==================== block 1
Fig. 1: block 1, placed cells, one colour a class
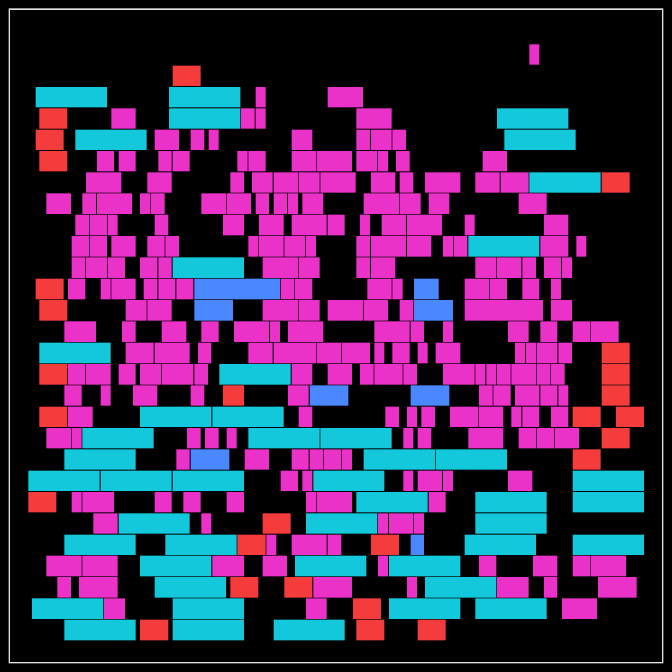

File: src/rtl/scoreboard_pkg.sv
// Shared definitions for the multi-player scoreboard controller:
// game-state encoding, player-index width and parameter legality helper.
package scoreboard_pkg;

    localparam int PID_W       = 2;
    localparam int MIN_PLAYERS = 2;
    localparam int MAX_PLAYERS = 4;

    typedef enum logic [1:0] {
        ST_IDLE = 2'd0,
        ST_PLAY = 2'd1,
        ST_WON  = 2'd2
    } state_e;

    // True when the controller configuration is within its supported range.
    function automatic bit cfg_legal(input int num_players, input int win_margin,
                                     input int debounce_cycles);
        return (num_players >= MIN_PLAYERS) && (num_players <= MAX_PLAYERS) &&
               (win_margin >= 1) && (debounce_cycles >= 1);
    endfunction

endpackage

File: src/rtl/scoreboard_multi_controller_button_debouncer.sv
// Per-button conditioning: 2-flop synchroniser, stability counter that
// flips the debounced level after DEBOUNCE_CYCLES disagreeing samples,
// and a registered one-cycle pulse on each rising edge of that level.
module button_debouncer #(
    parameter int DEBOUNCE_CYCLES = 4
) (
    input  logic clk_i,
    input  logic rst_i,
    input  logic raw_i,
    output logic level_o,
    output logic press_o
);

    localparam int CNT_W = $clog2(DEBOUNCE_CYCLES + 1);

    logic             sync1_r;
    logic             sync2_r;
    logic             level_r;
    logic             level_d_r;
    logic             press_r;
    logic [CNT_W-1:0] cnt_r;

    // Bring the asynchronous button into the clock domain.
    always_ff @(posedge clk_i or posedge rst_i) begin
        if (rst_i) begin
            sync1_r <= 1'b0;
            sync2_r <= 1'b0;
        end else begin
            sync1_r <= raw_i;
            sync2_r <= sync1_r;
        end
    end

    // Count consecutive samples that disagree with the level; flip on the last one.
    always_ff @(posedge clk_i or posedge rst_i) begin
        if (rst_i) begin
            cnt_r   <= '0;
            level_r <= 1'b0;
        end else if (sync2_r == level_r) begin
            cnt_r <= '0;
        end else if (cnt_r == CNT_W'(DEBOUNCE_CYCLES - 1)) begin
            cnt_r   <= '0;
            level_r <= ~level_r;
        end else begin
            cnt_r <= cnt_r + CNT_W'(1);
        end
    end

    // Registered rising-edge detector on the debounced level.
    always_ff @(posedge clk_i or posedge rst_i) begin
        if (rst_i) begin
            level_d_r <= 1'b0;
            press_r   <= 1'b0;
        end else begin
            level_d_r <= level_r;
            press_r   <= level_r & ~level_d_r;
        end
    end

    assign level_o = level_r;
    assign press_o = press_r;

endmodule

File: src/rtl/scoreboard_multi_controller.sv
// Multi-player scoreboard: debounced buttons, saturating score counters,
// win detection (target + margin) and an IDLE/PLAY/WON game FSM.
// Optional macro SCOREBOARD_UNDO_EN adds undo_i and a one-deep history
// of the players credited in the last scoring cycle.
module scoreboard_multi_controller
    import scoreboard_pkg::*;
#(
    parameter int NUM_PLAYERS     = 2,
    parameter int SCORE_W         = 8,
    parameter int WIN_SCORE       = 11,
    parameter int WIN_MARGIN      = 2,
    parameter int DEBOUNCE_CYCLES = 4
) (
    input  logic                           clk_i,
    input  logic                           rst_i,
    input  logic [NUM_PLAYERS-1:0]         btn_i,
    input  logic                           new_game_i,
`ifdef SCOREBOARD_UNDO_EN
    input  logic                           undo_i,
`endif
    output logic [NUM_PLAYERS*SCORE_W-1:0] scores_o,
    output logic [NUM_PLAYERS-1:0]         point_o,
    output logic                           winner_valid_o,
    output logic [PID_W-1:0]               winner_o,
    output logic [1:0]                     state_o
);

    if (!cfg_legal(NUM_PLAYERS, WIN_MARGIN, DEBOUNCE_CYCLES)) begin : g_cfg_err
        $error("scoreboard_multi_controller: illegal parameter combination");
    end

    localparam logic [SCORE_W-1:0] SCORE_MAX = '1;

    logic [NUM_PLAYERS-1:0] btn_press_s;
    logic [NUM_PLAYERS-1:0] btn_level_s;
    logic                   ng_press_s;
    logic                   ng_level_s;
    logic                   levels_unused_s;

    state_e                 state_r, state_nxt_s;
    logic [SCORE_W-1:0]     score_r     [NUM_PLAYERS];
    logic [SCORE_W-1:0]     score_nxt_s [NUM_PLAYERS];
    logic [NUM_PLAYERS-1:0] point_r, point_nxt_s;
    logic [PID_W-1:0]       winner_r, winner_nxt_s;
    logic                   wv_r, wv_nxt_s;
    logic                   cand_s;

    for (genvar k = 0; k < NUM_PLAYERS; k++) begin : g_btn
        button_debouncer #(.DEBOUNCE_CYCLES(DEBOUNCE_CYCLES)) u_btn (
            .clk_i  (clk_i),
            .rst_i  (rst_i),
            .raw_i  (btn_i[k]),
            .level_o(btn_level_s[k]),
            .press_o(btn_press_s[k])
        );
    end

    button_debouncer #(.DEBOUNCE_CYCLES(DEBOUNCE_CYCLES)) u_new_game (
        .clk_i  (clk_i),
        .rst_i  (rst_i),
        .raw_i  (new_game_i),
        .level_o(ng_level_s),
        .press_o(ng_press_s)
    );

`ifdef SCOREBOARD_UNDO_EN
    logic                   undo_press_s;
    logic                   undo_level_s;
    logic [NUM_PLAYERS-1:0] hist_mask_r, hist_mask_nxt_s;
    logic                   hist_valid_r, hist_valid_nxt_s;

    button_debouncer #(.DEBOUNCE_CYCLES(DEBOUNCE_CYCLES)) u_undo (
        .clk_i  (clk_i),
        .rst_i  (rst_i),
        .raw_i  (undo_i),
        .level_o(undo_level_s),
        .press_o(undo_press_s)
    );

    assign levels_unused_s = ^{btn_level_s, ng_level_s, undo_level_s};

    // History of the last scoring cycle, consumed by a single undo.
    always_ff @(posedge clk_i or posedge rst_i) begin
        if (rst_i) begin
            hist_mask_r  <= '0;
            hist_valid_r <= 1'b0;
        end else begin
            hist_mask_r  <= hist_mask_nxt_s;
            hist_valid_r <= hist_valid_nxt_s;
        end
    end
`else
    assign levels_unused_s = ^{btn_level_s, ng_level_s};
`endif

    // Game state register.
    always_ff @(posedge clk_i or posedge rst_i) begin
        if (rst_i) begin
            state_r <= ST_IDLE;
        end else begin
            state_r <= state_nxt_s;
        end
    end

    // Score, point-pulse and winner registers driving the outputs.
    always_ff @(posedge clk_i or posedge rst_i) begin
        if (rst_i) begin
            for (int k = 0; k < NUM_PLAYERS; k++) begin
                score_r[k] <= '0;
            end
            point_r  <= '0;
            winner_r <= '0;
            wv_r     <= 1'b0;
        end else begin
            score_r  <= score_nxt_s;
            point_r  <= point_nxt_s;
            winner_r <= winner_nxt_s;
            wv_r     <= wv_nxt_s;
        end
    end

    // Next-state logic: new game > undo > scoring; win checked on the updated scores.
    always_comb begin
        state_nxt_s  = state_r;
        score_nxt_s  = score_r;
        point_nxt_s  = '0;
        winner_nxt_s = winner_r;
        wv_nxt_s     = wv_r;
        cand_s       = 1'b0;
`ifdef SCOREBOARD_UNDO_EN
        hist_mask_nxt_s  = hist_mask_r;
        hist_valid_nxt_s = hist_valid_r;
`endif
        if (ng_press_s) begin
            state_nxt_s  = ST_IDLE;
            for (int k = 0; k < NUM_PLAYERS; k++) begin
                score_nxt_s[k] = '0;
            end
            winner_nxt_s = '0;
            wv_nxt_s     = 1'b0;
`ifdef SCOREBOARD_UNDO_EN
            hist_mask_nxt_s  = '0;
            hist_valid_nxt_s = 1'b0;
        end else if (undo_press_s) begin
            if (hist_valid_r) begin
                for (int k = 0; k < NUM_PLAYERS; k++) begin
                    if (hist_mask_r[k]) begin
                        score_nxt_s[k] = score_r[k] - SCORE_W'(1);
                    end else begin
                        score_nxt_s[k] = score_r[k];
                    end
                end
                hist_valid_nxt_s = 1'b0;
                winner_nxt_s     = '0;
                wv_nxt_s         = 1'b0;
                if (state_r == ST_WON) begin
                    state_nxt_s = ST_PLAY;
                end else begin
                    state_nxt_s = state_r;
                end
            end else begin
                hist_valid_nxt_s = 1'b0;
            end
`endif
        end else begin
            case (state_r)
                ST_IDLE, ST_PLAY: begin
                    if (|btn_press_s) begin
                        state_nxt_s = ST_PLAY;
                        for (int k = 0; k < NUM_PLAYERS; k++) begin
                            if (btn_press_s[k] && (score_r[k] != SCORE_MAX)) begin
                                score_nxt_s[k] = score_r[k] + SCORE_W'(1);
                                point_nxt_s[k] = 1'b1;
                            end else begin
                                score_nxt_s[k] = score_r[k];
                            end
                        end
`ifdef SCOREBOARD_UNDO_EN
                        if (|point_nxt_s) begin
                            hist_mask_nxt_s  = point_nxt_s;
                            hist_valid_nxt_s = 1'b1;
                        end else begin
                            hist_valid_nxt_s = hist_valid_r;
                        end
`endif
                        for (int k = 0; k < NUM_PLAYERS; k++) begin
                            cand_s = (int'(score_nxt_s[k]) >= WIN_SCORE);
                            for (int j = 0; j < NUM_PLAYERS; j++) begin
                                if ((j != k) &&
                                    (int'(score_nxt_s[k]) < int'(score_nxt_s[j]) + WIN_MARGIN)) begin
                                    cand_s = 1'b0;
                                end else begin
                                    cand_s = cand_s;
                                end
                            end
                            if (cand_s) begin
                                state_nxt_s  = ST_WON;
                                winner_nxt_s = PID_W'(k);
                                wv_nxt_s     = 1'b1;
                            end else begin
                                wv_nxt_s = wv_nxt_s;
                            end
                        end
                    end else begin
                        state_nxt_s = state_r;
                    end
                end
                ST_WON: begin
                    state_nxt_s = ST_WON;
                end
                default: begin
                    state_nxt_s = ST_IDLE;
                end
            endcase
        end
    end

    for (genvar k = 0; k < NUM_PLAYERS; k++) begin : g_flat
        assign scores_o[k*SCORE_W +: SCORE_W] = score_r[k];
    end

    assign point_o        = point_r;
    assign winner_o       = winner_r;
    assign winner_valid_o = wv_r;
    assign state_o        = state_r;

endmodule

File: config.mk
export PLATFORM = sky130hd
export DESIGN_NAME = scoreboard_multi_controller
export DESIGN_NICKNAME = d
export VERILOG_FILES = /design/src/rtl/scoreboard_pkg.sv /design/src/rtl/scoreboard_multi_controller_button_debouncer.sv /design/src/rtl/scoreboard_multi_controller.sv
export SDC_FILE = /design/constraint.sdc
export NUM_CORES = 1
export LEC_CHECK = 0
export CELL_PAD_IN_SITES_DETAIL_PLACEMENT = 0
export CELL_PAD_IN_SITES_GLOBAL_PLACEMENT = 1
export CORE_MARGIN = 2
export CORE_UTILIZATION = 49
export DETAILED_ROUTE_END_ITERATION = 8
export PLACE_DENSITY = 0.84
export SLEW_MARGIN = 15
export SYNTH_ARGS = -nofsm -noshare
export SYNTH_HDL_FRONTEND = slang
export SYNTH_HIERARCHICAL = 1
export SYNTH_SLANG_ARGS = --single-unit
File: constraint.sdc
create_clock -name clk_i -period 8.1 [get_ports clk_i]
set_input_delay 2.43 -clock clk_i [delete_from_list [all_inputs] [get_ports clk_i]]
set_output_delay 2.43 -clock clk_i [all_outputs]
set_load 0.02 [all_outputs]
==================== block 2
--- src/rtl/systolic_feeder_if.sv ---
// systolic_feeder_if: bundle of every non-clock signal around systolic_feeder.
//   Host side  : in_valid/in_ready + a/b (operands), c/out_valid/out_ready (result).
//   Array side : row/col skewed streams, do_process enable, array_c (array o_c).
//   Status     : busy (job in RUN or CAPT), state (FSM state, debug visibility).
// Modports:
//   slave  - the feeder's view (drives ready, streams, result, status).
//   master - the environment's view (host plus systolic array).
interface systolic_feeder_if #(
  parameter int N      = 4,
  parameter int DATA_W = 8,
  parameter int ACC_W  = 32
);
  localparam int S = 2*N-1;

  logic                               in_valid;
  logic                               in_ready;
  logic [N-1:0][N-1:0][DATA_W-1:0]    a;          // a[row][k]
  logic [N-1:0][N-1:0][DATA_W-1:0]    b;          // b[k][col]
  logic [N-1:0][S-1:0][DATA_W-1:0]    row;        // row[i][slot], slot 0 consumed
  logic [N-1:0][S-1:0][DATA_W-1:0]    col;        // col[j][slot], slot 0 consumed
  logic                               do_process;
  logic [N-1:0][N-1:0][ACC_W-1:0]     array_c;
  logic [N-1:0][N-1:0][ACC_W-1:0]     c;
  logic                               out_valid;
  logic                               out_ready;
  logic                               busy;
  logic [1:0]                         state;

  modport slave (
    input  in_valid, a, b, array_c, out_ready,
    output in_ready, row, col, do_process, c, out_valid, busy, state
  );

  modport master (
    output in_valid, a, b, array_c, out_ready,
    input  in_ready, row, col, do_process, c, out_valid, busy, state
  );
endinterface

--- src/rtl/systolic_feeder.sv ---
// systolic_feeder: sequencing front/back end for an NxN output-stationary
// systolic array. Accepts one A/B job, loads skewed row/col streams, holds
// do_process for RUN_CYCLES cycles while shifting the streams toward slot 0,
// captures the array result one cycle later and offers it downstream.
//
// Ports:
//   clk   - clock, rising edge
//   srst  - synchronous active-high reset (returns to IDLE from any state)
//   bus   - systolic_feeder_if.slave: operand handshake, array streams and
//           enable, captured result handshake, busy and debug state.
//
// Handshakes: a transfer happens on a rising edge where valid && ready are
// both high. Valid, once raised by the feeder, stays high with stable data
// until that transfer; ready may depend combinationally on the partner's ready
// but never on the partner's valid.
//
// Configuration macro SYSTOLIC_FEEDER_OVERLAP_EN: when defined, a new job may
// be accepted in the same cycle the previous result is handed off (DONE goes
// straight to RUN). When undefined, jobs are only accepted in IDLE.
module systolic_feeder #(
  parameter int N          = 4,
  parameter int DATA_W     = 8,
  parameter int ACC_W      = 32,
  parameter int RUN_CYCLES = 3*N-2
) (
  input logic          clk,
  input logic          srst,
  systolic_feeder_if.slave bus
);
  localparam int S  = 2*N-1;
  localparam int CW = $clog2(RUN_CYCLES+1);

  localparam logic [1:0] ST_IDLE = 2'd0,
                         ST_RUN  = 2'd1,
                         ST_CAPT = 2'd2,
                         ST_DONE = 2'd3;

  logic [1:0]                       state;
  logic [CW-1:0]                    cnt;
  logic [N-1:0][S-1:0][DATA_W-1:0]  row_q;
  logic [N-1:0][S-1:0][DATA_W-1:0]  col_q;
  logic [N-1:0][S-1:0][DATA_W-1:0]  row_load;
  logic [N-1:0][S-1:0][DATA_W-1:0]  col_load;
  logic [N-1:0][N-1:0][ACC_W-1:0]   c_q;
  logic                             in_ready_w;
  logic                             accept;

  // Skewed load images: stream i is delayed by i slots so that element k of
  // row i and of column j meet at PE(i,j) on the same cycle.
  for (genvar i = 0; i < N; i++) begin : g_skew_i
    for (genvar s = 0; s < S; s++) begin : g_skew_s
      if (s >= i && s < i + N) begin : g_data
        assign row_load[i][s] = bus.a[i][s-i];
        assign col_load[i][s] = bus.b[s-i][i];
      end else begin : g_zero
        assign row_load[i][s] = '0;
        assign col_load[i][s] = '0;
      end
    end
  end

`ifdef SYSTOLIC_FEEDER_OVERLAP_EN
  assign in_ready_w = (state == ST_IDLE) || ((state == ST_DONE) && bus.out_ready);
`else
  assign in_ready_w = (state == ST_IDLE);
`endif

  assign accept = bus.in_valid && in_ready_w;

  always_ff @(posedge clk) begin
    if (srst) begin
      state <= ST_IDLE;
      cnt   <= '0;
      row_q <= '0;
      col_q <= '0;
      c_q   <= '0;
    end else begin
      case (state)
        ST_IDLE: begin
          if (accept) begin
            row_q <= row_load;
            col_q <= col_load;
            cnt   <= CW'(RUN_CYCLES - 1);
            state <= ST_RUN;
          end
        end
        ST_RUN: begin
          // Every stream moves one slot toward slot 0; zeros enter the top.
          for (int i = 0; i < N; i++) begin
            row_q[i] <= row_q[i] >> DATA_W;
            col_q[i] <= col_q[i] >> DATA_W;
          end
          if (cnt == '0) begin
            state <= ST_CAPT;
          end else begin
            cnt <= cnt - 1'b1;
          end
        end
        ST_CAPT: begin
          // do_process is low here, which also lets the array clear its
          // accumulators before the next job.
          c_q   <= bus.array_c;
          state <= ST_DONE;
        end
        ST_DONE: begin
          if (bus.out_ready) begin
            // accept can only be true here when overlap is enabled.
            if (accept) begin
              row_q <= row_load;
              col_q <= col_load;
              cnt   <= CW'(RUN_CYCLES - 1);
              state <= ST_RUN;
            end else begin
              state <= ST_IDLE;
            end
          end
        end
        default: state <= ST_IDLE;
      endcase
    end
  end

  assign bus.in_ready   = in_ready_w;
  assign bus.row        = row_q;
  assign bus.col        = col_q;
  assign bus.do_process = (state == ST_RUN);
  assign bus.c          = c_q;
  assign bus.out_valid  = (state == ST_DONE);
  assign bus.busy       = (state == ST_RUN) || (state == ST_CAPT);
  assign bus.state      = state;
endmodule

--- src/flat_wrapper.sv ---
// flat-port wrapper written by rule: the top's interface ports become plain ports
module systolic_feeder_flat 
#(
  parameter int N          = 4,
  parameter int DATA_W     = 8,
  parameter int ACC_W      = 32,
  parameter int RUN_CYCLES = 3*N-2
)
  (clk, srst, bus_in_valid, bus_a, bus_b, bus_array_c, bus_out_ready, bus_in_ready, bus_row, bus_col, bus_do_process, bus_c, bus_out_valid, bus_busy, bus_state);
  systolic_feeder_if #(.N(N), .DATA_W(DATA_W), .ACC_W(ACC_W)) bus_i ();
  input logic clk;
  input logic srst;
  input wire logic [$bits(bus_i.in_valid)-1:0] bus_in_valid;
  input wire logic [$bits(bus_i.a)-1:0] bus_a;
  input wire logic [$bits(bus_i.b)-1:0] bus_b;
  input wire logic [$bits(bus_i.array_c)-1:0] bus_array_c;
  input wire logic [$bits(bus_i.out_ready)-1:0] bus_out_ready;
  output wire logic [$bits(bus_i.in_ready)-1:0] bus_in_ready;
  output wire logic [$bits(bus_i.row)-1:0] bus_row;
  output wire logic [$bits(bus_i.col)-1:0] bus_col;
  output wire logic [$bits(bus_i.do_process)-1:0] bus_do_process;
  output wire logic [$bits(bus_i.c)-1:0] bus_c;
  output wire logic [$bits(bus_i.out_valid)-1:0] bus_out_valid;
  output wire logic [$bits(bus_i.busy)-1:0] bus_busy;
  output wire logic [$bits(bus_i.state)-1:0] bus_state;
  assign bus_i.in_valid = bus_in_valid;
  assign bus_i.a = bus_a;
  assign bus_i.b = bus_b;
  assign bus_i.array_c = bus_array_c;
  assign bus_i.out_ready = bus_out_ready;
  assign bus_in_ready = bus_i.in_ready;
  assign bus_row = bus_i.row;
  assign bus_col = bus_i.col;
  assign bus_do_process = bus_i.do_process;
  assign bus_c = bus_i.c;
  assign bus_out_valid = bus_i.out_valid;
  assign bus_busy = bus_i.busy;
  assign bus_state = bus_i.state;
  systolic_feeder #(.N(N), .DATA_W(DATA_W), .ACC_W(ACC_W), .RUN_CYCLES(RUN_CYCLES)) u_core (.clk(clk), .srst(srst), .bus(bus_i));
endmodule
--- config.mk ---
export PLATFORM = sky130hd
export DESIGN_NAME = systolic_feeder_flat
export DESIGN_NICKNAME = d
export VERILOG_FILES = /design/src/rtl/systolic_feeder_if.sv /design/src/rtl/systolic_feeder.sv /design/src/flat_wrapper.sv
export SDC_FILE = /design/constraint.sdc
export NUM_CORES = 2
export LEC_CHECK = 0
export ABC_AREA = 0
export CAP_MARGIN = 15
export CORE_AREA = 3 3 671 673
export DETAILED_ROUTE_END_ITERATION = 7
export DIE_AREA = 0 0 674 676
export PLACE_DENSITY = 0.35
export SLEW_MARGIN = 20
export SYNTH_ARGS = -nofsm -noshare
export SYNTH_HDL_FRONTEND = slang
export SYNTH_SLANG_ARGS = --single-unit
--- constraint.sdc ---
create_clock -name clk -period 2.02 [get_ports clk]
set_input_delay 0.404 -clock clk [delete_from_list [all_inputs] [get_ports clk]]
set_output_delay 0.404 -clock clk [all_outputs]
set_load 0.05 [all_outputs]
Fig. 2: block 1, gate-type map
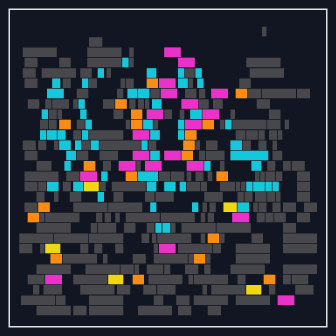
family	colour	cells	most used
mux cells	yellow	5	mux2_2
fa/ha/maj cells	magenta	20	ha_1
xor and xnor cells	orange	20	xnor2_1
aoi and oai cells	cyan	55	o21ai_0
Finished Layout Cells: 400
logic share of the area: 50.1%
most frequent logic cell in the layout: dfrtp_1

Fig. 3: block 1, sequential cells coloured by netlist name
Other sequential cells in the stronger grey, the rest of the logic in the fainter grey.
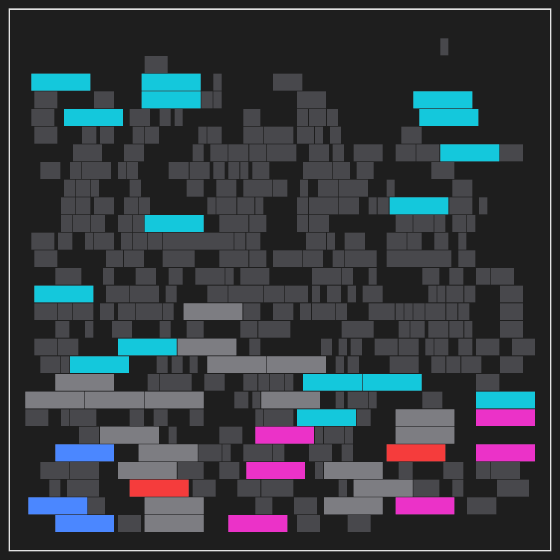
signal	colour	flops
g_btn.u_btn/cnt_r	magenta	6
u_new_game/cnt_r	blue	3
g_btn.u_btn/level_d_r	red	2
scores_o	cyan	16
not coloured	19
Seq. pwr: 0.000341 W
storage element area: 1150 um2
Seq area share: 34.0%
Final Util: 56.5%

## Picture notes: Fig. 1
class	colour	cells
remaining buffers and delay cells	red	27
clock drivers and dummy loads	blue	8
remaining logic cells	magenta	244
registers	cyan	46
Row Count: 28
Post-Layout Inst Area: 3390 um2

==> ci_impl_report.md, block 1 <==
### Flow metrics

| Metric | Value |
|---|---|
| Syn. warnings | 6 |
| Post-cts hold-fix buffer tally | 0 |
| Period utilisation layout | 51.0% |
| Synth top cell by count | dfrtp_1 |
| DP Worst Slack | 4.00 ns |
| # setup viols final | 0 |
| Ys async rst share | 100% |
| TNS Setup | 0 ns |
| Chip height | 83.2 um |
| PortBufs | 26 |
| Distinct cells, synth | between 60 and 70 |
| Filler cells | 517 |
| Min Tclk post-route | 4.13 ns |
| Critical path endpoint category | flop |
| Sequential Power Share | between 40% and 50% |
| Synth-to-layout area growth | 10.1% |
| Drt initial violations | 126 |
| Flop Count | ~46 |
| Share of the synthesized area in the top cell type | 37.4% |
| Routed met1 length | between 3000 and 4000 um |
| GP Congestion | 0.826 |
| Power group with the largest share | sequential cells |
| CTS max path bufs | 2 |
| Fmax | 0.242 GHz |
| HPWL after DPL | between 5000 and 6000 um |
| CP max stage cell | dfrtp_1 |
| Status | completed |
| Met1 usage | 27.2% |
| Data required time of the critical path | 8.34 ns |
| Sw Pwr | 0.000314 W |
| Cell Area, Synth | about 3100 um2 |
| Yosys reg bits | between 40 and 50 |
| Vias per inst | 5.91 |
| Avg WL per Cell | 16.6 um |
| Kind of critical path | flop to flop |
| Final setup margin | 3.97 ns |
Fig. 4: block 2, placed cells, one colour a class
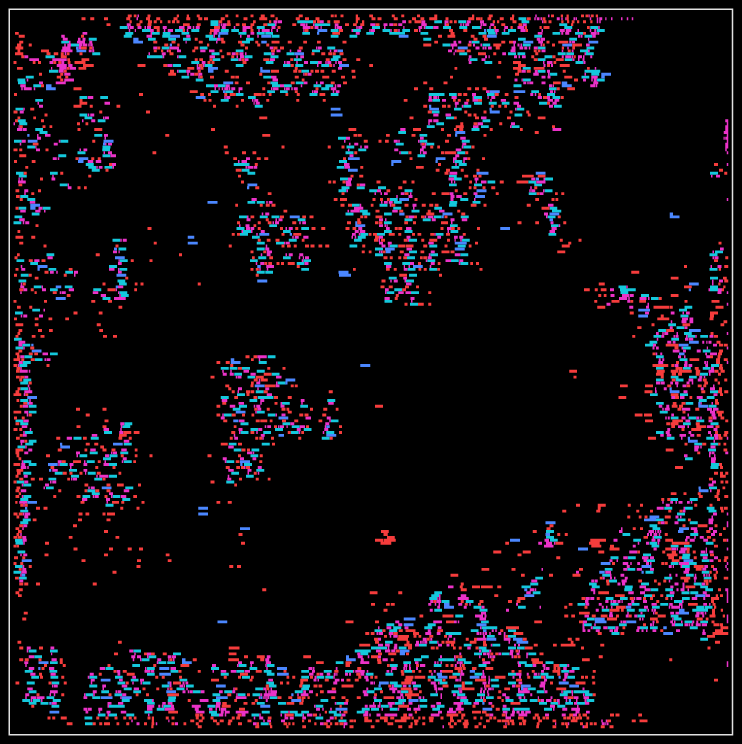
class	colour	cells
remaining logic cells	magenta	2222
clock drivers and dummy loads	blue	225
registers	cyan	870
remaining buffers and delay cells	red	1952
Seq area share: 27.5%
Row Count: 245
Post-Layout Inst Area: 63300 um2
Final Util: 14.2%
total core area: 445000 um2

Fig. 5: block 2, sequential cells coloured by netlist name
Other sequential cells in the stronger grey, the rest of the logic in the fainter grey.
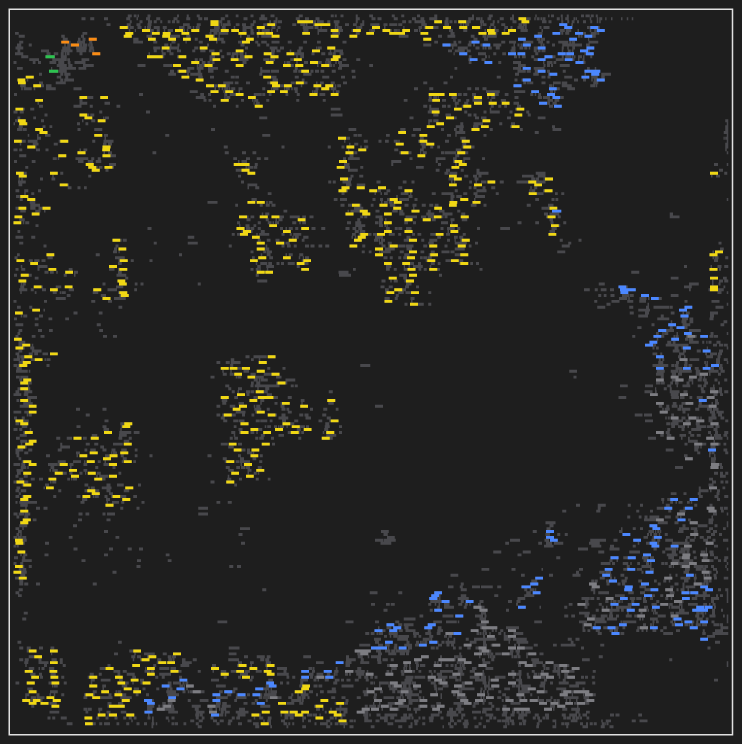
signal	colour	flops
u_core.bus.row	blue	176
u_core.cnt	orange	4
u_core.bus.state	green	2
u_core.bus.c	yellow	512
storage element area: 17400 um2
Seq. pwr: 0.0247 W

==> ci_impl_report.md, block 2 <==
### Flow metrics

| Metric | Value |
|---|---|
| Status | finished with violations |
| Failing checks | setup timing |
| Final setup margin | -0.422 ns |
| DRT antenna net count | 0 |
| Data required time of the critical path | 2.73 ns |
| WP buf/inv | 4 |
| Number of enable flip-flop cells | 0 |
| MUX share of area | 21.2% |
| Ao+oa area frac | 6.92% |
| Nets | between 5000 and 6000 |
| Top cells by area | dfxtp_1, mux2i_1, nor2_1 |
| Largest fanout on the critical path | 15 |
| Switching Share | a little under half |
| Flop Count | 870 |
| # setup viols final | 369 |
| Rel. slew slack | 59.2% |
| Period utilisation layout | 121% |
| Routed met1 length | about 120000 um |

==> gallery <==
Clock wiring as the flow saved it.
Plate I
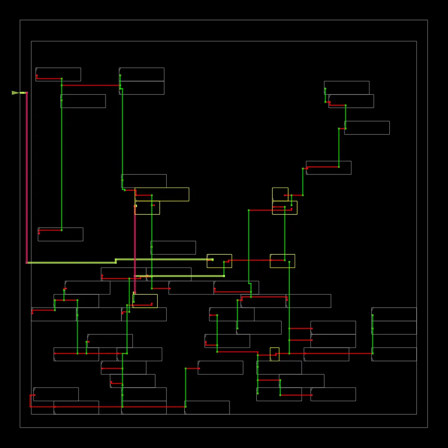
Plate II
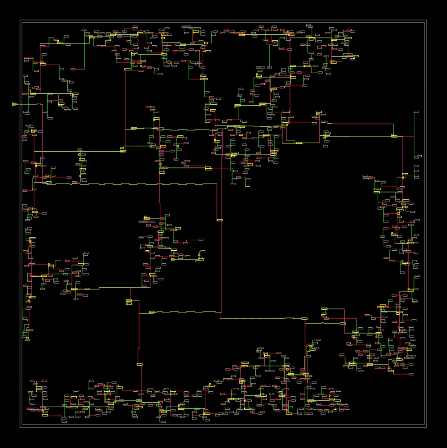
Plate II is block 2.
Plate I is block 1.
- most clock buffers: Plate II
- most sequential cells: Plate II


==================== block 3
Fig. 6: block 3, gate-type map
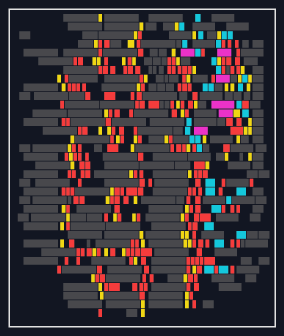

[src/rtl/param_sync_fifo_if.sv]
// Handshake and status bundle for param_sync_fifo.
// The producer/consumer side uses master; the FIFO itself uses slave.
interface param_sync_fifo_if #(
    parameter int unsigned DATA_WIDTH = 10,
    parameter int unsigned ADDR_WIDTH = 3
) ();
    logic                  push;
    logic                  pop;
    logic [DATA_WIDTH-1:0] data_in;
    logic                  err_clr;
    logic [DATA_WIDTH-1:0] data_out;
    logic                  data_valid;
    logic                  full;
    logic                  empty;
    logic                  almost_full;
    logic                  almost_empty;
    logic [ADDR_WIDTH:0]   count;
    logic                  overflow;
    logic                  underflow;

    modport master (
        output push, pop, data_in, err_clr,
        input  data_out, data_valid, full, empty, almost_full, almost_empty,
               count, overflow, underflow
    );

    modport slave (
        input  push, pop, data_in, err_clr,
        output data_out, data_valid, full, empty, almost_full, almost_empty,
               count, overflow, underflow
    );
endinterface

[src/rtl/param_sync_fifo.sv]
// Single-clock parametrised FIFO with registered read data, occupancy flags
// and sticky overflow/underflow error flags. Usable capacity is 2**ADDR_WIDTH.
module param_sync_fifo #(
    parameter int unsigned DATA_WIDTH = 10,
    parameter int unsigned ADDR_WIDTH = 3,
    parameter int unsigned AF_THRESH  = (1 << ADDR_WIDTH) - 2,
    parameter int unsigned AE_THRESH  = 2
) (
    input  logic                clk,
    input  logic                reset,
    param_sync_fifo_if.slave    bus
);
    localparam int unsigned DEPTH = 1 << ADDR_WIDTH;
    localparam int unsigned CNT_W = ADDR_WIDTH + 1;

    localparam logic [CNT_W-1:0] CNT_FULL = CNT_W'(DEPTH);
    localparam logic [CNT_W-1:0] CNT_AF   = CNT_W'(AF_THRESH);
    localparam logic [CNT_W-1:0] CNT_AE   = CNT_W'(AE_THRESH);

    logic [DATA_WIDTH-1:0] mem_q [DEPTH];

    logic [ADDR_WIDTH-1:0] wr_ptr_q,     wr_ptr_d;
    logic [ADDR_WIDTH-1:0] rd_ptr_q,     rd_ptr_d;
    logic [CNT_W-1:0]      count_q,      count_d;
    logic [DATA_WIDTH-1:0] data_out_q,   data_out_d;
    logic                  data_valid_q, data_valid_d;
    logic                  overflow_q,   overflow_d;
    logic                  underflow_q,  underflow_d;

    logic full_c;
    logic empty_c;
    logic pop_ok_c;
    logic push_ok_c;
    logic wr_en_c;

    // Occupancy flags decode straight from the registered count.
    assign full_c  = (count_q == CNT_FULL);
    assign empty_c = (count_q == '0);

    // Acceptance on pre-edge state; a full FIFO takes a push only alongside a pop.
    always_comb begin
        pop_ok_c  = 1'b0;
        push_ok_c = 1'b0;
        wr_en_c   = 1'b0;
        pop_ok_c  = bus.pop & ~empty_c;
        push_ok_c = bus.push & (~full_c | pop_ok_c);
        wr_en_c   = push_ok_c & ~reset;
    end

    // Next-state for pointers, occupancy, read data and error flags.
    always_comb begin
        wr_ptr_d     = wr_ptr_q;
        rd_ptr_d     = rd_ptr_q;
        count_d      = count_q;
        data_out_d   = data_out_q;
        data_valid_d = 1'b0;
        overflow_d   = overflow_q & ~bus.err_clr;
        underflow_d  = underflow_q & ~bus.err_clr;

        if (push_ok_c) begin
            wr_ptr_d = wr_ptr_q + ADDR_WIDTH'(1);
        end

        if (pop_ok_c) begin
            rd_ptr_d     = rd_ptr_q + ADDR_WIDTH'(1);
            data_out_d   = mem_q[rd_ptr_q];
            data_valid_d = 1'b1;
        end

        unique case ({push_ok_c, pop_ok_c})
            2'b10:   count_d = count_q + CNT_W'(1);
            2'b01:   count_d = count_q - CNT_W'(1);
            default: count_d = count_q;
        endcase

        // A fresh error outranks a simultaneous clear.
        if (bus.push & ~push_ok_c) begin
            overflow_d = 1'b1;
        end
        if (bus.pop & ~pop_ok_c) begin
            underflow_d = 1'b1;
        end
    end

    always_ff @(posedge clk) begin
        if (reset) begin
            wr_ptr_q     <= '0;
            rd_ptr_q     <= '0;
            count_q      <= '0;
            data_out_q   <= '0;
            data_valid_q <= 1'b0;
            overflow_q   <= 1'b0;
            underflow_q  <= 1'b0;
        end else begin
            wr_ptr_q     <= wr_ptr_d;
            rd_ptr_q     <= rd_ptr_d;
            count_q      <= count_d;
            data_out_q   <= data_out_d;
            data_valid_q <= data_valid_d;
            overflow_q   <= overflow_d;
            underflow_q  <= underflow_d;
        end
    end

    // Storage is not reset; the read above sees the pre-write word on a same-slot hit.
    always_ff @(posedge clk) begin
        if (wr_en_c) begin
            mem_q[wr_ptr_q] <= bus.data_in;
        end
    end

    assign bus.data_out     = data_out_q;
    assign bus.data_valid   = data_valid_q;
    assign bus.count        = count_q;
    assign bus.overflow     = overflow_q;
    assign bus.underflow    = underflow_q;
    assign bus.full         = full_c;
    assign bus.empty        = empty_c;
    assign bus.almost_full  = (count_q >= CNT_AF);
    assign bus.almost_empty = (count_q <= CNT_AE);

endmodule

[src/flat_wrapper.sv]
// flat-port wrapper written by rule: the top's interface ports become plain ports
module param_sync_fifo_flat 
#(
    parameter int unsigned DATA_WIDTH = 10,
    parameter int unsigned ADDR_WIDTH = 3,
    parameter int unsigned AF_THRESH  = (1 << ADDR_WIDTH) - 2,
    parameter int unsigned AE_THRESH  = 2
)
  (clk, reset, bus_push, bus_pop, bus_data_in, bus_err_clr, bus_data_out, bus_data_valid, bus_full, bus_empty, bus_almost_full, bus_almost_empty, bus_count, bus_overflow, bus_underflow);
  param_sync_fifo_if #(.DATA_WIDTH(DATA_WIDTH), .ADDR_WIDTH(ADDR_WIDTH)) bus_i ();
  input  logic clk;
  input  logic reset;
  input wire logic [$bits(bus_i.push)-1:0] bus_push;
  input wire logic [$bits(bus_i.pop)-1:0] bus_pop;
  input wire logic [$bits(bus_i.data_in)-1:0] bus_data_in;
  input wire logic [$bits(bus_i.err_clr)-1:0] bus_err_clr;
  output wire logic [$bits(bus_i.data_out)-1:0] bus_data_out;
  output wire logic [$bits(bus_i.data_valid)-1:0] bus_data_valid;
  output wire logic [$bits(bus_i.full)-1:0] bus_full;
  output wire logic [$bits(bus_i.empty)-1:0] bus_empty;
  output wire logic [$bits(bus_i.almost_full)-1:0] bus_almost_full;
  output wire logic [$bits(bus_i.almost_empty)-1:0] bus_almost_empty;
  output wire logic [$bits(bus_i.count)-1:0] bus_count;
  output wire logic [$bits(bus_i.overflow)-1:0] bus_overflow;
  output wire logic [$bits(bus_i.underflow)-1:0] bus_underflow;
  assign bus_i.push = bus_push;
  assign bus_i.pop = bus_pop;
  assign bus_i.data_in = bus_data_in;
  assign bus_i.err_clr = bus_err_clr;
  assign bus_data_out = bus_i.data_out;
  assign bus_data_valid = bus_i.data_valid;
  assign bus_full = bus_i.full;
  assign bus_empty = bus_i.empty;
  assign bus_almost_full = bus_i.almost_full;
  assign bus_almost_empty = bus_i.almost_empty;
  assign bus_count = bus_i.count;
  assign bus_overflow = bus_i.overflow;
  assign bus_underflow = bus_i.underflow;
  param_sync_fifo #(.DATA_WIDTH(DATA_WIDTH), .ADDR_WIDTH(ADDR_WIDTH), .AF_THRESH(AF_THRESH), .AE_THRESH(AE_THRESH)) u_core (.clk(clk), .reset(reset), .bus(bus_i));
endmodule
[config.mk]
export PLATFORM = sky130hd
export DESIGN_NAME = param_sync_fifo_flat
export DESIGN_NICKNAME = d
export VERILOG_FILES = /design/src/rtl/param_sync_fifo_if.sv /design/src/rtl/param_sync_fifo.sv /design/src/flat_wrapper.sv
export SDC_FILE = /design/constraint.sdc
export NUM_CORES = 1
export LEC_CHECK = 0
export ABC_AREA = 1
export CAP_MARGIN = 40
export CORE_ASPECT_RATIO = 1.2
export CORE_UTILIZATION = 58
export DETAILED_ROUTE_END_ITERATION = 8
export PLACE_DENSITY = 0.81
export SETUP_SLACK_MARGIN = 0.05
export SLEW_MARGIN = 25
export SYNTH_ARGS = -nofsm -noshare
export SYNTH_HDL_FRONTEND = slang
export SYNTH_SLANG_ARGS = --single-unit
[constraint.sdc]
create_clock -name clk -period 2.61 [get_ports clk]
set_input_delay 0.522 -clock clk [delete_from_list [all_inputs] [get_ports clk]]
set_output_delay 0.522 -clock clk [all_outputs]
set_load 0.005 [all_outputs]
==================== block 4
$ cat src/rtl/fir_pkg.sv
// Shared defaults and player state encoding for the FIR stimulus/capture engine.
package fir_pkg;

  localparam int N2_DEFAULT = 16;
  localparam int N3_DEFAULT = 32;

  typedef enum logic [2:0] {
    S_IDLE  = 3'd0,
    S_CLEAR = 3'd1,
    S_PLAY  = 3'd2,
    S_DRAIN = 3'd3,
    S_DONE  = 3'd4
  } player_state_t;

endpackage

$ cat src/rtl/fir_sample_ram.sv
// Register-array memory with one write port and one registered, gated read port.
module fir_sample_ram
  import fir_pkg::*;
#(
  parameter int WIDTH  = N2_DEFAULT,
  parameter int DEPTH  = 100,
  parameter int ADDR_W = 7
) (
  input  logic              clk,
  input  logic              rst_n,
  input  logic              we,
  input  logic [ADDR_W-1:0] wr_addr,
  input  logic [WIDTH-1:0]  wr_data,
  input  logic              rd_en,
  input  logic [ADDR_W-1:0] rd_addr,
  output logic [WIDTH-1:0]  rd_data
);

  localparam logic [ADDR_W:0] DEPTH_C = (ADDR_W + 1)'(DEPTH);

  logic [WIDTH-1:0] mem [DEPTH];

  // NOTE: the array itself is never reset; only the read register is, so the storage maps onto plain flops/RAM.
  always_ff @(posedge clk) begin
    if (we && ({1'b0, wr_addr} < DEPTH_C)) mem[wr_addr] <= wr_data;
  end

  // A disabled or out-of-range read returns zero.
  always_ff @(posedge clk or negedge rst_n) begin
    if (!rst_n) begin
      rd_data <= '0;
    end else if (!rd_en || ({1'b0, rd_addr} >= DEPTH_C)) begin
      rd_data <= '0;
    end else begin
      rd_data <= mem[rd_addr];
    end
  end

endmodule

$ cat src/rtl/fir_stream_player.sv
// Plays preloaded samples into a FIR filter and captures its outputs into a result memory.
// Define FIR_PLAYER_CHECKSUM_EN to add a running CHECKSUM of captured results.
module fir_stream_player
  import fir_pkg::*;
#(
  parameter int N2         = N2_DEFAULT,
  parameter int N3         = N3_DEFAULT,
  parameter int DEPTH      = 100,
  parameter int ADDR_W     = 7,
  parameter int FIR_LAT    = 1,
  parameter int CLR_CYCLES = 2
) (
  input  logic              CLK,
  input  logic              RST,
  input  logic              LOAD_WE,
  input  logic [ADDR_W-1:0] LOAD_ADDR,
  input  logic [N2-1:0]     LOAD_DATA,
  input  logic              START,
  input  logic [ADDR_W:0]   NUM_SAMPLES,
  output logic              FIR_RST,
  output logic              FIR_ENABLE,
  output logic [N2-1:0]     FIR_DATA_IN,
  input  logic [N3-1:0]     FIR_DATA_OUT,
  input  logic [ADDR_W-1:0] RD_ADDR,
  output logic [N3-1:0]     RD_DATA,
  output logic              BUSY,
  output logic              DONE,
`ifdef FIR_PLAYER_CHECKSUM_EN
  output logic [N3-1:0]     CHECKSUM,
`endif
  output logic [ADDR_W:0]   CAPTURE_COUNT
);

  localparam logic [ADDR_W:0] DEPTH_C  = (ADDR_W + 1)'(DEPTH);
  localparam int              CLR_W    = (CLR_CYCLES > 1) ? $clog2(CLR_CYCLES) : 1;
  localparam logic [CLR_W-1:0] CLR_LAST = CLR_W'(CLR_CYCLES - 1);

  player_state_t      state;
  logic [ADDR_W:0]    n_run;
  logic [ADDR_W:0]    n_req;
  logic [ADDR_W:0]    idx;
  logic [CLR_W-1:0]   clr_cnt;
  logic               drive_valid;
  logic [FIR_LAT-1:0] vpipe;
  logic               idle_like;
  logic               fetch;
  logic               capture;
  logic               last_capture;

  // NOTE: every signal is assigned on every pass through this block, so no latch can be inferred.
  always_comb begin
    idle_like    = (state == S_IDLE) || (state == S_DONE);
    n_req        = (NUM_SAMPLES > DEPTH_C) ? DEPTH_C : NUM_SAMPLES;
    fetch        = ((state == S_CLEAR) && (clr_cnt == CLR_LAST)) ||
                   ((state == S_PLAY) && (idx != n_run));
    capture      = vpipe[FIR_LAT-1] && ((state == S_PLAY) || (state == S_DRAIN));
    last_capture = capture && ((CAPTURE_COUNT + (ADDR_W + 1)'(1)) == n_run);
  end

  // The sample memory's read register is FIR_DATA_IN itself; fetch is issued one cycle ahead.
  fir_sample_ram #(.WIDTH(N2), .DEPTH(DEPTH), .ADDR_W(ADDR_W)) u_samples (
    .clk     (CLK),
    .rst_n   (RST),
    .we      (LOAD_WE && idle_like),
    .wr_addr (LOAD_ADDR),
    .wr_data (LOAD_DATA),
    .rd_en   (fetch),
    .rd_addr (idx[ADDR_W-1:0]),
    .rd_data (FIR_DATA_IN)
  );

  fir_sample_ram #(.WIDTH(N3), .DEPTH(DEPTH), .ADDR_W(ADDR_W)) u_results (
    .clk     (CLK),
    .rst_n   (RST),
    .we      (capture),
    .wr_addr (CAPTURE_COUNT[ADDR_W-1:0]),
    .wr_data (FIR_DATA_OUT),
    .rd_en   (1'b1),
    .rd_addr (RD_ADDR),
    .rd_data (RD_DATA)
  );

  // drive_valid marks a real sample on FIR_DATA_IN; the pipe delays it to the filter's output.
  always_ff @(posedge CLK or negedge RST) begin
    if (!RST) begin
      drive_valid <= 1'b0;
      vpipe       <= '0;
    end else begin
      drive_valid <= fetch;
      vpipe[0]    <= drive_valid;
      for (int i = 1; i < FIR_LAT; i++) vpipe[i] <= vpipe[i-1];
    end
  end

  // NOTE: sequential state uses non-blocking assignments so every register sees pre-edge values.
  always_ff @(posedge CLK or negedge RST) begin
    if (!RST) begin
      state         <= S_IDLE;
      FIR_RST       <= 1'b0;
      FIR_ENABLE    <= 1'b0;
      BUSY          <= 1'b0;
      DONE          <= 1'b0;
      CAPTURE_COUNT <= '0;
      n_run         <= '0;
      idx           <= '0;
      clr_cnt       <= '0;
`ifdef FIR_PLAYER_CHECKSUM_EN
      CHECKSUM      <= '0;
`endif
    end else begin
      if (fetch) idx <= idx + (ADDR_W + 1)'(1);
      if (capture) begin
        CAPTURE_COUNT <= CAPTURE_COUNT + (ADDR_W + 1)'(1);
`ifdef FIR_PLAYER_CHECKSUM_EN
        CHECKSUM      <= CHECKSUM + FIR_DATA_OUT;
`endif
      end

      case (state)
        S_IDLE, S_DONE: begin
          if (START) begin
            n_run         <= n_req;
            DONE          <= 1'b0;
            CAPTURE_COUNT <= '0;
            idx           <= '0;
            clr_cnt       <= '0;
`ifdef FIR_PLAYER_CHECKSUM_EN
            CHECKSUM      <= '0;
`endif
            if (n_req == '0) begin
              state <= S_DONE;
              DONE  <= 1'b1;
            end else begin
              state   <= S_CLEAR;
              FIR_RST <= 1'b1;
              BUSY    <= 1'b1;
            end
          end
        end
        S_CLEAR: begin
          if (clr_cnt == CLR_LAST) begin
            FIR_RST    <= 1'b0;
            FIR_ENABLE <= 1'b1;
            state      <= S_PLAY;
          end else begin
            clr_cnt <= clr_cnt + CLR_W'(1);
          end
        end
        S_PLAY: begin
          if (!fetch) state <= S_DRAIN;
        end
        S_DRAIN: begin
          if (last_capture) begin
            FIR_ENABLE <= 1'b0;
            BUSY       <= 1'b0;
            DONE       <= 1'b1;
            state      <= S_DONE;
          end
        end
        default: state <= S_IDLE;
      endcase
    end
  end

endmodule

$ cat config.mk
export PLATFORM = sky130hd
export DESIGN_NAME = fir_stream_player
export DESIGN_NICKNAME = d
export VERILOG_FILES = /design/src/rtl/fir_pkg.sv /design/src/rtl/fir_sample_ram.sv /design/src/rtl/fir_stream_player.sv
export SDC_FILE = /design/constraint.sdc
export NUM_CORES = 2
export LEC_CHECK = 0
export CAP_MARGIN = 20
export CORE_ASPECT_RATIO = 0.75
export CORE_MARGIN = 4
export CORE_UTILIZATION = 65
export CTS_BUF_LIST = sky130_fd_sc_hd__clkbuf_4
export DETAILED_ROUTE_END_ITERATION = 7
export PLACE_DENSITY = 0.82
export SKIP_LAST_GASP = 1
export SLEW_MARGIN = 30
export SYNTH_ARGS = -nofsm -noshare
export SYNTH_HDL_FRONTEND = slang
export SYNTH_MEMORY_MAX_BITS = 65536
export SYNTH_SLANG_ARGS = --single-unit
$ cat constraint.sdc
create_clock -name CLK -period 10.3 [get_ports CLK]
set_clock_uncertainty 0.2 [all_clocks]
set_input_delay 1.03 -clock CLK [delete_from_list [all_inputs] [get_ports CLK]]
set_output_delay 1.03 -clock CLK [all_outputs]
set_load 0.02 [all_outputs]
==================== block 5
<file path="config.mk">
export PLATFORM = sky130hd
export DESIGN_NAME = output_deskewer
export DESIGN_NICKNAME = d
export VERILOG_FILES = /design/src/rtl/output_deskewer.sv
export SDC_FILE = /design/constraint.sdc
export NUM_CORES = 1
export LEC_CHECK = 0
export CAP_MARGIN = 15
export CORE_MARGIN = 2
export CORE_UTILIZATION = 35
export CTS_CLUSTER_DIAMETER = 50
export DETAILED_ROUTE_END_ITERATION = 12
export PLACE_DENSITY_LB_ADDON = 0.2
export SYNTH_ARGS = -nofsm -noshare
export SYNTH_HDL_FRONTEND = slang
export SYNTH_SLANG_ARGS = --single-unit
</file>
<file path="constraint.sdc">
create_clock -name clk -period 7.3 [get_ports clk]
set_input_delay 1.095 -clock clk [delete_from_list [all_inputs] [get_ports clk]]
set_output_delay 1.095 -clock clk [all_outputs]
set_load 0.02 [all_outputs]
</file>
<file path="src/rtl/output_deskewer.sv">
// output_deskewer: realigns skewed column sums from the bottom of the systolic
// array into whole rows, buffers them in a small FIFO and hands them to the
// result store with matrix framing (row index, last flag, done pulse).
module output_deskewer #(
  parameter int unsigned MATRIX_SIZE = 2,
  parameter int unsigned DATA_SIZE   = 32,
  parameter int unsigned FIFO_DEPTH  = MATRIX_SIZE
) (
  input  logic                                  clk,
  input  logic                                  reset,
  input  logic                                  in_valid,
  input  logic [MATRIX_SIZE-1:0][DATA_SIZE-1:0] in_sum,
  output logic                                  in_ready,
  output logic                                  out_valid,
  input  logic                                  out_ready,
  output logic [MATRIX_SIZE-1:0][DATA_SIZE-1:0] out_data,
  output logic [$clog2(MATRIX_SIZE):0]          out_row_idx,
  output logic                                  out_last,
  output logic                                  done,
  output logic                                  overflow
);

  localparam int unsigned IDX_W = $clog2(MATRIX_SIZE) + 1;
  localparam int unsigned PTR_W = (FIFO_DEPTH > 1) ? $clog2(FIFO_DEPTH) : 1;
  localparam int unsigned CNT_W = $clog2(FIFO_DEPTH + 1);
  localparam int unsigned SUM_W = $clog2(FIFO_DEPTH + MATRIX_SIZE + 1);

  logic [MATRIX_SIZE-1:0][DATA_SIZE-1:0] aligned;
  logic                                  aligned_valid;
  logic [SUM_W-1:0]                      inflight;

  logic [MATRIX_SIZE-1:0][DATA_SIZE-1:0] mem_data [FIFO_DEPTH];
  logic [IDX_W-1:0]                      mem_tag  [FIFO_DEPTH];
  logic [PTR_W-1:0]                      rd_ptr;
  logic [PTR_W-1:0]                      wr_ptr;
  logic [CNT_W-1:0]                      count;
  logic [IDX_W-1:0]                      row_ctr;
  logic                                  full_c;
  logic                                  pop_c;
  logic                                  push_c;

  // Per-column delay lines: column j waits N-1-j cycles, the last column passes straight through
  for (genvar j = 0; j < MATRIX_SIZE; j++) begin : g_col
    if (j == MATRIX_SIZE - 1) begin : g_pass
      assign aligned[j] = in_sum[j];
    end else begin : g_dly
      localparam int unsigned LEN = MATRIX_SIZE - 1 - j;
      logic [LEN-1:0][DATA_SIZE-1:0] line;

      // Shift column j down its delay line
      always_ff @(posedge clk) begin
        if (reset) begin
          line <= '0;
        end else begin
          line[0] <= in_sum[j];
          for (int unsigned i = 1; i < LEN; i++) begin
            line[i] <= line[i-1];
          end
        end
      end

      assign aligned[j] = line[LEN-1];
    end
  end

  // Row-valid tracking: a row is complete N-1 cycles after its column 0 arrived
  if (MATRIX_SIZE == 1) begin : g_novsr
    assign aligned_valid = in_valid;
    assign inflight      = '0;
  end else begin : g_vsr
    logic [MATRIX_SIZE-2:0] vsr;

    // Shift in_valid along with the skew
    always_ff @(posedge clk) begin
      if (reset) begin
        vsr <= '0;
      end else begin
        vsr <= (MATRIX_SIZE-1)'({vsr, in_valid});
      end
    end

    // Count rows still being assembled, for the advisory in_ready
    always_comb begin
      inflight = '0;
      for (int unsigned i = 0; i < MATRIX_SIZE - 1; i++) begin
        inflight = inflight + SUM_W'(vsr[i]);
      end
    end

    assign aligned_valid = vsr[MATRIX_SIZE-2];
  end

  assign full_c    = (count == CNT_W'(FIFO_DEPTH));
  assign out_valid = (count != '0);
  assign pop_c     = out_valid && out_ready;
  assign push_c    = aligned_valid && (!full_c || pop_c);
  assign in_ready  = (SUM_W'(count) + inflight) < SUM_W'(FIFO_DEPTH);

  assign out_data    = out_valid ? mem_data[rd_ptr] : '0;
  assign out_row_idx = out_valid ? mem_tag[rd_ptr] : '0;
  assign out_last    = out_valid && (mem_tag[rd_ptr] == IDX_W'(MATRIX_SIZE - 1));

  function automatic logic [PTR_W-1:0] ptr_next(input logic [PTR_W-1:0] p);
    return (p == PTR_W'(FIFO_DEPTH - 1)) ? '0 : p + PTR_W'(1);
  endfunction

  // FIFO storage: aligned row plus its row-within-matrix tag
  always_ff @(posedge clk) begin
    if (!reset && push_c) begin
      mem_data[wr_ptr] <= aligned;
      mem_tag[wr_ptr]  <= row_ctr;
    end
  end

  // FIFO control, row framing, overflow and done
  always_ff @(posedge clk) begin
    if (reset) begin
      rd_ptr   <= '0;
      wr_ptr   <= '0;
      count    <= '0;
      row_ctr  <= '0;
      overflow <= 1'b0;
      done     <= 1'b0;
    end else begin
      if (push_c) begin
        wr_ptr <= ptr_next(wr_ptr);
      end
      if (pop_c) begin
        rd_ptr <= ptr_next(rd_ptr);
      end
      // Dropped rows still advance the tag so matrix framing survives an overflow
      if (aligned_valid) begin
        row_ctr <= (row_ctr == IDX_W'(MATRIX_SIZE - 1)) ? '0 : row_ctr + IDX_W'(1);
      end
      if (aligned_valid && !push_c) begin
        overflow <= 1'b1;
      end
      done <= pop_c && out_last;
      case ({push_c, pop_c})
        2'b10:   count <= count + CNT_W'(1);
        2'b01:   count <= count - CNT_W'(1);
        default: count <= count;
      endcase
    end
  end

endmodule

</file>
==================== block 6
## config.mk

```make
export PLATFORM = sky130hd
export DESIGN_NAME = serial_frame_rx
export DESIGN_NICKNAME = d
export VERILOG_FILES = /design/src/rtl/serial_frame_rx_pkg.sv /design/src/rtl/serial_frame_rx_shift_reg.sv /design/src/rtl/serial_frame_rx.sv
export SDC_FILE = /design/constraint.sdc
export NUM_CORES = 1
export LEC_CHECK = 0
export CAP_MARGIN = 15
export CORE_MARGIN = 2
export CORE_UTILIZATION = 54
export CTS_BUF_LIST = sky130_fd_sc_hd__clkbuf_16
export DETAILED_ROUTE_END_ITERATION = 6
export GPL_ROUTABILITY_DRIVEN = 0
export HOLD_SLACK_MARGIN = 0.12
export PLACE_DENSITY = 0.78
export SLEW_MARGIN = 5
export SYNTH_ARGS = -nofsm -noshare
export SYNTH_HDL_FRONTEND = slang
export SYNTH_SLANG_ARGS = --single-unit
```

## constraint.sdc

```tcl
create_clock -name CLK -period 1.85 [get_ports CLK]
set_input_delay 0.4625 -clock CLK [delete_from_list [all_inputs] [get_ports CLK]]
set_output_delay 0.4625 -clock CLK [all_outputs]
set_load 0.01 [all_outputs]
```

## src/rtl/serial_frame_rx_pkg.sv

```systemverilog
// Shared definitions for the serial frame receiver: FSM state encodings and
// the width of the completed-frame counter.
package serial_frame_rx_pkg;

  typedef enum logic [1:0] {
    ST_HUNT    = 2'd0,
    ST_COLLECT = 2'd1,
    ST_PARITY  = 2'd2
  } state_e;

  localparam int FRAME_CNT_W = 8;

endpackage

```

## src/rtl/serial_frame_rx_shift_reg.sv

```systemverilog
// Generic MSB-first shift register: new bits enter at the LSB, with a
// synchronous reload and an asynchronous clear, both to CLR_VAL.
module frame_shift_reg #(
  parameter int            N       = 8,
  parameter logic [N-1:0]  CLR_VAL = '0
) (
  input  logic         clk,
  input  logic         rst_n,
  input  logic         shift_en,
  input  logic         sync_clr,
  input  logic         din,
  output logic [N-1:0] q
);

  logic [N-1:0] q_q;
  logic [N-1:0] q_d;

  // Reload takes priority over shifting so a frame end always re-arms the window.
  always_comb begin
    q_d = q_q;
    if (sync_clr) begin
      q_d = CLR_VAL;
    end else if (shift_en) begin
      q_d = {q_q[N-2:0], din};
    end
  end

  always_ff @(posedge clk or negedge rst_n) begin
    if (!rst_n) begin
      q_q <= CLR_VAL;
    end else begin
      q_q <= q_d;
    end
  end

  assign q = q_q;

endmodule

```

## src/rtl/serial_frame_rx.sv

```systemverilog
// Serial frame receiver: hunts for a sync pattern, collects WIDTH data bits
// plus one even-parity bit, and presents the word with a one-cycle VALID.
module serial_frame_rx
  import serial_frame_rx_pkg::*;
#(
  parameter int                 WIDTH    = 8,
  parameter int                 SYNC_W   = 8,
  parameter logic [SYNC_W-1:0]  SYNC_PAT = 8'hA5
) (
  input  logic                   CLK,
  input  logic                   RESET,
  input  logic                   SIN,
  input  logic                   EN,
  output logic [WIDTH-1:0]       DATA,
  output logic                   VALID,
  output logic                   PERR,
  output logic                   LOCKED,
  output logic [FRAME_CNT_W-1:0] FRAMES
);

  localparam int CNT_W = $clog2(WIDTH + 1);

  state_e                  state_q, state_d;
  logic [CNT_W-1:0]        cnt_q, cnt_d;
  logic [WIDTH-1:0]        data_q, data_d;
  logic                    valid_q, valid_d;
  logic                    perr_q, perr_d;
  logic                    locked_q, locked_d;
  logic [FRAME_CNT_W-1:0]  frames_q, frames_d;

  logic [SYNC_W-1:0]       win;
  logic [SYNC_W-1:0]       win_next;
  logic [WIDTH-1:0]        word;
  logic                    win_shift;
  logic                    win_clr;
  logic                    data_shift;

  assign win_next   = {win[SYNC_W-2:0], SIN};
  assign win_shift  = EN && (state_q == ST_HUNT);
  assign win_clr    = EN && (state_q == ST_PARITY);
  assign data_shift = EN && (state_q == ST_COLLECT);

  // The window only moves while hunting, so sync-like payload cannot resync.
  frame_shift_reg #(
    .N       (SYNC_W),
    .CLR_VAL (~SYNC_PAT)
  ) u_sync_win (
    .clk      (CLK),
    .rst_n    (RESET),
    .shift_en (win_shift),
    .sync_clr (win_clr),
    .din      (SIN),
    .q        (win)
  );

  frame_shift_reg #(
    .N       (WIDTH),
    .CLR_VAL ('0)
  ) u_data_sr (
    .clk      (CLK),
    .rst_n    (RESET),
    .shift_en (data_shift),
    .sync_clr (1'b0),
    .din      (SIN),
    .q        (word)
  );

  always_ff @(posedge CLK or negedge RESET) begin
    if (!RESET) begin
      state_q <= ST_HUNT;
      cnt_q   <= '0;
    end else begin
      state_q <= state_d;
      cnt_q   <= cnt_d;
    end
  end

  always_comb begin
    state_d = state_q;
    cnt_d   = cnt_q;
    case (state_q)
      ST_HUNT: begin
        if (EN && (win_next == SYNC_PAT)) begin
          state_d = ST_COLLECT;
          cnt_d   = '0;
        end
      end
      ST_COLLECT: begin
        if (EN) begin
          cnt_d = cnt_q + 1'b1;
          if (cnt_q == CNT_W'(WIDTH - 1)) begin
            state_d = ST_PARITY;
          end
        end
      end
      ST_PARITY: begin
        if (EN) begin
          state_d = ST_HUNT;
        end
      end
      default: state_d = ST_HUNT;
    endcase
  end

  // Word, parity and frame count are all committed on the parity edge.
  always_comb begin
    data_d   = data_q;
    valid_d  = 1'b0;
    perr_d   = 1'b0;
    frames_d = frames_q;
    locked_d = (state_d == ST_COLLECT) || (state_d == ST_PARITY);
    if (EN && (state_q == ST_PARITY)) begin
      data_d   = word;
      valid_d  = 1'b1;
      perr_d   = (^word) ^ SIN;
      frames_d = frames_q + 1'b1;
    end
  end

  always_ff @(posedge CLK or negedge RESET) begin
    if (!RESET) begin
      data_q   <= '0;
      valid_q  <= 1'b0;
      perr_q   <= 1'b0;
      locked_q <= 1'b0;
      frames_q <= '0;
    end else begin
      data_q   <= data_d;
      valid_q  <= valid_d;
      perr_q   <= perr_d;
      locked_q <= locked_d;
      frames_q <= frames_d;
    end
  end

  assign DATA   = data_q;
  assign VALID  = valid_q;
  assign PERR   = perr_q;
  assign LOCKED = locked_q;
  assign FRAMES = frames_q;

endmodule

```

Fig. 7: block 5, gate-type map
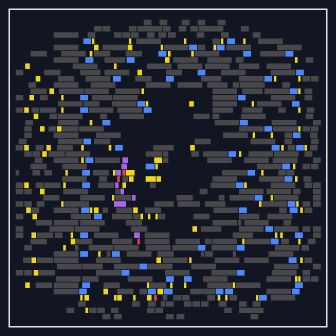
family	colour	cells	most used
nor cells	yellow	112	nor2_1
aoi and oai cells	purple	8	a211oi_1
inv cells	red	4	inv_1
mux cells	blue	67	mux2i_1
logic share of the area: 15.5%
Finished Layout Cells: 771
most frequent logic cell in the layout: clkdlybuf4s50_1

==> ci_impl_report.md, block 5 <==
### Flow metrics

| Metric | Value |
|---|---|
| Yosys reg bits | 174 |
| Logic area | roughly 1300 um2 |
| Top_reg_cell synth | edfxtp_1 |
| Grt peak-use layer | met2 |
| Total track usage | between 10% and 20% |
| Data arrival, critical path | 2.76 ns |
| Startpoint types | flop |
| Storage element area | 4810 um2 |
| Yosys adder share | 0% |
| Routed met1 length | 5390 um |
| HPWL after DPL | approximately 7100 um |
| Clock transition at path regs | 0.06 ns |
| Row Count | 48 |
| Filler cells | 1505 |
| Data required time of the critical path | 6.20 ns |
| Nonclk buf count | 143 |
| Worst Setup SP | count[0]$_SDFFE_PP0P_ |
| Critical path endpoint category | output pin |
| # diodes | 0 |
| Flop Count | ~170 |
| Cell type with the largest total area | edfxtp_1 |
| Initial antenna violation count | 0 |
| Share of layout cells above drive strength 1 | 8.24% |
| Fmax | 0.259 GHz |
| Pleak | 2.82 nW |
| Root buffer cell | clkbuf_16 |
| Critical path's top delay family | buffers and inverters |
| DP Worst Slack | 3.84 ns |
| Clk pwr share | 42.7% |
| Largest net degree at the start of global routing | 67 |
| Ys cells | 391 |
| Total number of vias | roughly 3400 |
| Final Util | 48.9% |
| Period utilisation layout | 52.8% |
| Status | completed |
| Seq area share | a little under three fifths |
| CP endpoint | out_data[18] |
| Tapcell count | 225 |
| Worst Hold Slack | 0.425 ns |
| Top cells excl fill/tap | clkdlybuf4s50_1, edfxtp_1, nor2_1, mux2i_1, dfxtp_1 |
| Syn Inst Count | 391 |
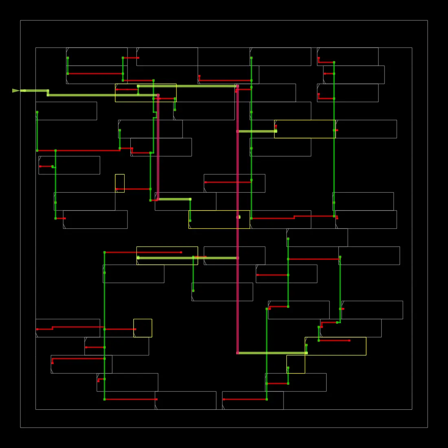
Fig. 8. Clock wiring as the flow saved it (block 6).
Num CTS Buffers: 5
clkbuf count: 5
Latency at later pin: 0.28 ns
clock sinks: 40

==> ci_impl_report.md, block 6 <==
### Flow metrics

| Metric | Value |
|---|---|
| Xor/xnor share of the synthesized area | 8.00% |
| CTS max path bufs | 2 |
| Logic power comb | 0.000469 W |
| Critical path endpoint category | output pin |
| Distinct cells, synth | 36 |
| Basic Gates by Area | roughly a fifth |
| WL met3 | 133 um |
| Rel. slew slack | just under 70% |
| Ys async rst share | 100% |
| GRT Residual Overflow | 0 |
| DRT antenna net count | 0 |
| Largest net degree at the start of global routing | 41 |
| Initial antenna violation count | 0 |
| Metal2 WL | 1810 um |
| Comb area leader | simple AND/OR/NAND/NOR gates |
| Pwr Total | 0.00251 W |
| Clock transition at path regs | 0.06 ns |
| # setup viols final | 0 |
| RR Endpoint | cnt_q[1]$_DFFE_PN0P_ |
| PortBufs | 22 |
| Final setup margin | 0.0910 ns |
| Cell Area, Synth | 1770 um2 |
| Top cells by count | nand2_1, dfrtp_1, mux2_2, o21ai_0, xnor2_1 |
| Placed Cells | 221 |
| Nets | roughly 190 |
| CP max stage cell | clkdlybuf4s50_1 |
| Cell type with the largest total area | dfrtp_1 |
| Final non-clock buffer share | 12.2% |
| Finished Layout Cells | 229 |
| PD cells | 1140 nW/um2 |
| Kind of critical path | flop to output pin |
| Logic area | 714 um2 |
| Drt initial violations | 73 |
| Status | completed |
| Total track usage | a little over a fifth |
| Most frequent logic cell in the layout | nand2_1 |
| Post-CTS Resized | 0 |
| Chip height | 61.2 um |
| Synth top cell by count | nand2_1 |
| Post-route DRC | 0 |
Fig. 9: block 4, sequential cells coloured by netlist name
Other sequential cells in the stronger grey, the rest of the logic in the fainter grey.
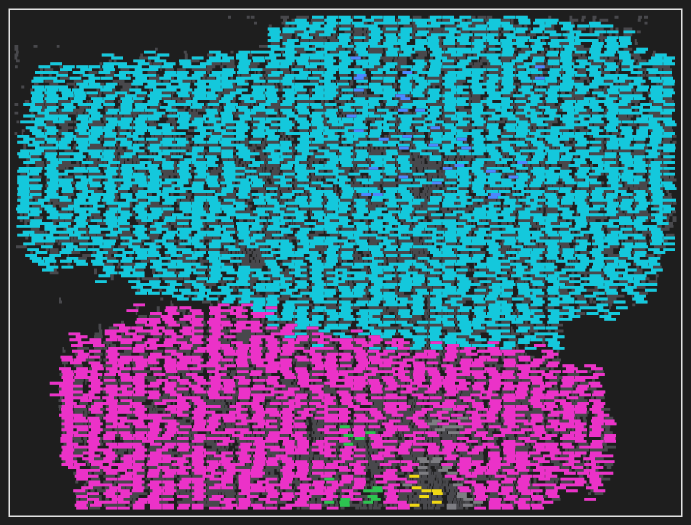
signal	colour	flops
u_results.mem	cyan	3200
u_results.rd_data	blue	32
u_samples.mem	magenta	1600
n_run	yellow	8
u_samples.rd_data	green	16
storage element area: 146000 um2
Final Util: 73.2%
Seq area share: 69.7%
Seq. pwr: 0.0221 W

==> ci_impl_report.md, block 4 <==
### Flow metrics

| Metric | Value |
|---|---|
| CTS max path bufs | 4 |
| Tapcell count | 3784 |
| Failing checks | DRC |
| Startpoint types | flop |
| Chip Area, Yosys | roughly 190000 um2 |
| Distinct cells, synth | around 76 |
| WL met3 | ~100000 um |
| Clk cell area share | under 10% |
| Max Cap Viol | 0 |
| PortBufs | about 130 |
| Top cells by count | edfxtp_1, mux4_2, mux2i_1, nor2_1, nand2_1 |
| CP endpoint | u_samples.rd_data[11]$_DFF_PN0_ |
| Ports | 134 |
| Critical path's top delay family | AND-OR/OR-AND gates |
| Fmax | 0.194 GHz |
| Chip footprint | 297000 um2 |
| First-pass GRT wire length | 745000 um |
| Status | finished with violations |
| Largest fanout on the critical path | 98 |
| Total core area | 287000 um2 |
| Post-route DRC | 5 |
| Most frequent logic cell in the layout | edfxtp_1 |
| Yosys adder share | less than 1% |
| Synthesized net count | 8548 |
| Cell mode on critical path | buf_12 |
| Fp_density | about two thirds |
| Drt initial violations | 21100 |
| Latency at later pin | ~1.5 ns |
| Worst Setup SP | idx[0]$_DFF_PN0_ |
| Ys cells | approximately 8500 |
Fig. 10: block 3, clock wiring as the flow saved it
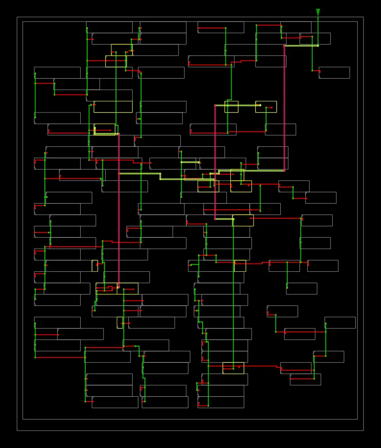
clock sinks: 103
clkbuf count: 13
Num CTS Buffers: 9

Fig. 11: block 3, sequential cells coloured by netlist name
Other sequential cells in the stronger grey, the rest of the logic in the fainter grey.
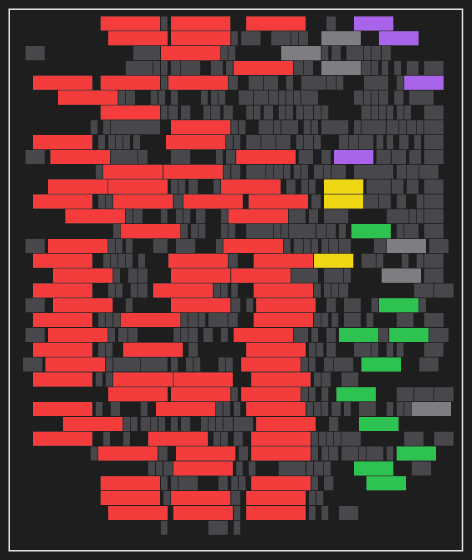
signal	colour	flops
u_core.bus.count	purple	4
u_core.rd_ptr_q	yellow	3
u_core.mem_q	red	80
u_core.bus.data_out	green	10
Seq. pwr: 0.00198 W
Final Util: 68.5%

Notes on Fig. 6 above:
family	colour	cells	most used
inv cells	yellow	83	inv_1
aoi and oai cells	cyan	31	a21oi_1
fa/ha/maj cells	magenta	6	ha_1
nand cells	red	196	nand2_1
most frequent logic cell in the layout: nand2_1
logic share of the area: 24.0%

==> ci_impl_report.md, block 3 <==
### Flow metrics

| Metric | Value |
|---|---|
| Status | completed |
| Vias per inst | 5.40 |
| Startpoint types | flop |
| Slew @ Worst Pin | 0.788 ns |
| Ys async rst share | 0% |
| Total track usage | 24.1% |
| Post-route DRC | 0 |
| Cell Area, Synth | 4550 um2 |
| Top cells by area | edfxtp_1, nand2_1, dfxtp_1 |
| GP Congestion | 0.794 |
| GRT Residual Overflow | 0 |
| Yosys reg bits | 103 |
| Rel. slew slack | 47.4% |
| Yosys adder share | 1.81% |
| Biggest Area Class | flip-flops and latches |
| Total tool warning count | 26 |
| First-pass GRT wire length | 15000 um |
| Critical path endpoint category | output pin |
| Cell type with the largest total area | edfxtp_1 |
| Global-route track usage on met3 | 3.52% |
| Worst Skew | 0.00747 ns |
| Tapcell count | 92 |
| Total number of vias | 3221 |
| WHS Endpoint | u_core.bus.data_out[6]$_SDFFE_PP0P_ |
| Power Clock | 0.000949 W |
| Setup Buffers After CTS | 0 |
| Kind of critical path | flop to output pin |
| Routed wire length | 9180 um |
| Max Cap Viol | 0 |

==> layout pictures side by side <==
Placed cells, one colour a class.
(a)
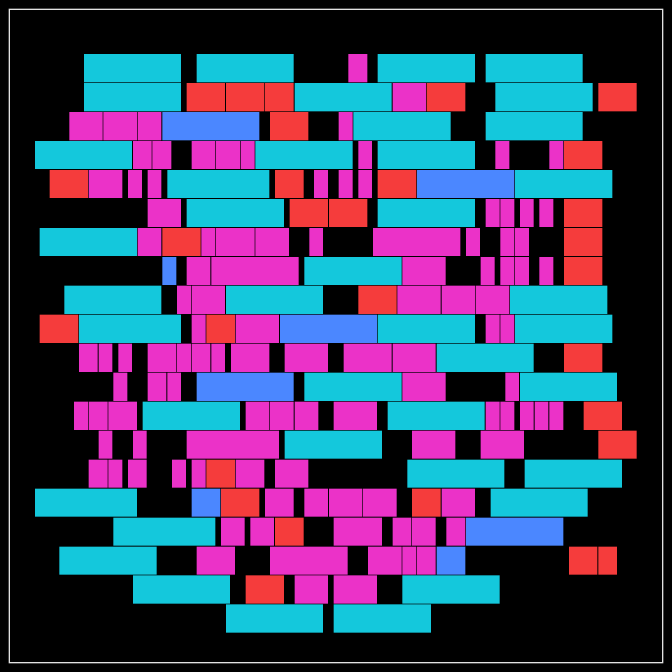
(b)
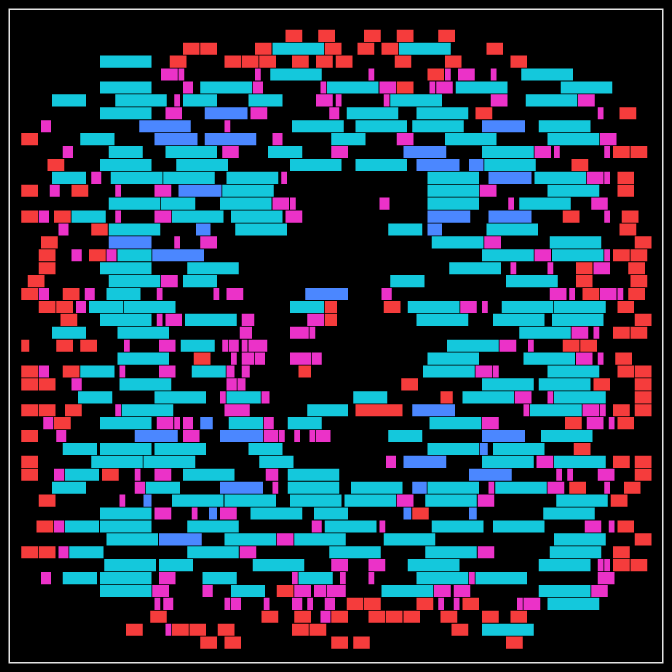
(c)
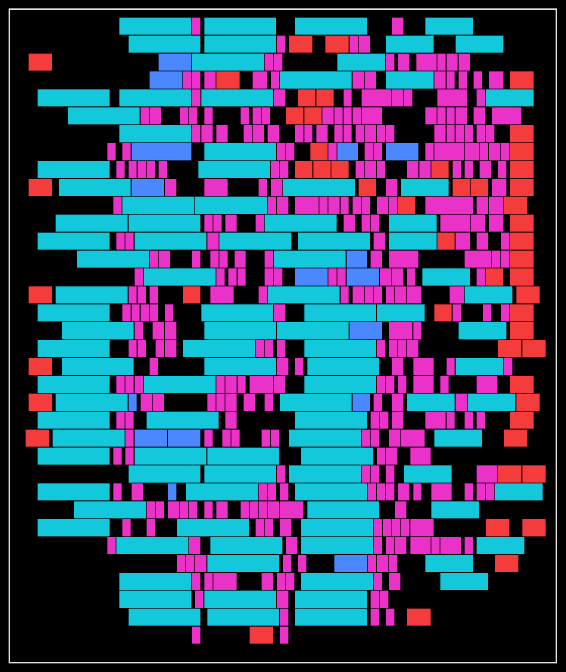
(d)
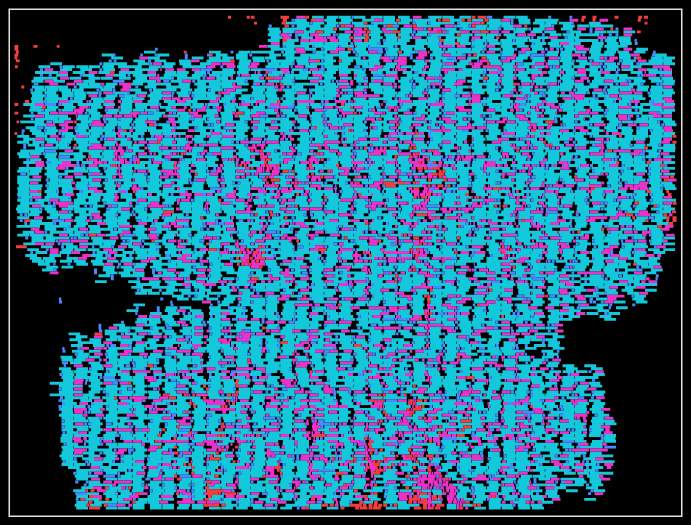
(a) comes from block 6.
(b) comes from block 5.
(c) comes from block 3.
(d) comes from block 4.
The one with the fewest sequential cells is (a).

Key to (b):
class	colour	cells
remaining buffers and delay cells	red	143
registers	cyan	174
clock drivers and dummy loads	blue	32
remaining logic cells	magenta	197



==> layout pictures side by side <==
Routed clock nets over the placement.
shot_01.png
Scale bar: 20 um.
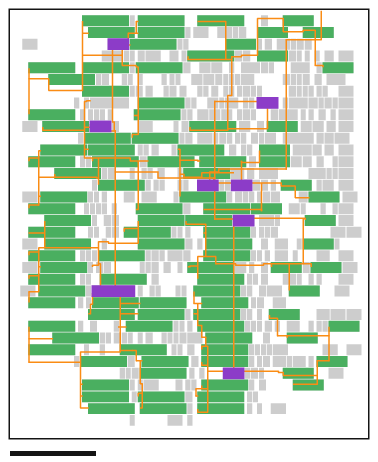
shot_02.png
Scale bar: 20 um.
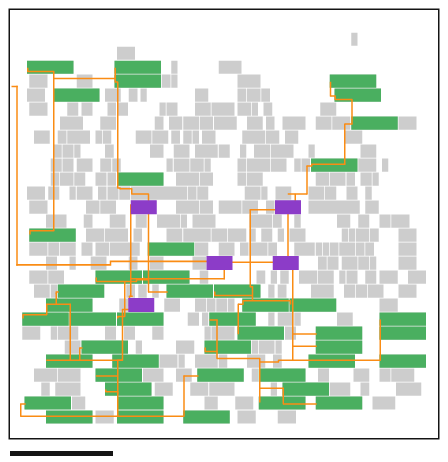
shot_03.png
Scale bar: 50 um.
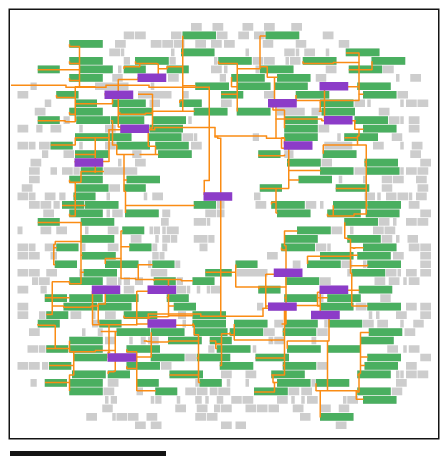
shot_04.png
Scale bar: 200 um.
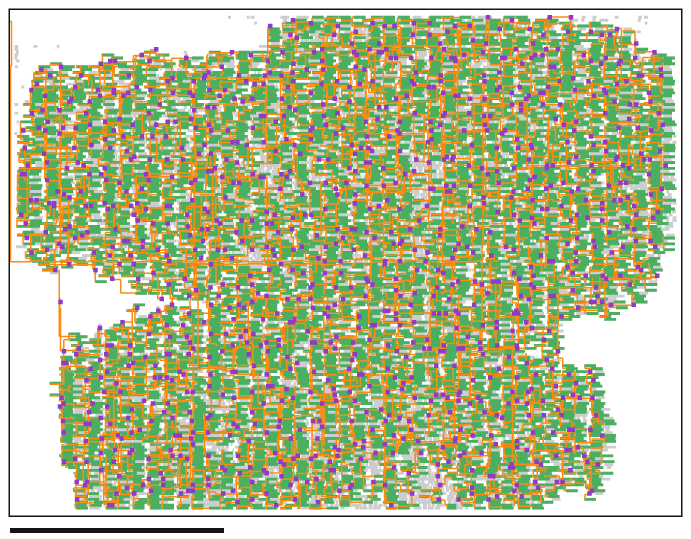
shot_05.png
Scale bar: 20 um.
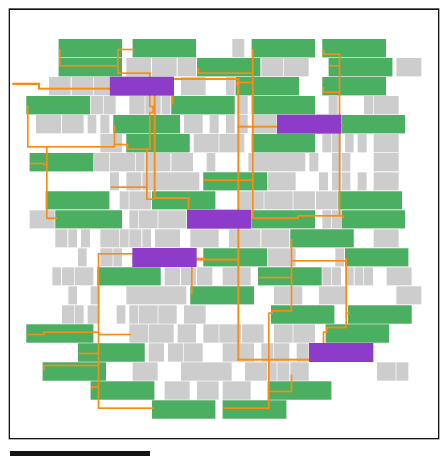
shot_06.png
Scale bar: 200 um.
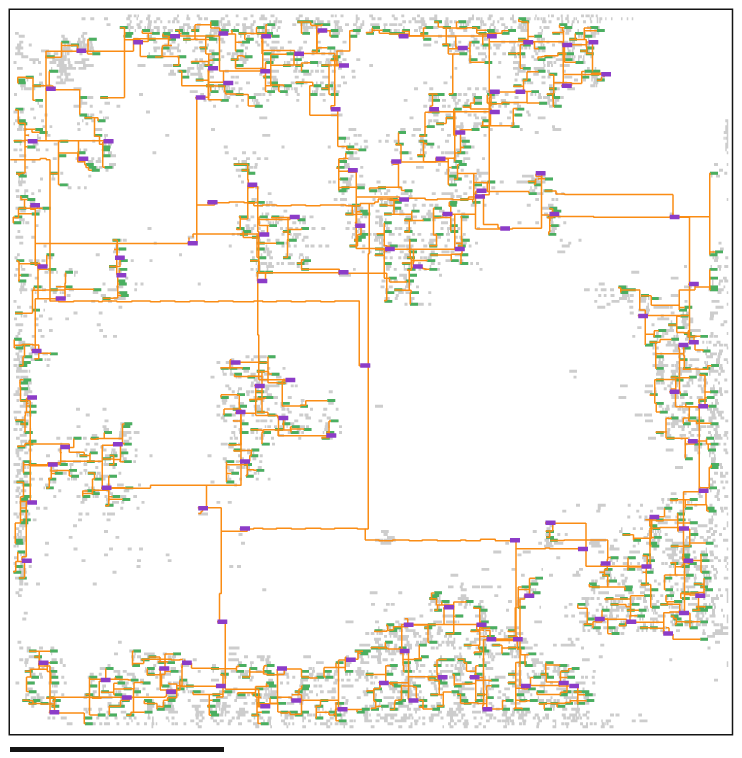
For block 3, see shot_01.png.
For block 6, see shot_05.png.
For block 2, see shot_06.png.
For block 4, see shot_04.png.
For block 5, see shot_03.png.
For block 1, see shot_02.png.
Of these, smallest die: shot_05.png
Of these, most sequential cells: shot_04.png

Key to shot_04.png:
[clock-net drivers] purple | count: 1119
[clock wires] orange | length: 58.3 mm
[flip-flops] green | count: 4882
flops lie	widely spread
routed clock nets	1120

Power figures rest on the tool's default switching activity, not on a simulated workload.
